=== datapath_ctrl ===
### I/O nets highlighted, datapath_ctrl

Scale: 4 px per micron.
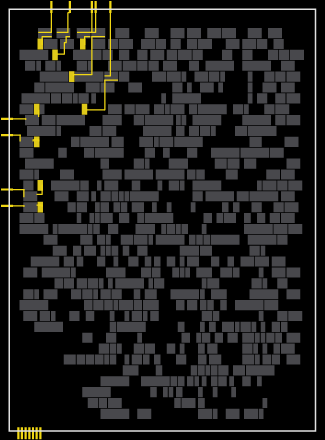

**src/rtl/datapath_ctrl.sv**
```systemverilog
// rtl/datapath_ctrl.sv - multi-cycle instruction controller for a simple datapath with a memory port
module datapath_ctrl (
  input  logic        clk,
  input  logic        reset_n,
  input  logic        instr_valid,
  input  logic [15:0] instr,
  output logic        instr_ready,
  output logic        done,
  output logic        illegal,
  output logic        halted,
  input  logic [15:0] c_in,
  output logic [2:0]  readnum,
  output logic [2:0]  writenum,
  output logic        write,
  output logic        loada,
  output logic        loadb,
  output logic        loadc,
  output logic        loads,
  output logic        asel,
  output logic        bsel,
  output logic        shiftsel,
  output logic [1:0]  vsel,
  output logic [1:0]  shift,
  output logic [1:0]  ALUop,
  output logic [15:0] sximm5,
  output logic [15:0] sximm8,
  output logic        mem_req,
  output logic        mem_we,
  output logic [8:0]  mem_addr,
  input  logic        mem_ack
);

  typedef enum logic [3:0] {
    IDLE, WB_IMM, LD_A, LD_B, EXEC, WB, ADDR, STR_B, STR_EXEC, MEM, MEM_WB, HALT
  } state_t;

  typedef enum logic [2:0] {
    K_ILL, K_MOVI, K_MOVR, K_ALU, K_CMP, K_LDR, K_STR, K_HALT
  } kind_t;

  typedef struct packed {
    logic [2:0] readnum;
    logic [2:0] writenum;
    logic       write;
    logic       loada;
    logic       loadb;
    logic       loadc;
    logic       loads;
    logic       asel;
    logic       bsel;
    logic       shiftsel;
    logic [1:0] vsel;
    logic [1:0] shift;
    logic [1:0] alu_op;
    logic       mem_req;
    logic       mem_we;
  } ctrl_t;

  state_t      state;
  kind_t       kind;
  kind_t       dk;
  ctrl_t       ctrl;
  logic [15:0] ir;
  logic        unused_c;

  function automatic kind_t decode(logic [4:0] w);
    kind_t k;
    k = K_ILL;
    case (w[4:2])
      3'b110: begin
        if (w[1:0] == 2'b10)      k = K_MOVI;
        else if (w[1:0] == 2'b00) k = K_MOVR;
      end
      3'b101: k = (w[1:0] == 2'b01) ? K_CMP : K_ALU;
      3'b011: if (w[1:0] == 2'b00) k = K_LDR;
      3'b100: if (w[1:0] == 2'b00) k = K_STR;
      3'b111: k = K_HALT;
      default: k = K_ILL;
    endcase
    return k;
  endfunction

  // Outputs seen while sitting in state s; registered on the edge that enters s.
  function automatic ctrl_t outs(state_t s, kind_t k, logic [12:0] w);
    ctrl_t c;
    c = '0;
    case (s)
      WB_IMM: begin
        c.write    = 1'b1;
        c.vsel     = 2'b01;
        c.writenum = w[10:8];
      end
      LD_A: begin
        c.readnum = w[10:8];
        c.loada   = 1'b1;
      end
      LD_B: begin
        c.readnum = w[2:0];
        c.loadb   = 1'b1;
      end
      EXEC: begin
        if (k == K_LDR || k == K_STR) begin
          c.bsel  = 1'b1;
          c.loadc = 1'b1;
        end else begin
          c.asel   = (k == K_MOVR);
          c.shift  = w[4:3];
          c.alu_op = (k == K_MOVR) ? 2'b00 : w[12:11];
          c.loads  = (k == K_CMP);
          c.loadc  = (k != K_CMP);
        end
      end
      WB: begin
        c.write    = 1'b1;
        c.vsel     = 2'b00;
        c.writenum = w[7:5];
      end
      STR_B: begin
        c.readnum  = w[7:5];
        c.loadb    = 1'b1;
        c.shiftsel = 1'b1;
      end
      STR_EXEC: begin
        c.asel     = 1'b1;
        c.shiftsel = 1'b1;
        c.loadc    = 1'b1;
      end
      MEM: begin
        c.mem_req = 1'b1;
        c.mem_we  = (k == K_STR);
      end
      MEM_WB: begin
        c.write    = 1'b1;
        c.vsel     = 2'b11;
        c.writenum = w[7:5];
      end
      default: c = '0;
    endcase
    return c;
  endfunction

  assign dk = decode(instr[15:11]);

  always_ff @(posedge clk) begin
    if (!reset_n) begin
      state    <= IDLE;
      kind     <= K_ILL;
      ir       <= '0;
      ctrl     <= '0;
      mem_addr <= '0;
      done     <= 1'b0;
      illegal  <= 1'b0;
      halted   <= 1'b0;
    end else begin
      done    <= 1'b0;
      illegal <= 1'b0;
      case (state)
        IDLE: begin
          if (instr_valid) begin
            ir   <= instr;
            kind <= dk;
            case (dk)
              K_MOVI: begin
                state <= WB_IMM;
                ctrl  <= outs(WB_IMM, dk, instr[12:0]);
              end
              K_MOVR: begin
                state <= LD_B;
                ctrl  <= outs(LD_B, dk, instr[12:0]);
              end
              K_ALU, K_CMP, K_LDR, K_STR: begin
                state <= LD_A;
                ctrl  <= outs(LD_A, dk, instr[12:0]);
              end
              K_HALT: begin
                state  <= HALT;
                halted <= 1'b1;
                ctrl   <= '0;
              end
              default: begin
                done    <= 1'b1;
                illegal <= 1'b1;
                ctrl    <= '0;
              end
            endcase
          end
        end
        WB_IMM, WB, MEM_WB: begin
          state <= IDLE;
          done  <= 1'b1;
          ctrl  <= '0;
        end
        LD_A: begin
          if (kind == K_LDR || kind == K_STR) begin
            state <= EXEC;
            ctrl  <= outs(EXEC, kind, ir[12:0]);
          end else begin
            state <= LD_B;
            ctrl  <= outs(LD_B, kind, ir[12:0]);
          end
        end
        LD_B: begin
          state <= EXEC;
          ctrl  <= outs(EXEC, kind, ir[12:0]);
        end
        EXEC: begin
          if (kind == K_CMP) begin
            state <= IDLE;
            done  <= 1'b1;
            ctrl  <= '0;
          end else if (kind == K_LDR || kind == K_STR) begin
            state <= ADDR;
            ctrl  <= '0;
          end else begin
            state <= WB;
            ctrl  <= outs(WB, kind, ir[12:0]);
          end
        end
        ADDR: begin
          // C now holds base + offset computed in EXEC
          mem_addr <= c_in[8:0];
          if (kind == K_STR) begin
            state <= STR_B;
            ctrl  <= outs(STR_B, kind, ir[12:0]);
          end else begin
            state <= MEM;
            ctrl  <= outs(MEM, kind, ir[12:0]);
          end
        end
        STR_B: begin
          state <= STR_EXEC;
          ctrl  <= outs(STR_EXEC, kind, ir[12:0]);
        end
        STR_EXEC: begin
          state <= MEM;
          ctrl  <= outs(MEM, kind, ir[12:0]);
        end
        MEM: begin
          if (mem_ack) begin
            if (kind == K_STR) begin
              state <= IDLE;
              done  <= 1'b1;
              ctrl  <= '0;
            end else begin
              state <= MEM_WB;
              ctrl  <= outs(MEM_WB, kind, ir[12:0]);
            end
          end
        end
        HALT: begin
          state <= HALT;
          ctrl  <= '0;
        end
        default: begin
          state <= IDLE;
          ctrl  <= '0;
        end
      endcase
    end
  end

  assign instr_ready = (state == IDLE);
  assign readnum     = ctrl.readnum;
  assign writenum    = ctrl.writenum;
  assign write       = ctrl.write;
  assign loada       = ctrl.loada;
  assign loadb       = ctrl.loadb;
  assign loadc       = ctrl.loadc;
  assign loads       = ctrl.loads;
  assign asel        = ctrl.asel;
  assign bsel        = ctrl.bsel;
  assign shiftsel    = ctrl.shiftsel;
  assign vsel        = ctrl.vsel;
  assign shift       = ctrl.shift;
  assign ALUop       = ctrl.alu_op;
  assign mem_req     = ctrl.mem_req;
  assign mem_we      = ctrl.mem_we;
  assign sximm5      = {{11{ir[4]}}, ir[4:0]};
  assign sximm8      = {{8{ir[7]}}, ir[7:0]};
  assign unused_c    = ^c_in[15:9];

endmodule

```
**config.mk**
```make
export PLATFORM = sky130hd
export DESIGN_NAME = datapath_ctrl
export DESIGN_NICKNAME = d
export VERILOG_FILES = /design/src/rtl/datapath_ctrl.sv
export SDC_FILE = /design/constraint.sdc
export NUM_CORES = 1
export LEC_CHECK = 0
export CORE_ASPECT_RATIO = 1.4
export CORE_MARGIN = 2
export CORE_UTILIZATION = 40
export DETAILED_ROUTE_END_ITERATION = 6
export GPL_TIMING_DRIVEN = 0
export PLACE_DENSITY_LB_ADDON = 0.1
export SLEW_MARGIN = 15
export SYNTH_ARGS = -nofsm -noshare
export SYNTH_HDL_FRONTEND = slang
export SYNTH_SLANG_ARGS = --single-unit
```
**constraint.sdc**
```tcl
create_clock -name clk -period 5.5 [get_ports clk]
set_input_delay 1.1 -clock clk [delete_from_list [all_inputs] [get_ports clk]]
set_output_delay 1.1 -clock clk [all_outputs]
set_load 0.05 [all_outputs]
```
=== serialize_value_flat ===
**config.mk**
```make
export PLATFORM = sky130hd
export DESIGN_NAME = serialize_value_flat
export DESIGN_NICKNAME = d
export VERILOG_FILES = /design/src/rtl/serialize_pkg.sv /design/src/rtl/data_valid_if.sv /design/src/rtl/parallel_load_shift_reg.sv /design/src/rtl/serialize_value.sv /design/src/flat_wrapper.sv
export SDC_FILE = /design/constraint.sdc
export NUM_CORES = 1
export LEC_CHECK = 0
export CORE_MARGIN = 10
export CORE_UTILIZATION = 44
export DETAILED_ROUTE_END_ITERATION = 16
export PLACE_DENSITY = 0.8
export SLEW_MARGIN = 20
export SYNTH_ARGS = -nofsm -noshare
export SYNTH_HDL_FRONTEND = slang
export SYNTH_SLANG_ARGS = --single-unit
```
**constraint.sdc**
```tcl
create_clock -name clk -period 1.88 [get_ports clk]
set_input_delay 0.376 -clock clk [delete_from_list [all_inputs] [get_ports clk]]
set_output_delay 0.376 -clock clk [all_outputs]
set_load 0.03 [all_outputs]
```
**src/rtl/serialize_pkg.sv**
```systemverilog
// Shared types for the serializer datapath and the TX framer: FSM state and
// beat-counter width helper.
package serialize_pkg;

    typedef enum logic [0:0] {
        StIdle,
        StShift
    } ser_state_e;

    // A one-beat word still needs a 1-bit counter so the port stays legal.
    function automatic int unsigned cnt_width(input int unsigned depth);
        return (depth > 1) ? $clog2(depth) : 1;
    endfunction

endpackage

```
**src/rtl/data_valid_if.sv**
```systemverilog
// Minimal data-plus-valid handshake bundle used across the TX datapath.
interface data_valid_if #(
    parameter int unsigned DATA_W = 8
);

    logic [DATA_W-1:0] data;
    logic              valid;

    modport master (output data, output valid);
    modport slave  (input data, input valid);

endinterface

```
**src/rtl/parallel_load_shift_reg.sv**
```systemverilog
// Parallel-load shift register presenting one narrow slice at its head;
// the mirror of the enabled capture shift register.
module parallel_load_shift_reg #(
    parameter int unsigned DATA_W     = 8,
    parameter int unsigned PIPE_DEPTH = 4,
    parameter bit          MSB_FIRST  = 1'b1
) (
    input  logic                         clk,
    input  logic                         rst,
    input  logic                         load,
    input  logic [PIPE_DEPTH*DATA_W-1:0] load_data,
    input  logic                         shift_en,
    output logic [DATA_W-1:0]            head_o
);

    localparam int unsigned TOTAL_W = PIPE_DEPTH * DATA_W;

    logic [TOTAL_W-1:0] sr_q;
    logic [TOTAL_W-1:0] shifted;

    if (PIPE_DEPTH == 1) begin : g_single
        assign shifted = sr_q;
        assign head_o  = sr_q;
    end else if (MSB_FIRST) begin : g_msb
        assign shifted = {sr_q[TOTAL_W-DATA_W-1:0], {DATA_W{1'b0}}};
        assign head_o  = sr_q[TOTAL_W-1 -: DATA_W];
    end else begin : g_lsb
        assign shifted = {{DATA_W{1'b0}}, sr_q[TOTAL_W-1:DATA_W]};
        assign head_o  = sr_q[DATA_W-1:0];
    end

    always_ff @(posedge clk) begin
        if (rst) begin
            sr_q <= '0;
        end else if (load) begin
            sr_q <= load_data;
        end else if (shift_en) begin
            sr_q <= shifted;
        end
    end

endmodule

```
**src/rtl/serialize_value.sv**
```systemverilog
// Wide-to-narrow serializer: loads one wide word and streams it out one
// narrow beat per enabled cycle, with back-to-back reload on the last beat.
module serialize_value
    import serialize_pkg::*;
#(
    parameter bit MSB_FIRST = 1'b1
) (
    input  logic         clk,
    input  logic         rst,
    input  logic         enable,
    data_valid_if.slave  load_data_if_i,
    output logic         ready_o,
    data_valid_if.master serial_data_if_o,
    output logic         overflow_o
);

    localparam int unsigned DATA_IN_W  = $bits(load_data_if_i.data);
    localparam int unsigned DATA_OUT_W = $bits(serial_data_if_o.data);
    localparam int unsigned PIPE_DEPTH = DATA_IN_W / DATA_OUT_W;
    localparam int unsigned CNT_W      = cnt_width(PIPE_DEPTH);
    localparam logic [CNT_W-1:0] LAST_BEAT = CNT_W'(PIPE_DEPTH - 1);

    if (PIPE_DEPTH * DATA_OUT_W != DATA_IN_W || PIPE_DEPTH == 0) begin : g_width_check
        $error("serialize_value: input width must be a nonzero multiple of output width");
    end

    ser_state_e            state_q;
    logic [CNT_W-1:0]      beat_cnt_q;
    logic                  overflow_q;
    logic                  last_beat;
    logic                  load;
    logic                  shift_en;
    logic [DATA_OUT_W-1:0] head;

    assign last_beat = (beat_cnt_q == LAST_BEAT);
    // Ready in idle, or on the final enabled beat so the next word follows with no bubble.
    assign ready_o   = !rst && (state_q == StIdle || (last_beat && enable));
    assign load      = load_data_if_i.valid && ready_o;
    assign shift_en  = (state_q == StShift) && enable;

    always_ff @(posedge clk) begin
        if (rst) begin
            state_q    <= StIdle;
            beat_cnt_q <= '0;
            overflow_q <= 1'b0;
        end else begin
            overflow_q <= load_data_if_i.valid && !ready_o;
            if (load) begin
                state_q    <= StShift;
                beat_cnt_q <= '0;
            end else if (shift_en) begin
                if (last_beat) begin
                    state_q    <= StIdle;
                    beat_cnt_q <= '0;
                end else begin
                    beat_cnt_q <= beat_cnt_q + 1'b1;
                end
            end
        end
    end

    parallel_load_shift_reg #(
        .DATA_W    (DATA_OUT_W),
        .PIPE_DEPTH(PIPE_DEPTH),
        .MSB_FIRST (MSB_FIRST)
    ) u_shift_reg (
        .clk      (clk),
        .rst      (rst),
        .load     (load),
        .load_data(load_data_if_i.data),
        .shift_en (shift_en),
        .head_o   (head)
    );

    assign serial_data_if_o.valid = (state_q == StShift);
    assign serial_data_if_o.data  = head;
    assign overflow_o             = overflow_q;

endmodule

```
**src/flat_wrapper.sv**
```systemverilog
// flat-port wrapper written by rule: the top's interface ports become plain ports
module serialize_value_flat import serialize_pkg::*;
#(
    parameter bit MSB_FIRST = 1'b1
)
  (clk, rst, enable, ready_o, overflow_o, load_data_if_i_data, load_data_if_i_valid, serial_data_if_o_data, serial_data_if_o_valid);
  data_valid_if #(.DATA_W(32)) load_data_if_i_i ();
  data_valid_if #(.DATA_W(8)) serial_data_if_o_i ();
  input  logic clk;
  input  logic rst;
  input  logic enable;
  output logic ready_o;
  output logic overflow_o;
  input wire logic [$bits(load_data_if_i_i.data)-1:0] load_data_if_i_data;
  input wire logic [$bits(load_data_if_i_i.valid)-1:0] load_data_if_i_valid;
  output wire logic [$bits(serial_data_if_o_i.data)-1:0] serial_data_if_o_data;
  output wire logic [$bits(serial_data_if_o_i.valid)-1:0] serial_data_if_o_valid;
  assign load_data_if_i_i.data = load_data_if_i_data;
  assign load_data_if_i_i.valid = load_data_if_i_valid;
  assign serial_data_if_o_data = serial_data_if_o_i.data;
  assign serial_data_if_o_valid = serial_data_if_o_i.valid;
  serialize_value #(.MSB_FIRST(MSB_FIRST)) u_core (.clk(clk), .rst(rst), .enable(enable), .load_data_if_i(load_data_if_i_i), .ready_o(ready_o), .serial_data_if_o(serial_data_if_o_i), .overflow_o(overflow_o));
endmodule
```
=== custom_mac_lane_array_flat ===
[config.mk]
export PLATFORM = sky130hd
export DESIGN_NAME = custom_mac_lane_array_flat
export DESIGN_NICKNAME = d
export VERILOG_FILES = /design/src/rtl/custom_mac_lane_array_pkg.sv /design/src/rtl/custom_mac_lane_array_if.sv /design/src/rtl/custom_mac_lane_array_lane.sv /design/src/rtl/custom_mac_lane_array.sv /design/src/flat_wrapper.sv
export SDC_FILE = /design/constraint.sdc
export NUM_CORES = 1
export LEC_CHECK = 0
export CORE_MARGIN = 1
export CORE_UTILIZATION = 69
export DETAILED_ROUTE_END_ITERATION = 12
export PLACE_DENSITY = 0.95
export SKIP_CTS_REPAIR_TIMING = 1
export SLEW_MARGIN = 25
export SYNTH_ARGS = -nofsm -noshare
export SYNTH_HDL_FRONTEND = slang
export SYNTH_SLANG_ARGS = --single-unit
[constraint.sdc]
create_clock -name clk -period 12.7 [get_ports clk]
set_input_delay 1.27 -clock clk [delete_from_list [all_inputs] [get_ports clk]]
set_output_delay 1.27 -clock clk [all_outputs]
set_load 0.005 [all_outputs]
[src/rtl/custom_mac_lane_array_pkg.sv]
// Shared constants and FSM encoding for the MAC lane array and its loader.
package custom_mac_lane_array_pkg;
    localparam int DATA_W    = 8;
    localparam int LANES     = 4;
    localparam int ACC_W     = 21;
    localparam int LANE_W    = (LANES > 1) ? $clog2(LANES) : 1;
    // Number of load stages per pass; the loader uses the same constant.
    localparam int STAGE_CNT = 27;

    typedef enum logic [1:0] {
        ST_IDLE  = 2'd0,
        ST_WAIT  = 2'd1,
        ST_DRAIN = 2'd2
    } state_e;
endpackage

[src/rtl/custom_mac_lane_array_if.sv]
// Loader-side controls and result drain port of the MAC lane array.
interface custom_mac_lane_array_if;
    import custom_mac_lane_array_pkg::*;

    logic [DATA_W-1:0] data_i;
    logic [LANES-1:0]  feature_en_i;
    logic [LANES-1:0]  weight_en_i;
    logic [LANES-1:0]  acc_en_i;
    logic              load_done_i;
    logic              busy_o;
    logic              res_valid_o;
    logic [ACC_W-1:0]  res_data_o;
    logic [LANE_W-1:0] res_lane_o;
    logic              res_ready_i;
    logic              drain_done_o;

    modport slave (
        input  data_i, feature_en_i, weight_en_i, acc_en_i, load_done_i, res_ready_i,
        output busy_o, res_valid_o, res_data_o, res_lane_o, drain_done_o
    );

    modport master (
        output data_i, feature_en_i, weight_en_i, acc_en_i, load_done_i, res_ready_i,
        input  busy_o, res_valid_o, res_data_o, res_lane_o, drain_done_o
    );
endinterface

[src/rtl/custom_mac_lane_array_lane.sv]
// One MAC lane: feature/weight operand registers and a wrapping accumulator.
module custom_mac_lane
    import custom_mac_lane_array_pkg::*;
(
    input  logic              clk,
    input  logic              rst,
    input  logic [DATA_W-1:0] data_i,
    input  logic              feat_we_i,
    input  logic              wt_we_i,
    input  logic              acc_en_i,
    input  logic              clr_i,
    output logic [ACC_W-1:0]  acc_o
);
    logic [DATA_W-1:0]   feat_q, wt_q;
    logic [ACC_W-1:0]    acc_q, acc_d;
    logic [2*DATA_W-1:0] prod;

    // Product uses the pre-write operands, so a same-cycle write does not leak in.
    always_comb begin
        prod  = feat_q * wt_q;
        acc_d = acc_q + ACC_W'(prod);
    end

    // Operand capture, accumulate, and end-of-drain clear.
    always_ff @(posedge clk or negedge rst) begin
        if (!rst) begin
            feat_q <= '0;
            wt_q   <= '0;
            acc_q  <= '0;
        end else if (clr_i) begin
            feat_q <= '0;
            wt_q   <= '0;
            acc_q  <= '0;
        end else begin
            if (feat_we_i) feat_q <= data_i;
            if (wt_we_i)   wt_q   <= data_i;
            if (acc_en_i)  acc_q  <= acc_d;
        end
    end

    assign acc_o = acc_q;
endmodule

[src/rtl/custom_mac_lane_array.sv]
// MAC lane array: per-lane capture/accumulate, then serial drain of all accumulators.
module custom_mac_lane_array
    import custom_mac_lane_array_pkg::*;
(
    input  logic                   clk,
    input  logic                   rst,
    custom_mac_lane_array_if.slave bus
);
    state_e                       state_q;
    logic [LANE_W-1:0]            k_q;
    logic                         done_q;
    logic [LANES-1:0][ACC_W-1:0]  acc;
    logic                         cap_en, beat, last;

    // Lane controls still apply in WAIT: the final stage lags load_done by one cycle.
    assign cap_en = (state_q != ST_DRAIN);
    assign beat   = (state_q == ST_DRAIN) && bus.res_ready_i;
    assign last   = beat && (k_q == LANE_W'(LANES - 1));

    for (genvar g = 0; g < LANES; g++) begin : g_lane
        custom_mac_lane u_lane (
            .clk       (clk),
            .rst       (rst),
            .data_i    (bus.data_i),
            .feat_we_i (cap_en & bus.feature_en_i[g]),
            .wt_we_i   (cap_en & bus.weight_en_i[g]),
            .acc_en_i  (cap_en & bus.acc_en_i[g]),
            .clr_i     (last),
            .acc_o     (acc[g])
        );
    end

    // Sequencer: IDLE -> WAIT (alignment) -> DRAIN over LANES beats -> IDLE.
    always_ff @(posedge clk or negedge rst) begin
        if (!rst) begin
            state_q <= ST_IDLE;
            k_q     <= '0;
            done_q  <= 1'b0;
        end else begin
            done_q <= 1'b0;
            case (state_q)
                ST_IDLE:  if (bus.load_done_i) state_q <= ST_WAIT;
                ST_WAIT: begin
                    state_q <= ST_DRAIN;
                    k_q     <= '0;
                end
                ST_DRAIN: if (beat) begin
                    if (last) begin
                        state_q <= ST_IDLE;
                        k_q     <= '0;
                        done_q  <= 1'b1;
                    end else begin
                        k_q <= k_q + LANE_W'(1);
                    end
                end
                default:  state_q <= ST_IDLE;
            endcase
        end
    end

    assign bus.busy_o       = (state_q != ST_IDLE);
    assign bus.res_valid_o  = (state_q == ST_DRAIN);
    assign bus.res_lane_o   = k_q;
    assign bus.res_data_o   = bus.res_valid_o ? acc[k_q] : '0;
    assign bus.drain_done_o = done_q;
endmodule

[src/flat_wrapper.sv]
// flat-port wrapper written by rule: the top's interface ports become plain ports
module custom_mac_lane_array_flat import custom_mac_lane_array_pkg::*;
  (clk, rst, bus_data_i, bus_feature_en_i, bus_weight_en_i, bus_acc_en_i, bus_load_done_i, bus_res_ready_i, bus_busy_o, bus_res_valid_o, bus_res_data_o, bus_res_lane_o, bus_drain_done_o);
  custom_mac_lane_array_if bus_i ();
  input  logic clk;
  input  logic rst;
  input wire logic [$bits(bus_i.data_i)-1:0] bus_data_i;
  input wire logic [$bits(bus_i.feature_en_i)-1:0] bus_feature_en_i;
  input wire logic [$bits(bus_i.weight_en_i)-1:0] bus_weight_en_i;
  input wire logic [$bits(bus_i.acc_en_i)-1:0] bus_acc_en_i;
  input wire logic [$bits(bus_i.load_done_i)-1:0] bus_load_done_i;
  input wire logic [$bits(bus_i.res_ready_i)-1:0] bus_res_ready_i;
  output wire logic [$bits(bus_i.busy_o)-1:0] bus_busy_o;
  output wire logic [$bits(bus_i.res_valid_o)-1:0] bus_res_valid_o;
  output wire logic [$bits(bus_i.res_data_o)-1:0] bus_res_data_o;
  output wire logic [$bits(bus_i.res_lane_o)-1:0] bus_res_lane_o;
  output wire logic [$bits(bus_i.drain_done_o)-1:0] bus_drain_done_o;
  assign bus_i.data_i = bus_data_i;
  assign bus_i.feature_en_i = bus_feature_en_i;
  assign bus_i.weight_en_i = bus_weight_en_i;
  assign bus_i.acc_en_i = bus_acc_en_i;
  assign bus_i.load_done_i = bus_load_done_i;
  assign bus_i.res_ready_i = bus_res_ready_i;
  assign bus_busy_o = bus_i.busy_o;
  assign bus_res_valid_o = bus_i.res_valid_o;
  assign bus_res_data_o = bus_i.res_data_o;
  assign bus_res_lane_o = bus_i.res_lane_o;
  assign bus_drain_done_o = bus_i.drain_done_o;
  custom_mac_lane_array u_core (.clk(clk), .rst(rst), .bus(bus_i));
endmodule
=== segment_if_id_skid_flat ===
<file path="src/rtl/segment_if_id_skid_if.sv">
// Valid/ready bundle carrying one fetched instruction (pc + instr).
// master drives valid/pc/instr and samples ready; slave is the reverse.
interface segment_if_id_skid_if #(
  parameter int ADDR_W = 32,
  parameter int DATA_W = 32
);
  logic              valid;
  logic              ready;
  logic [ADDR_W-1:0] pc;
  logic [DATA_W-1:0] instr;

  modport master (
    output valid, pc, instr,
    input  ready
  );

  modport slave (
    input  valid, pc, instr,
    output ready
  );
endinterface

</file>
<file path="src/rtl/segment_if_id_skid.sv">
// IF/ID segment: valid/ready, optional 2-entry skid, flush, stall counter.
// Ports: clk (falling-edge), rst (async, high), flush, in_if (slave,
// from fetch), out_if (master, to decode), stall_cnt (saturating).
module segment_if_id_skid #(
  parameter int ADDR_W = 32,
  parameter int DATA_W = 32,
  parameter bit SKID   = 1'b1,
  parameter int CNT_W  = 16
) (
  input  logic                    clk,
  input  logic                    rst,
  input  logic                    flush,
  segment_if_id_skid_if.slave     in_if,
  segment_if_id_skid_if.master    out_if,
  output logic [CNT_W-1:0]        stall_cnt
);

  typedef enum logic [1:0] {
    EMPTY = 2'd0,
    ONE   = 2'd1,
    TWO   = 2'd2
  } state_t;

  state_t state, state_n;

  logic [ADDR_W-1:0] main_pc, main_pc_n;
  logic [DATA_W-1:0] main_in, main_in_n;
  logic [ADDR_W-1:0] skid_pc, skid_pc_n;
  logic [DATA_W-1:0] skid_in, skid_in_n;

  logic in_fire, out_fire, out_valid;

  assign out_valid = (state != EMPTY);

  // SKID=1: ready depends on state only, so it is a registered path.
  // SKID=0: ready looks through to decode's ready.
  always_comb begin
    if (SKID)
      in_if.ready = !rst && (state != TWO);
    else
      in_if.ready = !rst && (!out_valid || out_if.ready);
  end

  assign in_fire  = in_if.valid && in_if.ready;
  assign out_fire = out_valid && out_if.ready;

  assign out_if.valid = out_valid;
  assign out_if.pc    = main_pc;
  assign out_if.instr = main_in;

  // main regs are zeroed whenever the segment drains, so an idle
  // output is an all-zero bubble without extra muxing.
  always_comb begin
    state_n   = state;
    main_pc_n = main_pc;
    main_in_n = main_in;
    skid_pc_n = skid_pc;
    skid_in_n = skid_in;
    if (flush) begin
      state_n   = EMPTY;
      main_pc_n = '0;
      main_in_n = '0;
      skid_pc_n = '0;
      skid_in_n = '0;
    end else begin
      unique case (state)
        EMPTY: begin
          if (in_fire) begin
            main_pc_n = in_if.pc;
            main_in_n = in_if.instr;
            state_n   = ONE;
          end
        end
        ONE: begin
          if (in_fire && out_fire) begin
            main_pc_n = in_if.pc;
            main_in_n = in_if.instr;
          end else if (in_fire && SKID) begin
            skid_pc_n = in_if.pc;
            skid_in_n = in_if.instr;
            state_n   = TWO;
          end else if (out_fire) begin
            main_pc_n = '0;
            main_in_n = '0;
            state_n   = EMPTY;
          end
        end
        TWO: begin
          if (out_fire) begin
            main_pc_n = skid_pc;
            main_in_n = skid_in;
            skid_pc_n = '0;
            skid_in_n = '0;
            state_n   = ONE;
          end
        end
        default: begin
          state_n = EMPTY;
        end
      endcase
    end
  end

  always_ff @(negedge clk or posedge rst) begin
    if (rst) begin
      state   <= EMPTY;
      main_pc <= '0;
      main_in <= '0;
      skid_pc <= '0;
      skid_in <= '0;
    end else begin
      state   <= state_n;
      main_pc <= main_pc_n;
      main_in <= main_in_n;
      skid_pc <= skid_pc_n;
      skid_in <= skid_in_n;
    end
  end

  // Counts stalled edges even while flushing; only rst clears it.
  always_ff @(negedge clk or posedge rst) begin
    if (rst)
      stall_cnt <= '0;
    else if (out_valid && !out_if.ready && (stall_cnt != '1))
      stall_cnt <= stall_cnt + 1'b1;
  end

endmodule

</file>
<file path="src/flat_wrapper.sv">
// flat-port wrapper written by rule: the top's interface ports become plain ports
module segment_if_id_skid_flat 
#(
  parameter int ADDR_W = 32,
  parameter int DATA_W = 32,
  parameter bit SKID   = 1'b1,
  parameter int CNT_W  = 16
)
  (clk, rst, flush, stall_cnt, in_if_valid, in_if_pc, in_if_instr, in_if_ready, out_if_valid, out_if_pc, out_if_instr, out_if_ready);
  segment_if_id_skid_if #(.ADDR_W(ADDR_W), .DATA_W(DATA_W)) in_if_i ();
  segment_if_id_skid_if #(.ADDR_W(ADDR_W), .DATA_W(DATA_W)) out_if_i ();
  input  logic clk;
  input  logic rst;
  input  logic flush;
  output logic [CNT_W-1:0] stall_cnt;
  input wire logic [$bits(in_if_i.valid)-1:0] in_if_valid;
  input wire logic [$bits(in_if_i.pc)-1:0] in_if_pc;
  input wire logic [$bits(in_if_i.instr)-1:0] in_if_instr;
  output wire logic [$bits(in_if_i.ready)-1:0] in_if_ready;
  output wire logic [$bits(out_if_i.valid)-1:0] out_if_valid;
  output wire logic [$bits(out_if_i.pc)-1:0] out_if_pc;
  output wire logic [$bits(out_if_i.instr)-1:0] out_if_instr;
  input wire logic [$bits(out_if_i.ready)-1:0] out_if_ready;
  assign in_if_i.valid = in_if_valid;
  assign in_if_i.pc = in_if_pc;
  assign in_if_i.instr = in_if_instr;
  assign in_if_ready = in_if_i.ready;
  assign out_if_valid = out_if_i.valid;
  assign out_if_pc = out_if_i.pc;
  assign out_if_instr = out_if_i.instr;
  assign out_if_i.ready = out_if_ready;
  segment_if_id_skid #(.ADDR_W(ADDR_W), .DATA_W(DATA_W), .SKID(SKID), .CNT_W(CNT_W)) u_core (.clk(clk), .rst(rst), .flush(flush), .in_if(in_if_i), .out_if(out_if_i), .stall_cnt(stall_cnt));
endmodule
</file>
<file path="config.mk">
export PLATFORM = sky130hd
export DESIGN_NAME = segment_if_id_skid_flat
export DESIGN_NICKNAME = d
export VERILOG_FILES = /design/src/rtl/segment_if_id_skid_if.sv /design/src/rtl/segment_if_id_skid.sv /design/src/flat_wrapper.sv
export SDC_FILE = /design/constraint.sdc
export NUM_CORES = 1
export LEC_CHECK = 0
export CORE_MARGIN = 3
export CORE_UTILIZATION = 35
export DETAILED_ROUTE_END_ITERATION = 7
export PLACE_DENSITY = 0.69
export SLEW_MARGIN = 30
export SYNTH_ARGS = -nofsm -noshare
export SYNTH_HDL_FRONTEND = slang
export SYNTH_SLANG_ARGS = --single-unit
</file>
<file path="constraint.sdc">
create_clock -name clk -period 6.3 [get_ports clk]
set_input_delay 1.26 -clock clk [delete_from_list [all_inputs] [get_ports clk]]
set_output_delay 1.26 -clock clk [all_outputs]
set_load 0.02 [all_outputs]
</file>

## Gallery

I/O nets highlighted.
image #1
Scale: 2 px per micron.
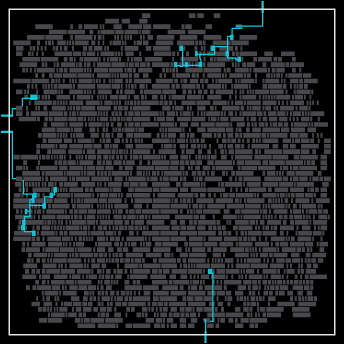
image #2
Scale: 4 px per micron.
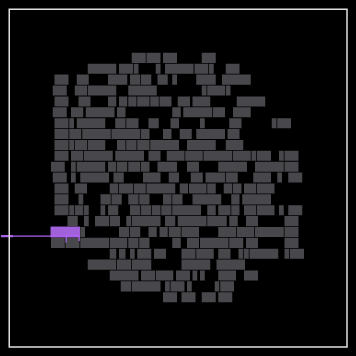
image #3
Scale: 3 px per micron.
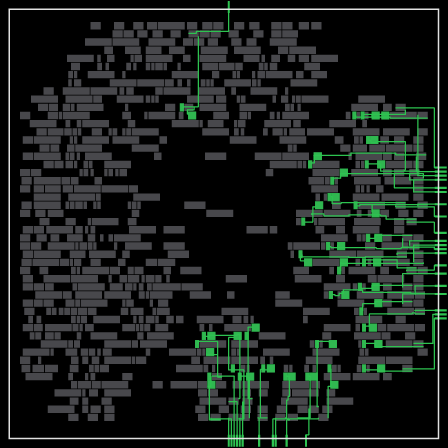
Image #3 comes from segment_if_id_skid_flat.
Image #1 comes from custom_mac_lane_array_flat.
Image #2 comes from serialize_value_flat.
The one with the most cells is image #1.

Key to image #2:
`overflow_o`: marked purple, bits 1, direction output, edge west, end cells 1, buffers 1, wire 22.9 microns.

### Routed clock nets over the placement, custom_mac_lane_array_flat

Scale: 3 px per micron.
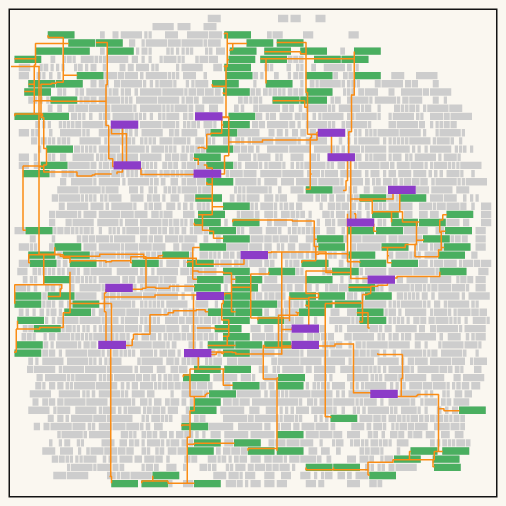
flip-flops: marked green, count 153. cells driving clock nets: marked purple, count 17. clock wires: marked orange, length 2320 microns.
There are 18 routed clock nets.
Setup Skew: 14.3 ps
clk ins delay skew pair: 460 ps

==> flow_summary_export.csv, custom_mac_lane_array_flat <==
group,metric,value,unit
drt,met1_length,17.2,mm
sta,finalWorstSetupSlack,7870,ps
yosys,syn_nets,2380,
flow_run,maxCapViolations,0,
setup_path,cp_cell_sequence,"nand2_1 -> fa_1 -> inv_1 -> fa_1 -> inv_1 -> fa_1 -> fa_1 -> inv_1 -> ha_1 -> a21o_1 -> a21oi_1 -> nand2_1 -> a211oi_1 -> nor4b_1 -> a211o_1",
outcome,status,"completed",
drt,dr.pass1.iters,6,
cts,clk_pin_slew,80,ps
drt,postRouteAntennaNets,0,
setup_path,cp_slowest_stage_delay,560,ps
grt,use_met3,0.0781,
floorplanning,rows,58,
setup_path,r2r_slack,7870,ps
yosys,synth_top_area_share,0.227,
setup_path,r2r-start,"u_core.g_lane[2].u_lane.feat_q[5]$_DFFE_PN0P_",
place,placed_cell_area,18300,sq um
grt,met2_usage,0.619,
setup_path,end_kind,"flop",
setup_path,crit_top_cell,"fa_1",
floorplanning,core_area,25100,sq um
yosys,synth_flops,153,
sta,finalSetupTns,0,ps
yosys,simple_gate_share,0.165,
layout,antenna_cells,0,
drt,drtIter0Drc,1484,
sta,fmax,207,MHz
setup_path,r2r_end,"u_core.g_lane[2].u_lane.acc_o[14]$_DFFE_PN0P_",
floorplanning,fp.dieW,162,microns
min_path,hp-class,"reg2reg",
place,dpl.hpwl,35.5,mm
cts,htreeDepth,4,
sta,relSlewSlack,0.288,
sta,slew_viol_final,0,
yosys,synth_cells,1991,
sta,whs,502,ps
place,dp.cells,2304,
layout,nNetsFinal,2382,
floorplanning,tapcell.inserted,330,
setup_path,cp-startpoint,"u_core.g_lane[2].u_lane.feat_q[5]$_DFFE_PN0P_",
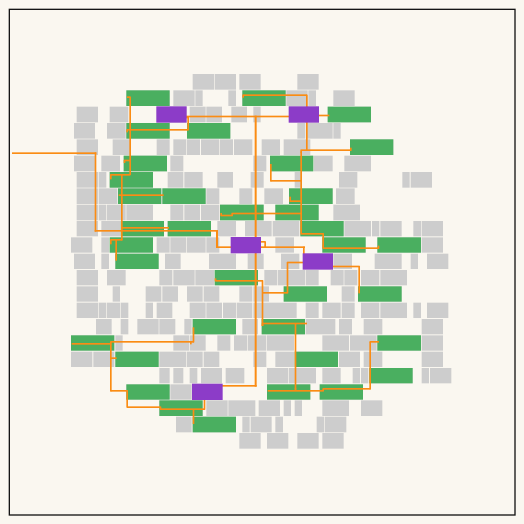
*Routed clock nets over the placement, serialize_value_flat*
Scale: 6 px per micron.
clock wires: marked orange, length 441 microns. flip-flops: marked green, count 36. cells driving clock nets: marked purple, count 5.
There are 6 routed clock nets.
Setup Skew: 9.37 ps
clk ins delay skew pair: 290 ps

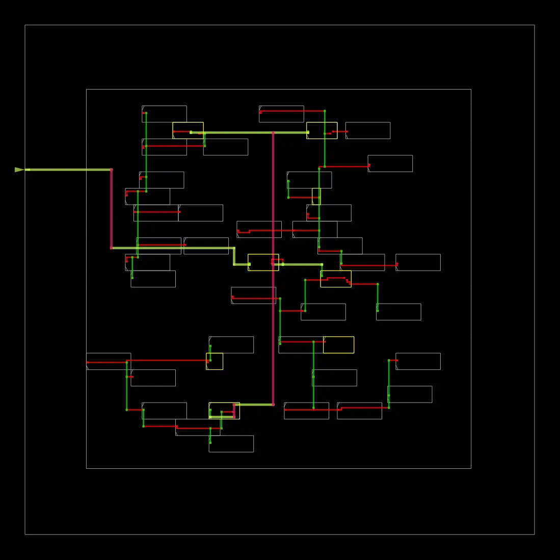
*Clock routing, serialize_value_flat*
flip-flops: 36
CTS buffer count: 5

==> flow_summary_export.csv, serialize_value_flat <==
group,metric,value,unit
yosys,synthArstFlopShare,0,
sta,rsz0062_at_grt,"no",
yosys,top_area_cell,"dfxtp_1",
yosys,simple_gate_share,0.114,
sta,relSlewSlack,0.679,
cts,htreeDepth,2,
sta,setup_viol,0,
setup_path,r2r-start,"u_core.beat_cnt_q[0]$_SDFFE_PP0P_",
outcome,status,"completed",
layout,syn_to_final_growth,31.9,%
place,dpl.hpwl,3.23,mm
layout,final_core_util,0.600,
sta,finalWorstSetupSlack,139,ps
min_path,min_path_cells,1,
layout,buffer_area_frac,0.250,
layout,inv_count,24,
drt,viasPerCell,5.42,
drt,met1_length,1.98,mm
layout,largest_cell_class,"logic gates",
yosys,ys_types,21,
yosys,common_cells,"dfxtp_1 (36), a221oi_1 (24), and3_1 (24), inv_1 (24), a211oi_2 (19)",
setup_path,cp.depth,4,
grt,grt.busiest_layer,"met2",
layout,nClkBuffers,7,
yosys,flop_cell,"dfxtp_1",
floorplanning,core_area,3970,sq um
layout,n_fill_cell,343,
yosys,synth.most_common_cell,"dfxtp_1",
cts,clock_path_buffers,2,
grt,met2_usage,0.187,
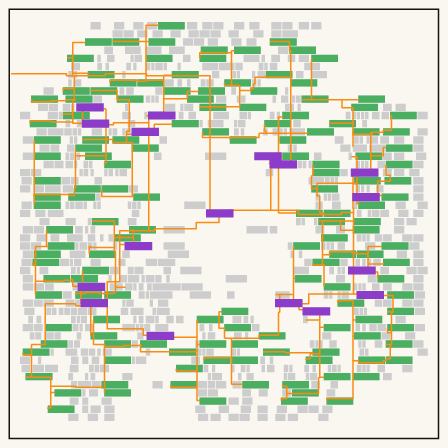
*Routed clock nets over the placement, segment_if_id_skid_flat*
Scale: 3 px per micron.
clock wires: marked orange, length 1900 microns. cells driving clock nets: marked purple, count 17. flip-flops: marked green, count 146.
There are 18 routed clock nets.
clk ins delay skew pair: 390 ps

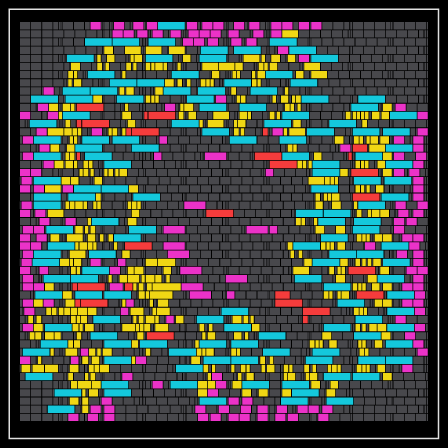
*Cell classes on the final placement, segment_if_id_skid_flat*
Scale: 3 px per micron. Fill, decap, tap and diode cells in gray.
flip-flops: marked cyan, cells 146. clock drivers and dummy loads: marked red, cells 29. other buffers and delay cells: marked magenta, cells 171. all other logic: marked yellow, cells 413.

==> flow_summary_export.csv, segment_if_id_skid_flat <==
group,metric,value,unit
floorplanning,rows,49,
floorplanning,tapcell.inserted,229,
floorplanning,fp.dieW,143,microns
drt,met3_length,928,microns
layout,buffers_excl_clock,171,
layout,inv_count,6,
floorplanning,initCoreUtil,0.360,
yosys,xor_share,0.0201,
layout,final_core_util,0.488,
cts,htreeDepth,4,
layout,n_fill_cell,1692,
layout,mostFrequentLayoutCell,"clkdlybuf4s50_1",
yosys,syn_nets,683,
setup_path,critPathKind,"reg2out",
setup_path,ff2ff_path_depth,6,
drt,viasPerCell,5.14,
setup_path,cp.required,5040,ps
setup_path,r2r-start,"u_core.state[1]$_DFFE_NP0P_",
layout,combGateArea,2610,sq um
setup_path,crit_family,"buffers and inverters",
yosys,ys_sh_aoi,0.240,
yosys,ys_types,40,
grt,track_usage,0.168,
yosys,synth_cells,609,
outcome,status,"completed",
layout,fin_cells,988,
sta,timing.final.hold_violations,0,
layout,seq_cell_count,146,
layout,final_cell_area,8860,sq um
yosys,yosys-stat-cells,609,
yosys,common_cells,"dfrtn_1 (146), nand2_1 (136), o21ai_0 (66)",
layout,syn_to_final_growth,35.7,%
setup_path,cp-endpoint,"in_if_ready",
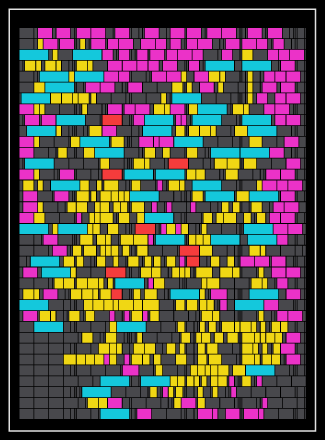
*Cell classes on the final placement, datapath_ctrl*
Scale: 4 px per micron. Fill, decap, tap and diode cells in gray.
clock drivers and dummy loads: marked red, cells 8. all other logic: marked yellow, cells 261. flip-flops: marked cyan, cells 51. other buffers and delay cells: marked magenta, cells 152.

Notes on 'I/O nets highlighted' of datapath_ctrl above:
`c_in`: marked yellow, bits 16, direction input, edge 7 south, 5 north, 4 west, end cells 9, buffers 9, wire 123 microns.
I/O pins: 103
# port buffers: 92

==> flow_summary_export.csv, datapath_ctrl <==
group,metric,value,unit
outcome,status,"completed",
layout,syn_to_final_growth,39.0,%
drt,wl_met2,4.62,mm
sta,whs,468,ps
sta,slew_viol_final,0,
cts,cts_setup_buffers,0,
yosys,flop_cell,"dfxtp_1",
layout,logic_gate_count,256,
flow_run,warning_count,33,
yosys,synthArstFlopShare,0,
cts,clk_latency,300,ps
cts,clk_pin_slew,100,ps
min_path,hold-path-endpoint,"mem_addr[3]$_SDFFE_PN0P_",
layout,mostFrequentLayoutCell,"clkdlybuf4s50_1",
drt,top_layer,"met4",
cts,cts_resized,0,
cts,hold_buffers,0,
setup_path,cp.depth,4,
yosys,avgSynthCellArea,7.84,sq um
grt,use_met3,0.0406,
grt,met2_usage,0.405,
place,dp.cells,559,
grt,grt-ovfl-total,0,
setup_path,cp-startpoint,"state[2]$_SDFFE_PN0P_",
sta,timing.final.hold_violations,0,
floorplanning,fp.dieW,76.2,microns
setup_path,ff2ff_path_depth,7,
min_path,hp-class,"reg2reg",
layout,nClkBuffers,6,
setup_path,cp.required,4400,ps
cts,cts.sinks,51,
floorplanning,initCoreUtil,0.415,
floorplanning,fp.dieH,105,microns
yosys,ys_seq_share,0.350,
sta,finalWorstSetupSlack,2150,ps
grt,grtUsageMet1,0.246,
layout,final_core_util,0.577,
drt,viasPerCell,5.25,
layout,seq_cell_count,51,
layout,seq_share,0.252,
layout,antenna_cells,0,

=== pet_stat_engine ===
### I/O nets highlighted, pet_stat_engine

Scale: 3 px per micron.
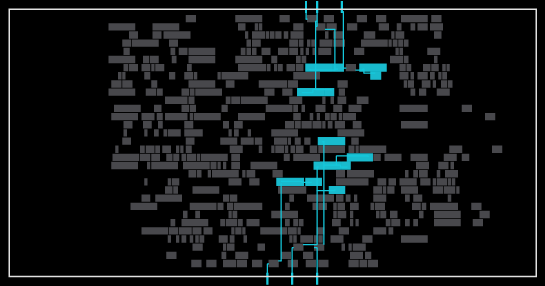

## src/rtl/pet_stat_engine_pkg.sv

```systemverilog
// Shared constants and helpers for the pet stat engine.
// Holds the health index, default sizing and the saturating clamp used by every stat.
package pet_pkg;

    localparam int HEALTH_IDX     = 0;
    localparam int DEF_STAT_W     = 4;
    localparam int DEF_NUM_STATS  = 6;
    localparam int DEF_CRIT_LEVEL = 2;

    // Clamp a signed intermediate result into the unsigned range [0, 2^width-1].
    function automatic logic [31:0] sat_clamp(input logic signed [31:0] value, input int width);
        longint      maxVal;
        logic [31:0] result;
        maxVal = (longint'(1) << width) - 1;
        if (value < 0) begin
            result = '0;
        end else if (longint'(value) > maxVal) begin
            result = 32'(maxVal);
        end else begin
            result = 32'(value);
        end
        return result;
    endfunction

endpackage

```

## src/rtl/pet_stat_engine_tick_prescaler.sv

```systemverilog
// Free-running decay tick divider.
// Counts 0..DIV-1 while run is high and flags the last count as a one-cycle tick.
module tick_prescaler #(
    parameter int DIV = 10_000_000
) (
    input  logic clk,
    input  logic rst_n,
    input  logic run,
    output logic tick
);

    localparam int            CW   = (DIV > 1) ? $clog2(DIV) : 1;
    localparam logic [CW-1:0] LAST = CW'(DIV - 1);

    logic [CW-1:0] count_q;
    logic [CW-1:0] count_d;

    assign tick = run && (count_q == LAST);

    // Advance the count only while running; wrap to zero on the tick cycle.
    always_comb begin
        count_d = count_q;
        if (run) begin
            count_d = tick ? '0 : count_q + 1'b1;
        end
    end

    // Count register, cleared immediately by reset so the first tick is a full period away.
    always_ff @(posedge clk or negedge rst_n) begin
        if (!rst_n) begin
            count_q <= '0;
        end else begin
            count_q <= count_d;
        end
    end

endmodule

```

## src/rtl/pet_stat_engine.sv

```systemverilog
// Pet stat engine: a bank of saturating stat counters with random decay and button boosts.
// Stat 0 is health, which heals or decays depending on whether any other stat is critical.
// Once health hits zero the pet is dead until reset, and everything freezes.
module pet_stat_engine
    import pet_pkg::*;
#(
    parameter int NUM_STATS  = DEF_NUM_STATS,
    parameter int STAT_W     = DEF_STAT_W,
    parameter int TICK_DIV   = 10_000_000,
    parameter int ACT_GAIN   = 4,
    parameter int CRIT_LEVEL = DEF_CRIT_LEVEL,
    parameter int INIT_LEVEL = 8,
    parameter int RAND_W     = 8
) (
    input  logic                          clk,
    input  logic                          rst_n,
    input  logic                          ena,
    input  logic [NUM_STATS-1:0]          action_i,
    input  logic [RAND_W-1:0]             rand_i,
    output logic [NUM_STATS*STAT_W-1:0]   stats_o,
    output logic [NUM_STATS-1:0]          critical_o,
    output logic                          alive_o,
    output logic                          tick_o
);

    localparam int                       SUM_W  = STAT_W + 2;
    localparam logic signed [SUM_W-1:0]  GAIN_S = SUM_W'(ACT_GAIN);
    localparam logic signed [SUM_W-1:0]  ONE_S  = SUM_W'(1);
    localparam logic [STAT_W-1:0]        INIT_V = STAT_W'(INIT_LEVEL);

    logic [STAT_W-1:0]        stat_q [NUM_STATS];
    logic [STAT_W-1:0]        stat_d [NUM_STATS];
    logic signed [SUM_W-1:0]  sum    [NUM_STATS];
    logic [NUM_STATS-1:0]     actPrev_q;
    logic                     dead_q;
    logic [NUM_STATS-1:0]     critical;
    logic [NUM_STATS-1:0]     edges;
    logic                     anyCrit;
    logic                     alive;
    logic                     run;
    logic                     tick;
    logic                     unusedRand;

    // Random bits above NUM_STATS are not consumed by any stat.
    assign unusedRand = ^rand_i;

    // Critical flags come straight from the registered stats.
    always_comb begin
        critical = '0;
        for (int k = 0; k < NUM_STATS; k++) begin
            critical[k] = (int'(stat_q[k]) < CRIT_LEVEL);
        end
    end

    assign anyCrit = |critical[NUM_STATS-1:1];
    assign alive   = !dead_q && (stat_q[HEALTH_IDX] != '0);
    assign run     = ena && alive;
    assign edges   = action_i & ~actPrev_q & {NUM_STATS{run}};

    tick_prescaler #(
        .DIV(TICK_DIV)
    ) u_prescaler (
        .clk  (clk),
        .rst_n(rst_n),
        .run  (run),
        .tick (tick)
    );

    // Sum boost and decay terms in widened signed arithmetic, then saturate back to a stat.
    always_comb begin
        for (int k = 0; k < NUM_STATS; k++) begin
            sum[k] = signed'({2'b00, stat_q[k]});
            if (edges[k]) begin
                sum[k] = sum[k] + GAIN_S;
            end
            if (tick) begin
                if (k == HEALTH_IDX) begin
                    if (anyCrit) begin
                        sum[k] = sum[k] - ONE_S;
                    end else if (rand_i[HEALTH_IDX]) begin
                        sum[k] = sum[k] + ONE_S;
                    end
                end else if (rand_i[k]) begin
                    sum[k] = sum[k] - ONE_S;
                end
            end
            stat_d[k] = STAT_W'(sat_clamp(32'(sum[k]), STAT_W));
        end
    end

    // Stat registers; without a tick or edge the next value equals the current one.
    always_ff @(posedge clk or negedge rst_n) begin
        if (!rst_n) begin
            for (int k = 0; k < NUM_STATS; k++) begin
                stat_q[k] <= INIT_V;
            end
        end else begin
            for (int k = 0; k < NUM_STATS; k++) begin
                stat_q[k] <= stat_d[k];
            end
        end
    end

    // Button history tracks the pins every cycle so a held button never re-triggers.
    always_ff @(posedge clk or negedge rst_n) begin
        if (!rst_n) begin
            actPrev_q <= '0;
        end else begin
            actPrev_q <= action_i;
        end
    end

    // Sticky death flag, set the clock after health reaches zero.
    always_ff @(posedge clk or negedge rst_n) begin
        if (!rst_n) begin
            dead_q <= 1'b0;
        end else if (stat_q[HEALTH_IDX] == '0) begin
            dead_q <= 1'b1;
        end
    end

    // Pack the stat registers onto the output bus.
    always_comb begin
        stats_o = '0;
        for (int k = 0; k < NUM_STATS; k++) begin
            stats_o[k*STAT_W +: STAT_W] = stat_q[k];
        end
    end

    assign critical_o = critical;
    assign alive_o    = alive;
    assign tick_o     = tick;

endmodule
```

## config.mk

```make
export PLATFORM = sky130hd
export DESIGN_NAME = pet_stat_engine
export DESIGN_NICKNAME = d
export VERILOG_FILES = /design/src/rtl/pet_stat_engine_pkg.sv /design/src/rtl/pet_stat_engine_tick_prescaler.sv /design/src/rtl/pet_stat_engine.sv
export SDC_FILE = /design/constraint.sdc
export NUM_CORES = 1
export LEC_CHECK = 0
export ABC_AREA = 0
export ABC_CLOCK_PERIOD_IN_PS = 3940
export CAP_MARGIN = 20
export CORE_ASPECT_RATIO = 0.5
export CORE_UTILIZATION = 25
export DETAILED_ROUTE_END_ITERATION = 7
export PLACE_DENSITY = 0.5
export SYNTH_ARGS = -nofsm -noshare
export SYNTH_HDL_FRONTEND = slang
export SYNTH_HIERARCHICAL = 1
export SYNTH_SLANG_ARGS = --single-unit
```

## constraint.sdc

```tcl
create_clock -name clk -period 3.94 [get_ports clk]
set_input_delay 0.591 -clock clk [delete_from_list [all_inputs] [get_ports clk]]
set_output_delay 0.591 -clock clk [all_outputs]
set_load 0.01 [all_outputs]
```

=== as_hazard_ctrl_flat ===
`config.mk`:
```
export PLATFORM = sky130hd
export DESIGN_NAME = as_hazard_ctrl_flat
export DESIGN_NICKNAME = d
export VERILOG_FILES = /design/src/rtl/as_hazard_ctrl_pkg.sv /design/src/rtl/as_hazard_ctrl_if.sv /design/src/rtl/as_hazard_ctrl_fwd_unit.sv /design/src/rtl/as_hazard_ctrl.sv /design/src/flat_wrapper.sv
export SDC_FILE = /design/constraint.sdc
export NUM_CORES = 1
export LEC_CHECK = 0
export CAP_MARGIN = 20
export CORE_UTILIZATION = 42
export DETAILED_ROUTE_END_ITERATION = 10
export GPL_ROUTABILITY_DRIVEN = 0
export HOLD_SLACK_MARGIN = 0.06
export PLACE_DENSITY = 0.77
export SLEW_MARGIN = 20
export SYNTH_ARGS = -nofsm -noshare
export SYNTH_HDL_FRONTEND = slang
export SYNTH_SLANG_ARGS = --single-unit
```
`constraint.sdc`:
```
create_clock -name clk_i -period 2.9 [get_ports clk_i]
set_input_delay 0.87 -clock clk_i [delete_from_list [all_inputs] [get_ports clk_i]]
set_output_delay 0.87 -clock clk_i [all_outputs]
set_load 0.1 [all_outputs]
```
`src/rtl/as_hazard_ctrl_pkg.sv`:
```
// Shared types and defaults for the pipeline hazard controller.
package as_pack;

  // Controller sequencing states (memory handshake tracking).
  typedef enum logic [1:0] {
    RUN      = 2'd0,
    MEM_WAIT = 2'd1,
    TIMEOUT  = 2'd2
  } hazard_state_t;

  // ALU operand source select.
  typedef enum logic [1:0] {
    FWD_REG = 2'd0,
    FWD_WB  = 2'd1,
    FWD_MEM = 2'd2
  } fwd_sel_t;

  // Default number of MEM_WAIT cycles tolerated before flagging a timeout.
  localparam int MEM_TIMEOUT_DFLT = 255;

endpackage

```
`src/rtl/as_hazard_ctrl_if.sv`:
```
// Pipeline-to-hazard-controller signal bundle.
// The master side is the pipeline, the slave side is the controller.
interface as_hazard_ctrl_if #(
  parameter int REG_ADDR_W = 5,
  parameter int CNT_W      = 16
);
  import as_pack::*;

  logic [REG_ADDR_W-1:0] id_rs1_i, id_rs2_i;
  logic                  id_use_rs1_i, id_use_rs2_i;
  logic [REG_ADDR_W-1:0] ex_rs1_i, ex_rs2_i, ex_rd_i;
  logic                  ex_is_load_i, ex_branch_taken_i;
  logic [REG_ADDR_W-1:0] mem_rd_i;
  logic                  mem_reg_wr_i;
  logic [REG_ADDR_W-1:0] wb_rd_i;
  logic                  wb_reg_wr_i;
  logic                  dmem_req_i, dmem_ready_i;

  fwd_sel_t              forward_a_o, forward_b_o;
  logic                  stall_if_o, stall_id_o;
  logic                  flush_id_o, flush_ex_o;
  logic                  freeze_o, timeout_o;
  logic [CNT_W-1:0]      stall_cnt_o, flush_cnt_o;

  modport master (
    output id_rs1_i, id_rs2_i, id_use_rs1_i, id_use_rs2_i,
           ex_rs1_i, ex_rs2_i, ex_rd_i, ex_is_load_i, ex_branch_taken_i,
           mem_rd_i, mem_reg_wr_i, wb_rd_i, wb_reg_wr_i,
           dmem_req_i, dmem_ready_i,
    input  forward_a_o, forward_b_o, stall_if_o, stall_id_o,
           flush_id_o, flush_ex_o, freeze_o, timeout_o,
           stall_cnt_o, flush_cnt_o
  );

  modport slave (
    input  id_rs1_i, id_rs2_i, id_use_rs1_i, id_use_rs2_i,
           ex_rs1_i, ex_rs2_i, ex_rd_i, ex_is_load_i, ex_branch_taken_i,
           mem_rd_i, mem_reg_wr_i, wb_rd_i, wb_reg_wr_i,
           dmem_req_i, dmem_ready_i,
    output forward_a_o, forward_b_o, stall_if_o, stall_id_o,
           flush_id_o, flush_ex_o, freeze_o, timeout_o,
           stall_cnt_o, flush_cnt_o
  );

endinterface

```
`src/rtl/as_hazard_ctrl_fwd_unit.sv`:
```
// Forwarding select for one ALU operand; the MEM-stage result is newer than
// the WB-stage result, so a MEM match wins. x0 is never forwarded.
module as_fwd_unit
  import as_pack::*;
#(
  parameter int REG_ADDR_W = 5
) (
  input  logic [REG_ADDR_W-1:0] i_ex_rs,
  input  logic [REG_ADDR_W-1:0] i_mem_rd,
  input  logic                  i_mem_reg_wr,
  input  logic [REG_ADDR_W-1:0] i_wb_rd,
  input  logic                  i_wb_reg_wr,
  output fwd_sel_t              o_sel
);

  logic w_mem_hit;
  logic w_wb_hit;

  assign w_mem_hit = i_mem_reg_wr && (i_mem_rd != '0) && (i_mem_rd == i_ex_rs);
  assign w_wb_hit  = i_wb_reg_wr  && (i_wb_rd  != '0) && (i_wb_rd  == i_ex_rs);

  // Prioritised source selection: MEM, then WB, else register file.
  always_comb begin
    o_sel = FWD_REG;
    if (w_mem_hit)     o_sel = FWD_MEM;
    else if (w_wb_hit) o_sel = FWD_WB;
  end

endmodule

```
`src/rtl/as_hazard_ctrl.sv`:
```
// Central hazard controller: forwarding, load-use stall, branch flush,
// data-memory freeze with timeout, and saturating debug event counters.
//
// state    | meaning
// RUN      | normal flow, hazards resolved by stall/flush
// MEM_WAIT | data access outstanding, pipeline frozen until ready
// TIMEOUT  | access never completed, frozen with sticky error until reset
module as_hazard_ctrl
  import as_pack::*;
#(
  parameter int REG_ADDR_W  = 5,
  parameter int CNT_W       = 16,
  parameter int MEM_TIMEOUT = MEM_TIMEOUT_DFLT
) (
  input  logic            clk_i,
  input  logic            rst_i,
  as_hazard_ctrl_if.slave hz
);

  localparam int WAIT_W = $clog2(MEM_TIMEOUT + 1);

  hazard_state_t     r_state;
  logic [WAIT_W-1:0] r_wait_cnt;
  logic              r_timeout;
  logic [CNT_W-1:0]  r_stall_cnt;
  logic [CNT_W-1:0]  r_flush_cnt;

  fwd_sel_t w_fwd_a, w_fwd_b;
  logic     w_lu, w_freeze, w_active, w_stall_eff, w_flush_eff;

  as_fwd_unit #(.REG_ADDR_W(REG_ADDR_W)) u_fwd_a (
    .i_ex_rs      (hz.ex_rs1_i),
    .i_mem_rd     (hz.mem_rd_i),
    .i_mem_reg_wr (hz.mem_reg_wr_i),
    .i_wb_rd      (hz.wb_rd_i),
    .i_wb_reg_wr  (hz.wb_reg_wr_i),
    .o_sel        (w_fwd_a)
  );

  as_fwd_unit #(.REG_ADDR_W(REG_ADDR_W)) u_fwd_b (
    .i_ex_rs      (hz.ex_rs2_i),
    .i_mem_rd     (hz.mem_rd_i),
    .i_mem_reg_wr (hz.mem_reg_wr_i),
    .i_wb_rd      (hz.wb_rd_i),
    .i_wb_reg_wr  (hz.wb_reg_wr_i),
    .o_sel        (w_fwd_b)
  );

  assign w_lu = hz.ex_is_load_i && (hz.ex_rd_i != '0) &&
                ((hz.id_use_rs1_i && (hz.id_rs1_i == hz.ex_rd_i)) ||
                 (hz.id_use_rs2_i && (hz.id_rs2_i == hz.ex_rd_i)));

  // Freeze is combinational so the pipeline holds in the very cycle the
  // access stalls and releases in the very cycle ready arrives.
  always_comb begin
    w_freeze = 1'b0;
    case (r_state)
      RUN:      w_freeze = hz.dmem_req_i && !hz.dmem_ready_i;
      MEM_WAIT: w_freeze = !hz.dmem_ready_i;
      TIMEOUT:  w_freeze = 1'b1;
      default:  w_freeze = 1'b0;
    endcase
    if (!rst_i) w_freeze = 1'b0;
  end

  // Stall/flush only act in RUN with no freeze; the MEM_WAIT release cycle
  // stays quiet too. Branch flush outranks load-use.
  assign w_active    = rst_i && (r_state == RUN) && !w_freeze;
  assign w_flush_eff = w_active && hz.ex_branch_taken_i;
  assign w_stall_eff = w_active && w_lu && !hz.ex_branch_taken_i;

  assign hz.forward_a_o = rst_i ? w_fwd_a : FWD_REG;
  assign hz.forward_b_o = rst_i ? w_fwd_b : FWD_REG;
  assign hz.stall_if_o  = w_stall_eff;
  assign hz.stall_id_o  = w_stall_eff;
  assign hz.flush_id_o  = w_flush_eff;
  assign hz.flush_ex_o  = w_flush_eff || w_stall_eff;
  assign hz.freeze_o    = w_freeze;
  assign hz.timeout_o   = r_timeout;
  assign hz.stall_cnt_o = r_stall_cnt;
  assign hz.flush_cnt_o = r_flush_cnt;

  // Memory handshake FSM with wait counter and sticky timeout flag.
  always_ff @(posedge clk_i or negedge rst_i) begin
    if (!rst_i) begin
      r_state    <= RUN;
      r_wait_cnt <= '0;
      r_timeout  <= 1'b0;
    end else begin
      case (r_state)
        RUN: begin
          if (hz.dmem_req_i && !hz.dmem_ready_i) begin
            r_state    <= MEM_WAIT;
            r_wait_cnt <= '0;
          end
        end
        MEM_WAIT: begin
          if (hz.dmem_ready_i) begin
            r_state    <= RUN;
            r_wait_cnt <= '0;
          end else if (r_wait_cnt == WAIT_W'(MEM_TIMEOUT - 1)) begin
            r_state    <= TIMEOUT;
            r_wait_cnt <= WAIT_W'(MEM_TIMEOUT);
            r_timeout  <= 1'b1;
          end else begin
            r_wait_cnt <= r_wait_cnt + WAIT_W'(1);
          end
        end
        TIMEOUT: begin
          r_state   <= TIMEOUT;
          r_timeout <= 1'b1;
        end
        default: r_state <= RUN;
      endcase
    end
  end

  // Saturating debug counters of effective stall and flush events.
  always_ff @(posedge clk_i or negedge rst_i) begin
    if (!rst_i) begin
      r_stall_cnt <= '0;
      r_flush_cnt <= '0;
    end else begin
      if (w_stall_eff && (r_stall_cnt != '1)) r_stall_cnt <= r_stall_cnt + CNT_W'(1);
      if (w_flush_eff && (r_flush_cnt != '1)) r_flush_cnt <= r_flush_cnt + CNT_W'(1);
    end
  end

endmodule

```
`src/flat_wrapper.sv`:
```
// flat-port wrapper written by rule: the top's interface ports become plain ports
module as_hazard_ctrl_flat import as_pack::*;
#(
  parameter int REG_ADDR_W  = 5,
  parameter int CNT_W       = 16,
  parameter int MEM_TIMEOUT = MEM_TIMEOUT_DFLT
)
  (clk_i, rst_i, hz_id_rs1_i, hz_id_rs2_i, hz_id_use_rs1_i, hz_id_use_rs2_i, hz_ex_rs1_i, hz_ex_rs2_i, hz_ex_rd_i, hz_ex_is_load_i, hz_ex_branch_taken_i, hz_mem_rd_i, hz_mem_reg_wr_i, hz_wb_rd_i, hz_wb_reg_wr_i, hz_dmem_req_i, hz_dmem_ready_i, hz_forward_a_o, hz_forward_b_o, hz_stall_if_o, hz_stall_id_o, hz_flush_id_o, hz_flush_ex_o, hz_freeze_o, hz_timeout_o, hz_stall_cnt_o, hz_flush_cnt_o);
  as_hazard_ctrl_if #(.REG_ADDR_W(REG_ADDR_W), .CNT_W(CNT_W)) hz_i ();
  input  logic clk_i;
  input  logic rst_i;
  input wire logic [$bits(hz_i.id_rs1_i)-1:0] hz_id_rs1_i;
  input wire logic [$bits(hz_i.id_rs2_i)-1:0] hz_id_rs2_i;
  input wire logic [$bits(hz_i.id_use_rs1_i)-1:0] hz_id_use_rs1_i;
  input wire logic [$bits(hz_i.id_use_rs2_i)-1:0] hz_id_use_rs2_i;
  input wire logic [$bits(hz_i.ex_rs1_i)-1:0] hz_ex_rs1_i;
  input wire logic [$bits(hz_i.ex_rs2_i)-1:0] hz_ex_rs2_i;
  input wire logic [$bits(hz_i.ex_rd_i)-1:0] hz_ex_rd_i;
  input wire logic [$bits(hz_i.ex_is_load_i)-1:0] hz_ex_is_load_i;
  input wire logic [$bits(hz_i.ex_branch_taken_i)-1:0] hz_ex_branch_taken_i;
  input wire logic [$bits(hz_i.mem_rd_i)-1:0] hz_mem_rd_i;
  input wire logic [$bits(hz_i.mem_reg_wr_i)-1:0] hz_mem_reg_wr_i;
  input wire logic [$bits(hz_i.wb_rd_i)-1:0] hz_wb_rd_i;
  input wire logic [$bits(hz_i.wb_reg_wr_i)-1:0] hz_wb_reg_wr_i;
  input wire logic [$bits(hz_i.dmem_req_i)-1:0] hz_dmem_req_i;
  input wire logic [$bits(hz_i.dmem_ready_i)-1:0] hz_dmem_ready_i;
  output wire logic [$bits(hz_i.forward_a_o)-1:0] hz_forward_a_o;
  output wire logic [$bits(hz_i.forward_b_o)-1:0] hz_forward_b_o;
  output wire logic [$bits(hz_i.stall_if_o)-1:0] hz_stall_if_o;
  output wire logic [$bits(hz_i.stall_id_o)-1:0] hz_stall_id_o;
  output wire logic [$bits(hz_i.flush_id_o)-1:0] hz_flush_id_o;
  output wire logic [$bits(hz_i.flush_ex_o)-1:0] hz_flush_ex_o;
  output wire logic [$bits(hz_i.freeze_o)-1:0] hz_freeze_o;
  output wire logic [$bits(hz_i.timeout_o)-1:0] hz_timeout_o;
  output wire logic [$bits(hz_i.stall_cnt_o)-1:0] hz_stall_cnt_o;
  output wire logic [$bits(hz_i.flush_cnt_o)-1:0] hz_flush_cnt_o;
  assign hz_i.id_rs1_i = hz_id_rs1_i;
  assign hz_i.id_rs2_i = hz_id_rs2_i;
  assign hz_i.id_use_rs1_i = hz_id_use_rs1_i;
  assign hz_i.id_use_rs2_i = hz_id_use_rs2_i;
  assign hz_i.ex_rs1_i = hz_ex_rs1_i;
  assign hz_i.ex_rs2_i = hz_ex_rs2_i;
  assign hz_i.ex_rd_i = hz_ex_rd_i;
  assign hz_i.ex_is_load_i = hz_ex_is_load_i;
  assign hz_i.ex_branch_taken_i = hz_ex_branch_taken_i;
  assign hz_i.mem_rd_i = hz_mem_rd_i;
  assign hz_i.mem_reg_wr_i = hz_mem_reg_wr_i;
  assign hz_i.wb_rd_i = hz_wb_rd_i;
  assign hz_i.wb_reg_wr_i = hz_wb_reg_wr_i;
  assign hz_i.dmem_req_i = hz_dmem_req_i;
  assign hz_i.dmem_ready_i = hz_dmem_ready_i;
  assign hz_forward_a_o = hz_i.forward_a_o;
  assign hz_forward_b_o = hz_i.forward_b_o;
  assign hz_stall_if_o = hz_i.stall_if_o;
  assign hz_stall_id_o = hz_i.stall_id_o;
  assign hz_flush_id_o = hz_i.flush_id_o;
  assign hz_flush_ex_o = hz_i.flush_ex_o;
  assign hz_freeze_o = hz_i.freeze_o;
  assign hz_timeout_o = hz_i.timeout_o;
  assign hz_stall_cnt_o = hz_i.stall_cnt_o;
  assign hz_flush_cnt_o = hz_i.flush_cnt_o;
  as_hazard_ctrl #(.REG_ADDR_W(REG_ADDR_W), .CNT_W(CNT_W), .MEM_TIMEOUT(MEM_TIMEOUT)) u_core (.clk_i(clk_i), .rst_i(rst_i), .hz(hz_i));
endmodule
```
=== alu_seq ===
==> config.mk <==
export PLATFORM = sky130hd
export DESIGN_NAME = alu_seq
export DESIGN_NICKNAME = d
export VERILOG_FILES = /design/src/rtl/alu_defs_pkg.sv /design/src/rtl/alu_mul_iter.sv /design/src/rtl/alu_seq.sv
export SDC_FILE = /design/constraint.sdc
export NUM_CORES = 1
export LEC_CHECK = 0
export ABC_AREA = 1
export CORE_MARGIN = 3
export CORE_UTILIZATION = 40
export DETAILED_ROUTE_END_ITERATION = 7
export PLACE_DENSITY_LB_ADDON = 0.05
export SYNTH_ARGS = -nofsm -noshare
export SYNTH_HDL_FRONTEND = slang
export SYNTH_HIERARCHICAL = 1
export SYNTH_SLANG_ARGS = --single-unit
==> constraint.sdc <==
create_clock -name i_clk -period 4.3 [get_ports i_clk]
set_input_delay 0.86 -clock i_clk [delete_from_list [all_inputs] [get_ports i_clk]]
set_output_delay 0.86 -clock i_clk [all_outputs]
set_load 0.01 [all_outputs]
==> src/rtl/alu_defs_pkg.sv <==
// ALU control encodings shared by the ALU-control decoder and the execution unit.
// The 4-bit codes are the contract between the two blocks.
package alu_defs_pkg;

  localparam int ALU_CTRL_W = 4;

  localparam logic [ALU_CTRL_W-1:0] ALU_ADD  = 4'b0000;
  localparam logic [ALU_CTRL_W-1:0] ALU_ADDU = 4'b0001;
  localparam logic [ALU_CTRL_W-1:0] ALU_SUB  = 4'b0010;
  localparam logic [ALU_CTRL_W-1:0] ALU_AND  = 4'b0100;
  localparam logic [ALU_CTRL_W-1:0] ALU_OR   = 4'b0101;
  localparam logic [ALU_CTRL_W-1:0] ALU_NOR  = 4'b0110;
  localparam logic [ALU_CTRL_W-1:0] ALU_LUI  = 4'b1001;
  localparam logic [ALU_CTRL_W-1:0] ALU_SLT  = 4'b1010;
  localparam logic [ALU_CTRL_W-1:0] ALU_MUL  = 4'b1100;

  // Codes that need more than one cycle in the execution unit.
  function automatic logic is_multicycle(input logic [ALU_CTRL_W-1:0] code);
    return code == ALU_MUL;
  endfunction

endpackage

==> src/rtl/alu_mul_iter.sv <==
// Iterative shift-add multiplier: one partial product per cycle, WIDTH cycles per product.
// done/product are presented combinationally during the last iteration so the caller can register them.
module alu_mul_iter #(
  parameter int WIDTH = 32,
  parameter int CNT_W = $clog2(WIDTH) + 1
) (
  input  logic             clk,
  input  logic             rst_n,
  input  logic             start,
  input  logic [WIDTH-1:0] a,
  input  logic [WIDTH-1:0] b,
  output logic             done,
  output logic [WIDTH-1:0] product
);

  localparam logic [CNT_W-1:0] LAST = CNT_W'(WIDTH - 1);

  logic             busy;
  logic [CNT_W-1:0] cnt;
  logic [WIDTH-1:0] acc;
  logic [WIDTH-1:0] mcand;
  logic [WIDTH-1:0] mplier;
  logic [WIDTH-1:0] acc_next;

  assign acc_next = mplier[0] ? acc + mcand : acc;
  assign done     = busy && (cnt == LAST);
  assign product  = acc_next;

  // No early exit on a zero multiplier: latency is fixed regardless of operands.
  always_ff @(posedge clk or negedge rst_n) begin
    if (!rst_n) begin
      busy   <= 1'b0;
      cnt    <= '0;
      acc    <= '0;
      mcand  <= '0;
      mplier <= '0;
    end else if (start) begin
      busy   <= 1'b1;
      cnt    <= '0;
      acc    <= '0;
      mcand  <= a;
      mplier <= b;
    end else if (busy) begin
      acc    <= acc_next;
      mcand  <= mcand << 1;
      mplier <= mplier >> 1;
      cnt    <= cnt + CNT_W'(1);
      if (cnt == LAST) begin
        busy <= 1'b0;
      end
    end
  end

endmodule

==> src/rtl/alu_seq.sv <==
// Sequential ALU execution unit: valid/ready request in, registered result with zero/overflow out.
// Single-cycle ops are computed at the accept edge; MUL is delegated to alu_mul_iter.
module alu_seq
  import alu_defs_pkg::*;
#(
  parameter int WIDTH = 32,
  parameter int CNT_W = $clog2(WIDTH) + 1
) (
  input  logic             i_clk,
  input  logic             i_rst_n,
  input  logic             i_valid,
  output logic             o_ready,
  input  logic [3:0]       i_aluControl,
  input  logic [WIDTH-1:0] i_a,
  input  logic [WIDTH-1:0] i_b,
  output logic             o_valid,
  input  logic             i_ready,
  output logic [WIDTH-1:0] o_result,
  output logic             o_zero,
  output logic             o_overflow
);

  typedef enum logic [1:0] {
    IDLE = 2'd0,
    MUL  = 2'd1,
    DONE = 2'd2
  } state_t;

  state_t           state;
  state_t           state_next;
  logic [WIDTH-1:0] result_q;
  logic [WIDTH-1:0] result_next;
  logic             zero_q;
  logic             zero_next;
  logic             ovf_q;
  logic             ovf_next;

  logic             mul_start;
  logic             mul_done;
  logic [WIDTH-1:0] mul_product;

  logic [WIDTH-1:0] sum;
  logic [WIDTH-1:0] diff;
  logic             slt;
  logic [WIDTH-1:0] op_result;
  logic             op_ovf;

  assign sum  = i_a + i_b;
  assign diff = i_a - i_b;
  assign slt  = $signed(i_a) < $signed(i_b);

  // Single-cycle op mux; MUL and unassigned codes fall through to zero.
  always_comb begin
    op_result = '0;
    op_ovf    = 1'b0;
    case (i_aluControl)
      ALU_ADD: begin
        op_result = sum;
        op_ovf    = (i_a[WIDTH-1] == i_b[WIDTH-1]) && (sum[WIDTH-1] != i_a[WIDTH-1]);
      end
      ALU_ADDU: op_result = sum;
      ALU_SUB: begin
        op_result = diff;
        op_ovf    = (i_a[WIDTH-1] != i_b[WIDTH-1]) && (diff[WIDTH-1] != i_a[WIDTH-1]);
      end
      ALU_AND: op_result = i_a & i_b;
      ALU_OR:  op_result = i_a | i_b;
      ALU_NOR: op_result = ~(i_a | i_b);
      ALU_LUI: op_result = {i_b[15:0], {(WIDTH-16){1'b0}}};
      ALU_SLT: op_result = {{(WIDTH-1){1'b0}}, slt};
      default: op_result = '0;
    endcase
  end

  alu_mul_iter #(
    .WIDTH (WIDTH),
    .CNT_W (CNT_W)
  ) u_mul (
    .clk     (i_clk),
    .rst_n   (i_rst_n),
    .start   (mul_start),
    .a       (i_a),
    .b       (i_b),
    .done    (mul_done),
    .product (mul_product)
  );

  // Result registers only change on an accept or MUL completion, so they hold under backpressure.
  always_comb begin
    state_next  = state;
    result_next = result_q;
    zero_next   = zero_q;
    ovf_next    = ovf_q;
    mul_start   = 1'b0;
    case (state)
      IDLE: begin
        if (i_valid) begin
          if (is_multicycle(i_aluControl)) begin
            mul_start  = 1'b1;
            state_next = MUL;
          end else begin
            result_next = op_result;
            zero_next   = (op_result == '0);
            ovf_next    = op_ovf;
            state_next  = DONE;
          end
        end
      end
      MUL: begin
        if (mul_done) begin
          result_next = mul_product;
          zero_next   = (mul_product == '0);
          ovf_next    = 1'b0;
          state_next  = DONE;
        end
      end
      DONE: begin
        if (i_ready) begin
          state_next = IDLE;
        end
      end
      default: state_next = IDLE;
    endcase
  end

  always_ff @(posedge i_clk or negedge i_rst_n) begin
    if (!i_rst_n) begin
      state    <= IDLE;
      result_q <= '0;
      zero_q   <= 1'b0;
      ovf_q    <= 1'b0;
    end else begin
      state    <= state_next;
      result_q <= result_next;
      zero_q   <= zero_next;
      ovf_q    <= ovf_next;
    end
  end

  assign o_ready    = (state == IDLE);
  assign o_valid    = (state == DONE);
  assign o_result   = result_q;
  assign o_zero     = zero_q;
  assign o_overflow = ovf_q;

endmodule

==> notes/layouts.md <==
Pictures saved along the way, in no particular order.

The metal 2 layer.
picture 1
Scale: 2 px per micron.
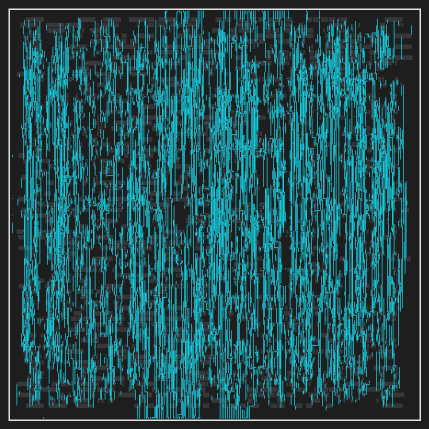
picture 2
Scale: 6 px per micron.
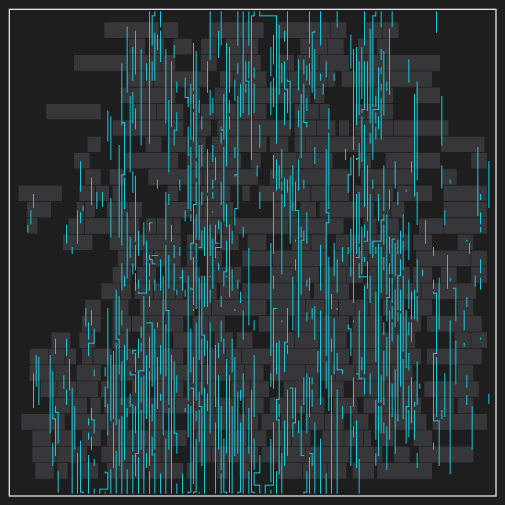
picture 3
Scale: 4 px per micron.
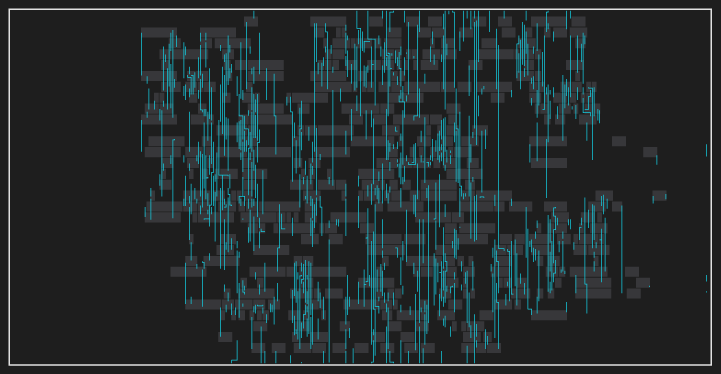
- alu_seq = picture 1
- pet_stat_engine = picture 3
- as_hazard_ctrl_flat = picture 2
- largest die: picture 1

Key to picture 3:
The layer holds 46% of the routed length. The layer carries 3910 microns of wire.

### Cell classes on the final placement, pet_stat_engine

Scale: 3 px per micron. Fill, decap, tap and diode cells in gray.
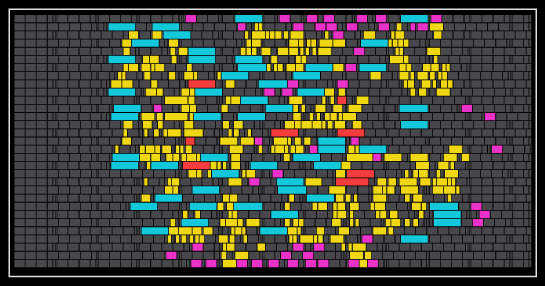
all other logic: marked yellow, cells 329. clock drivers and dummy loads: marked red, cells 8. other buffers and delay cells: marked magenta, cells 52. flip-flops: marked cyan, cells 55.
Core ar.: 14500 sq um
Final Cell Area: 4640 sq um
flop share of the area: 0.298
fin util: 0.319

About 'I/O nets highlighted' of pet_stat_engine:
`action_i`: marked cyan, bits 6, direction input, edge 3 south, 3 north, end cells 13, buffers 6, wire 253 microns.
I/O pins: 49
# port buffers: 46

==> flow_summary_export.csv, pet_stat_engine <==
group,metric,value,unit
place,gp_congestion,0.799,
cts,cts_tree,"yes",
grt,grtUsageMet1,0.158,
yosys,synth_warnings,6,
drt,dr.pass1.iters,4,
yosys,synth.most_common_cell,"dfrtp_1",
yosys,ys_sh_aoi,0.140,
drt,vias,2966,
grt,use_met3,0.0193,
layout,buffer_area_frac,0.108,
place,dp.cells,634,
sta,rsz0062_at_grt,"no",
setup_path,cp.depth,8,
drt,postRouteAntennaNets,0,
layout,combGateArea,2210,sq um
outcome,status,"completed",
grt,track_usage,0.115,
yosys,syn_nets,434,
sta,slew_viol_final,0,
flow_run,maxCapViolations,0,
grt,grt-ovfl-total,0,
cts,clock_path_buffers,2,
cts,cts-buffers-inserted,5,
drt,met3_length,155,microns
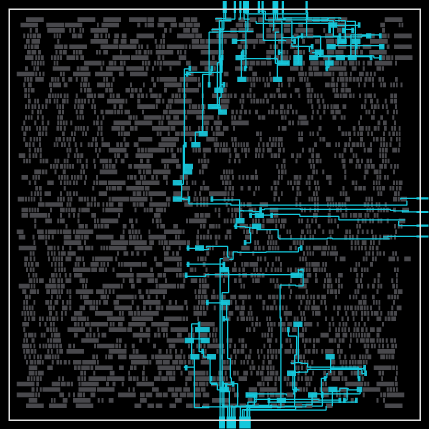
*I/O nets highlighted, alu_seq*
Scale: 2 px per micron.
`i_b`: marked cyan, bits 32, direction input, edge 14 south, 14 north, 4 east, end cells 108, buffers 46, wire 2780 microns.
# port buffers: 107
I/O pins: 108

==> flow_summary_export.csv, alu_seq <==
group,metric,value,unit
cts,clk_pin_slew,70,ps
yosys,common_cells,"nand2_1 (947), inv_1 (460), nor2_1 (244)",
layout,final_cell_area,18800,sq um
drt,drtIter0Drc,1761,
sta,rsz0062_at_grt,"no",
drt,drcViolationCount,0,
sta,timing.final.hold_violations,0,
cts,clk_latency,480,ps
yosys,ys_sh_aoi,0.118,
drt,wl_met2,31.5,mm
grt,track_usage,0.338,
layout,n_fill_cell,4210,
sta,relSlewSlack,0.344,
layout,largest_cell_class,"logic gates",
grt,use_met3,0.0623,
outcome,status,"completed",
yosys,synth_chip_area,15800,sq um
pwr,combPwrFrac,0.565,
pwr,top_power_group,"combinational cells",
sta,finalSetupTns,0,ps
grt,grt_pass1_wl,106,mm
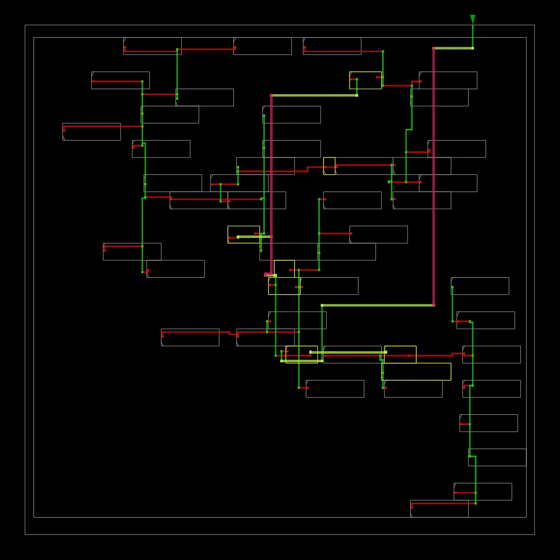
*Clock routing, as_hazard_ctrl_flat*
CTS sink count: 43
Setup Skew: 13.8 ps
Power Clock: 0.470 mW
flip-flops: 43
clk ins delay skew pair: 300 ps

==> flow_summary_export.csv, as_hazard_ctrl_flat <==
group,metric,value,unit
outcome,status,"finished, violations left",
outcome,violations,"negative setup slack",
drt,routed_wl,6.97,mm
pwr,vdd_ir_drop_max,422,uV
cts,cts_setup_buffers,5,
layout,final_cell_mix,"buf_4 (69), dfrtp_1 (43), xnor2_1 (35)",
layout,seq_share,0.263,
yosys,fa_ha_area_frac,0.0192,
floorplanning,core_area,5960,sq um
pwr,fin_total_pwr,1.80,mW
layout,syn_to_final_growth,56.7,%
drt,met3_length,244,microns
cts,cts_resized,112,
setup_path,r2r_end,"u_core.hz.stall_cnt_o[15]$_DFFE_PN0P_",
setup_path,critPathKind,"in2out",
setup_path,worst_path_max_delay_cell,"or4_4",
layout,largest_cell_class,"logic gates",
setup_path,cp-endpoint,"hz_forward_a_o[0]",
drt,wl_per_cell,14.8,microns
layout,clkCellAreaFrac,0.0275,
sta,setup_viol,7,
drt,drtIter0Drc,55,
grt,use_met3,0.0472,
drt,met1_length,3.03,mm
grt,grtUsageMet1,0.273,
sta,fmax,319,MHz
layout,inv_count,5,
layout,nNetsFinal,445,
sta,finalWorstSetupSlack,-234,ps
pwr,swShare,0.386,
sta,finalSetupTns,-1130,ps
place,dpl.hpwl,5.24,mm
yosys,synth_chip_area,2610,sq um
layout,buffer_area_frac,0.275,


==> notes/layouts.md <==
Pictures saved along the way, in no particular order.

Clock routing.
Plate I
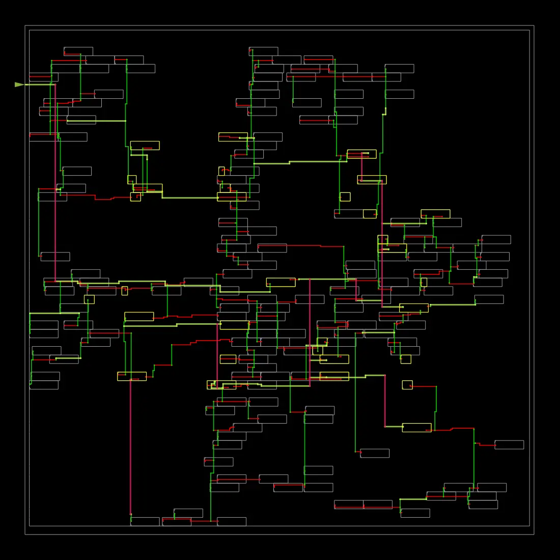
Plate II
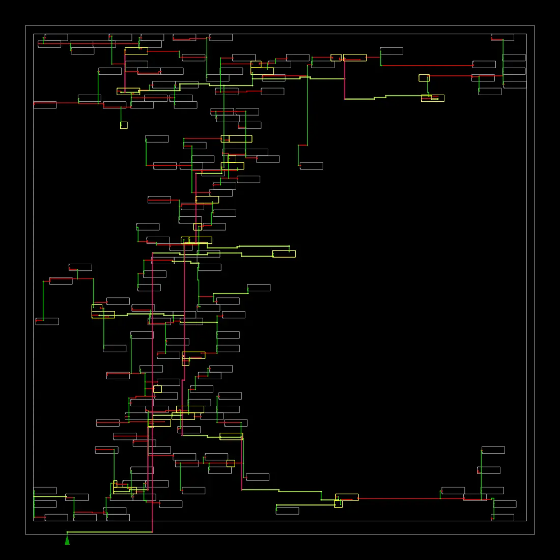
Plate III
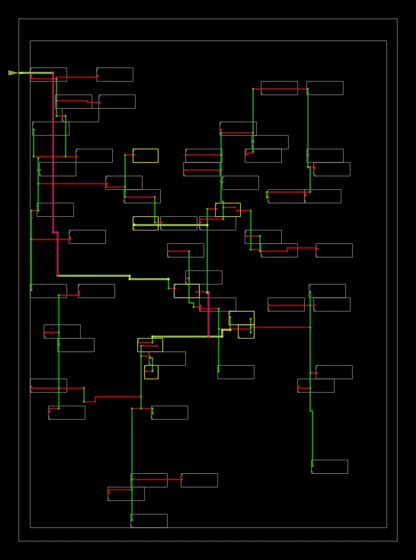
Plate IV
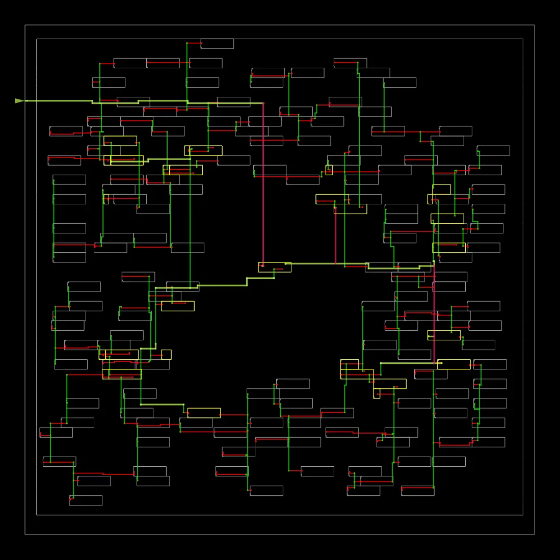
Plate III is datapath_ctrl.
Plate IV is segment_if_id_skid_flat.
Plate II is alu_seq.
Plate I is custom_mac_lane_array_flat.


==> gallery <==
The metal 2 layer.
(a)
Scale: 3 px per micron.
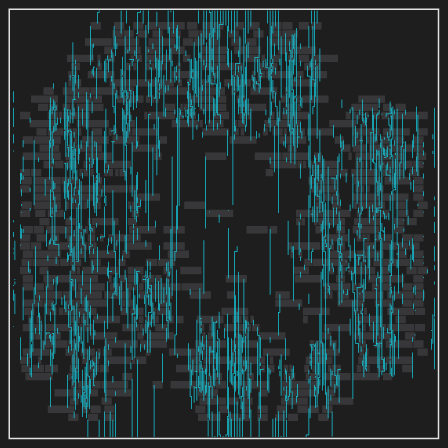
(b)
Scale: 3 px per micron.
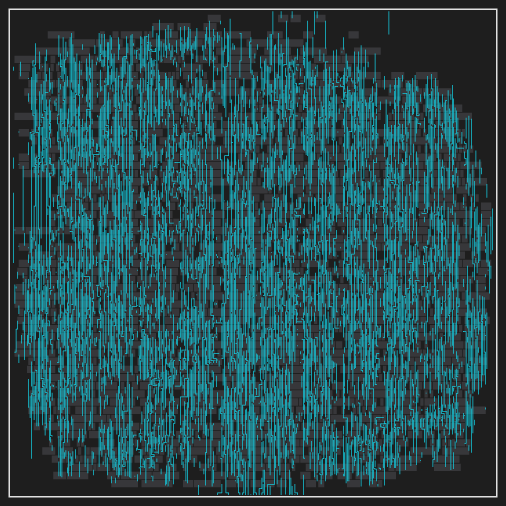
(c)
Scale: 4 px per micron.
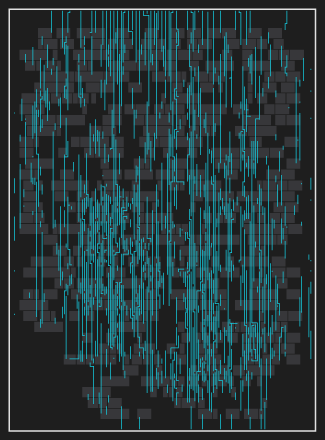
(d)
Scale: 6 px per micron.
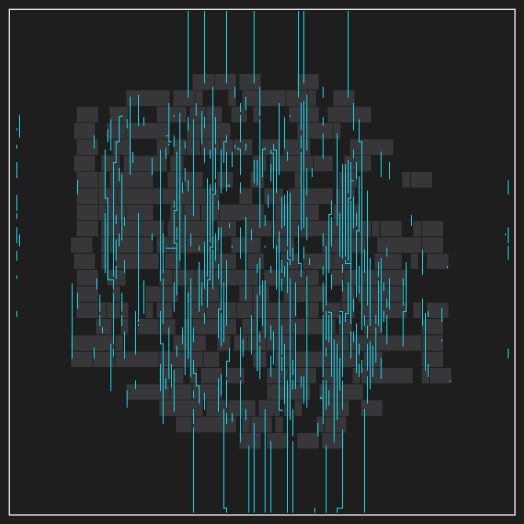
serialize_value_flat: (d)
segment_if_id_skid_flat: (a)
datapath_ctrl: (c)
custom_mac_lane_array_flat: (b)

Key to (b):
The layer carries 22.4 mm of wire. The wires run mostly vertical. 2081 nets have wire on it. The longest straight run is 45.2 microns. The layer holds 48% of the routed length.

Power figures rest on the tool's default switching activity, not on a simulated workload.
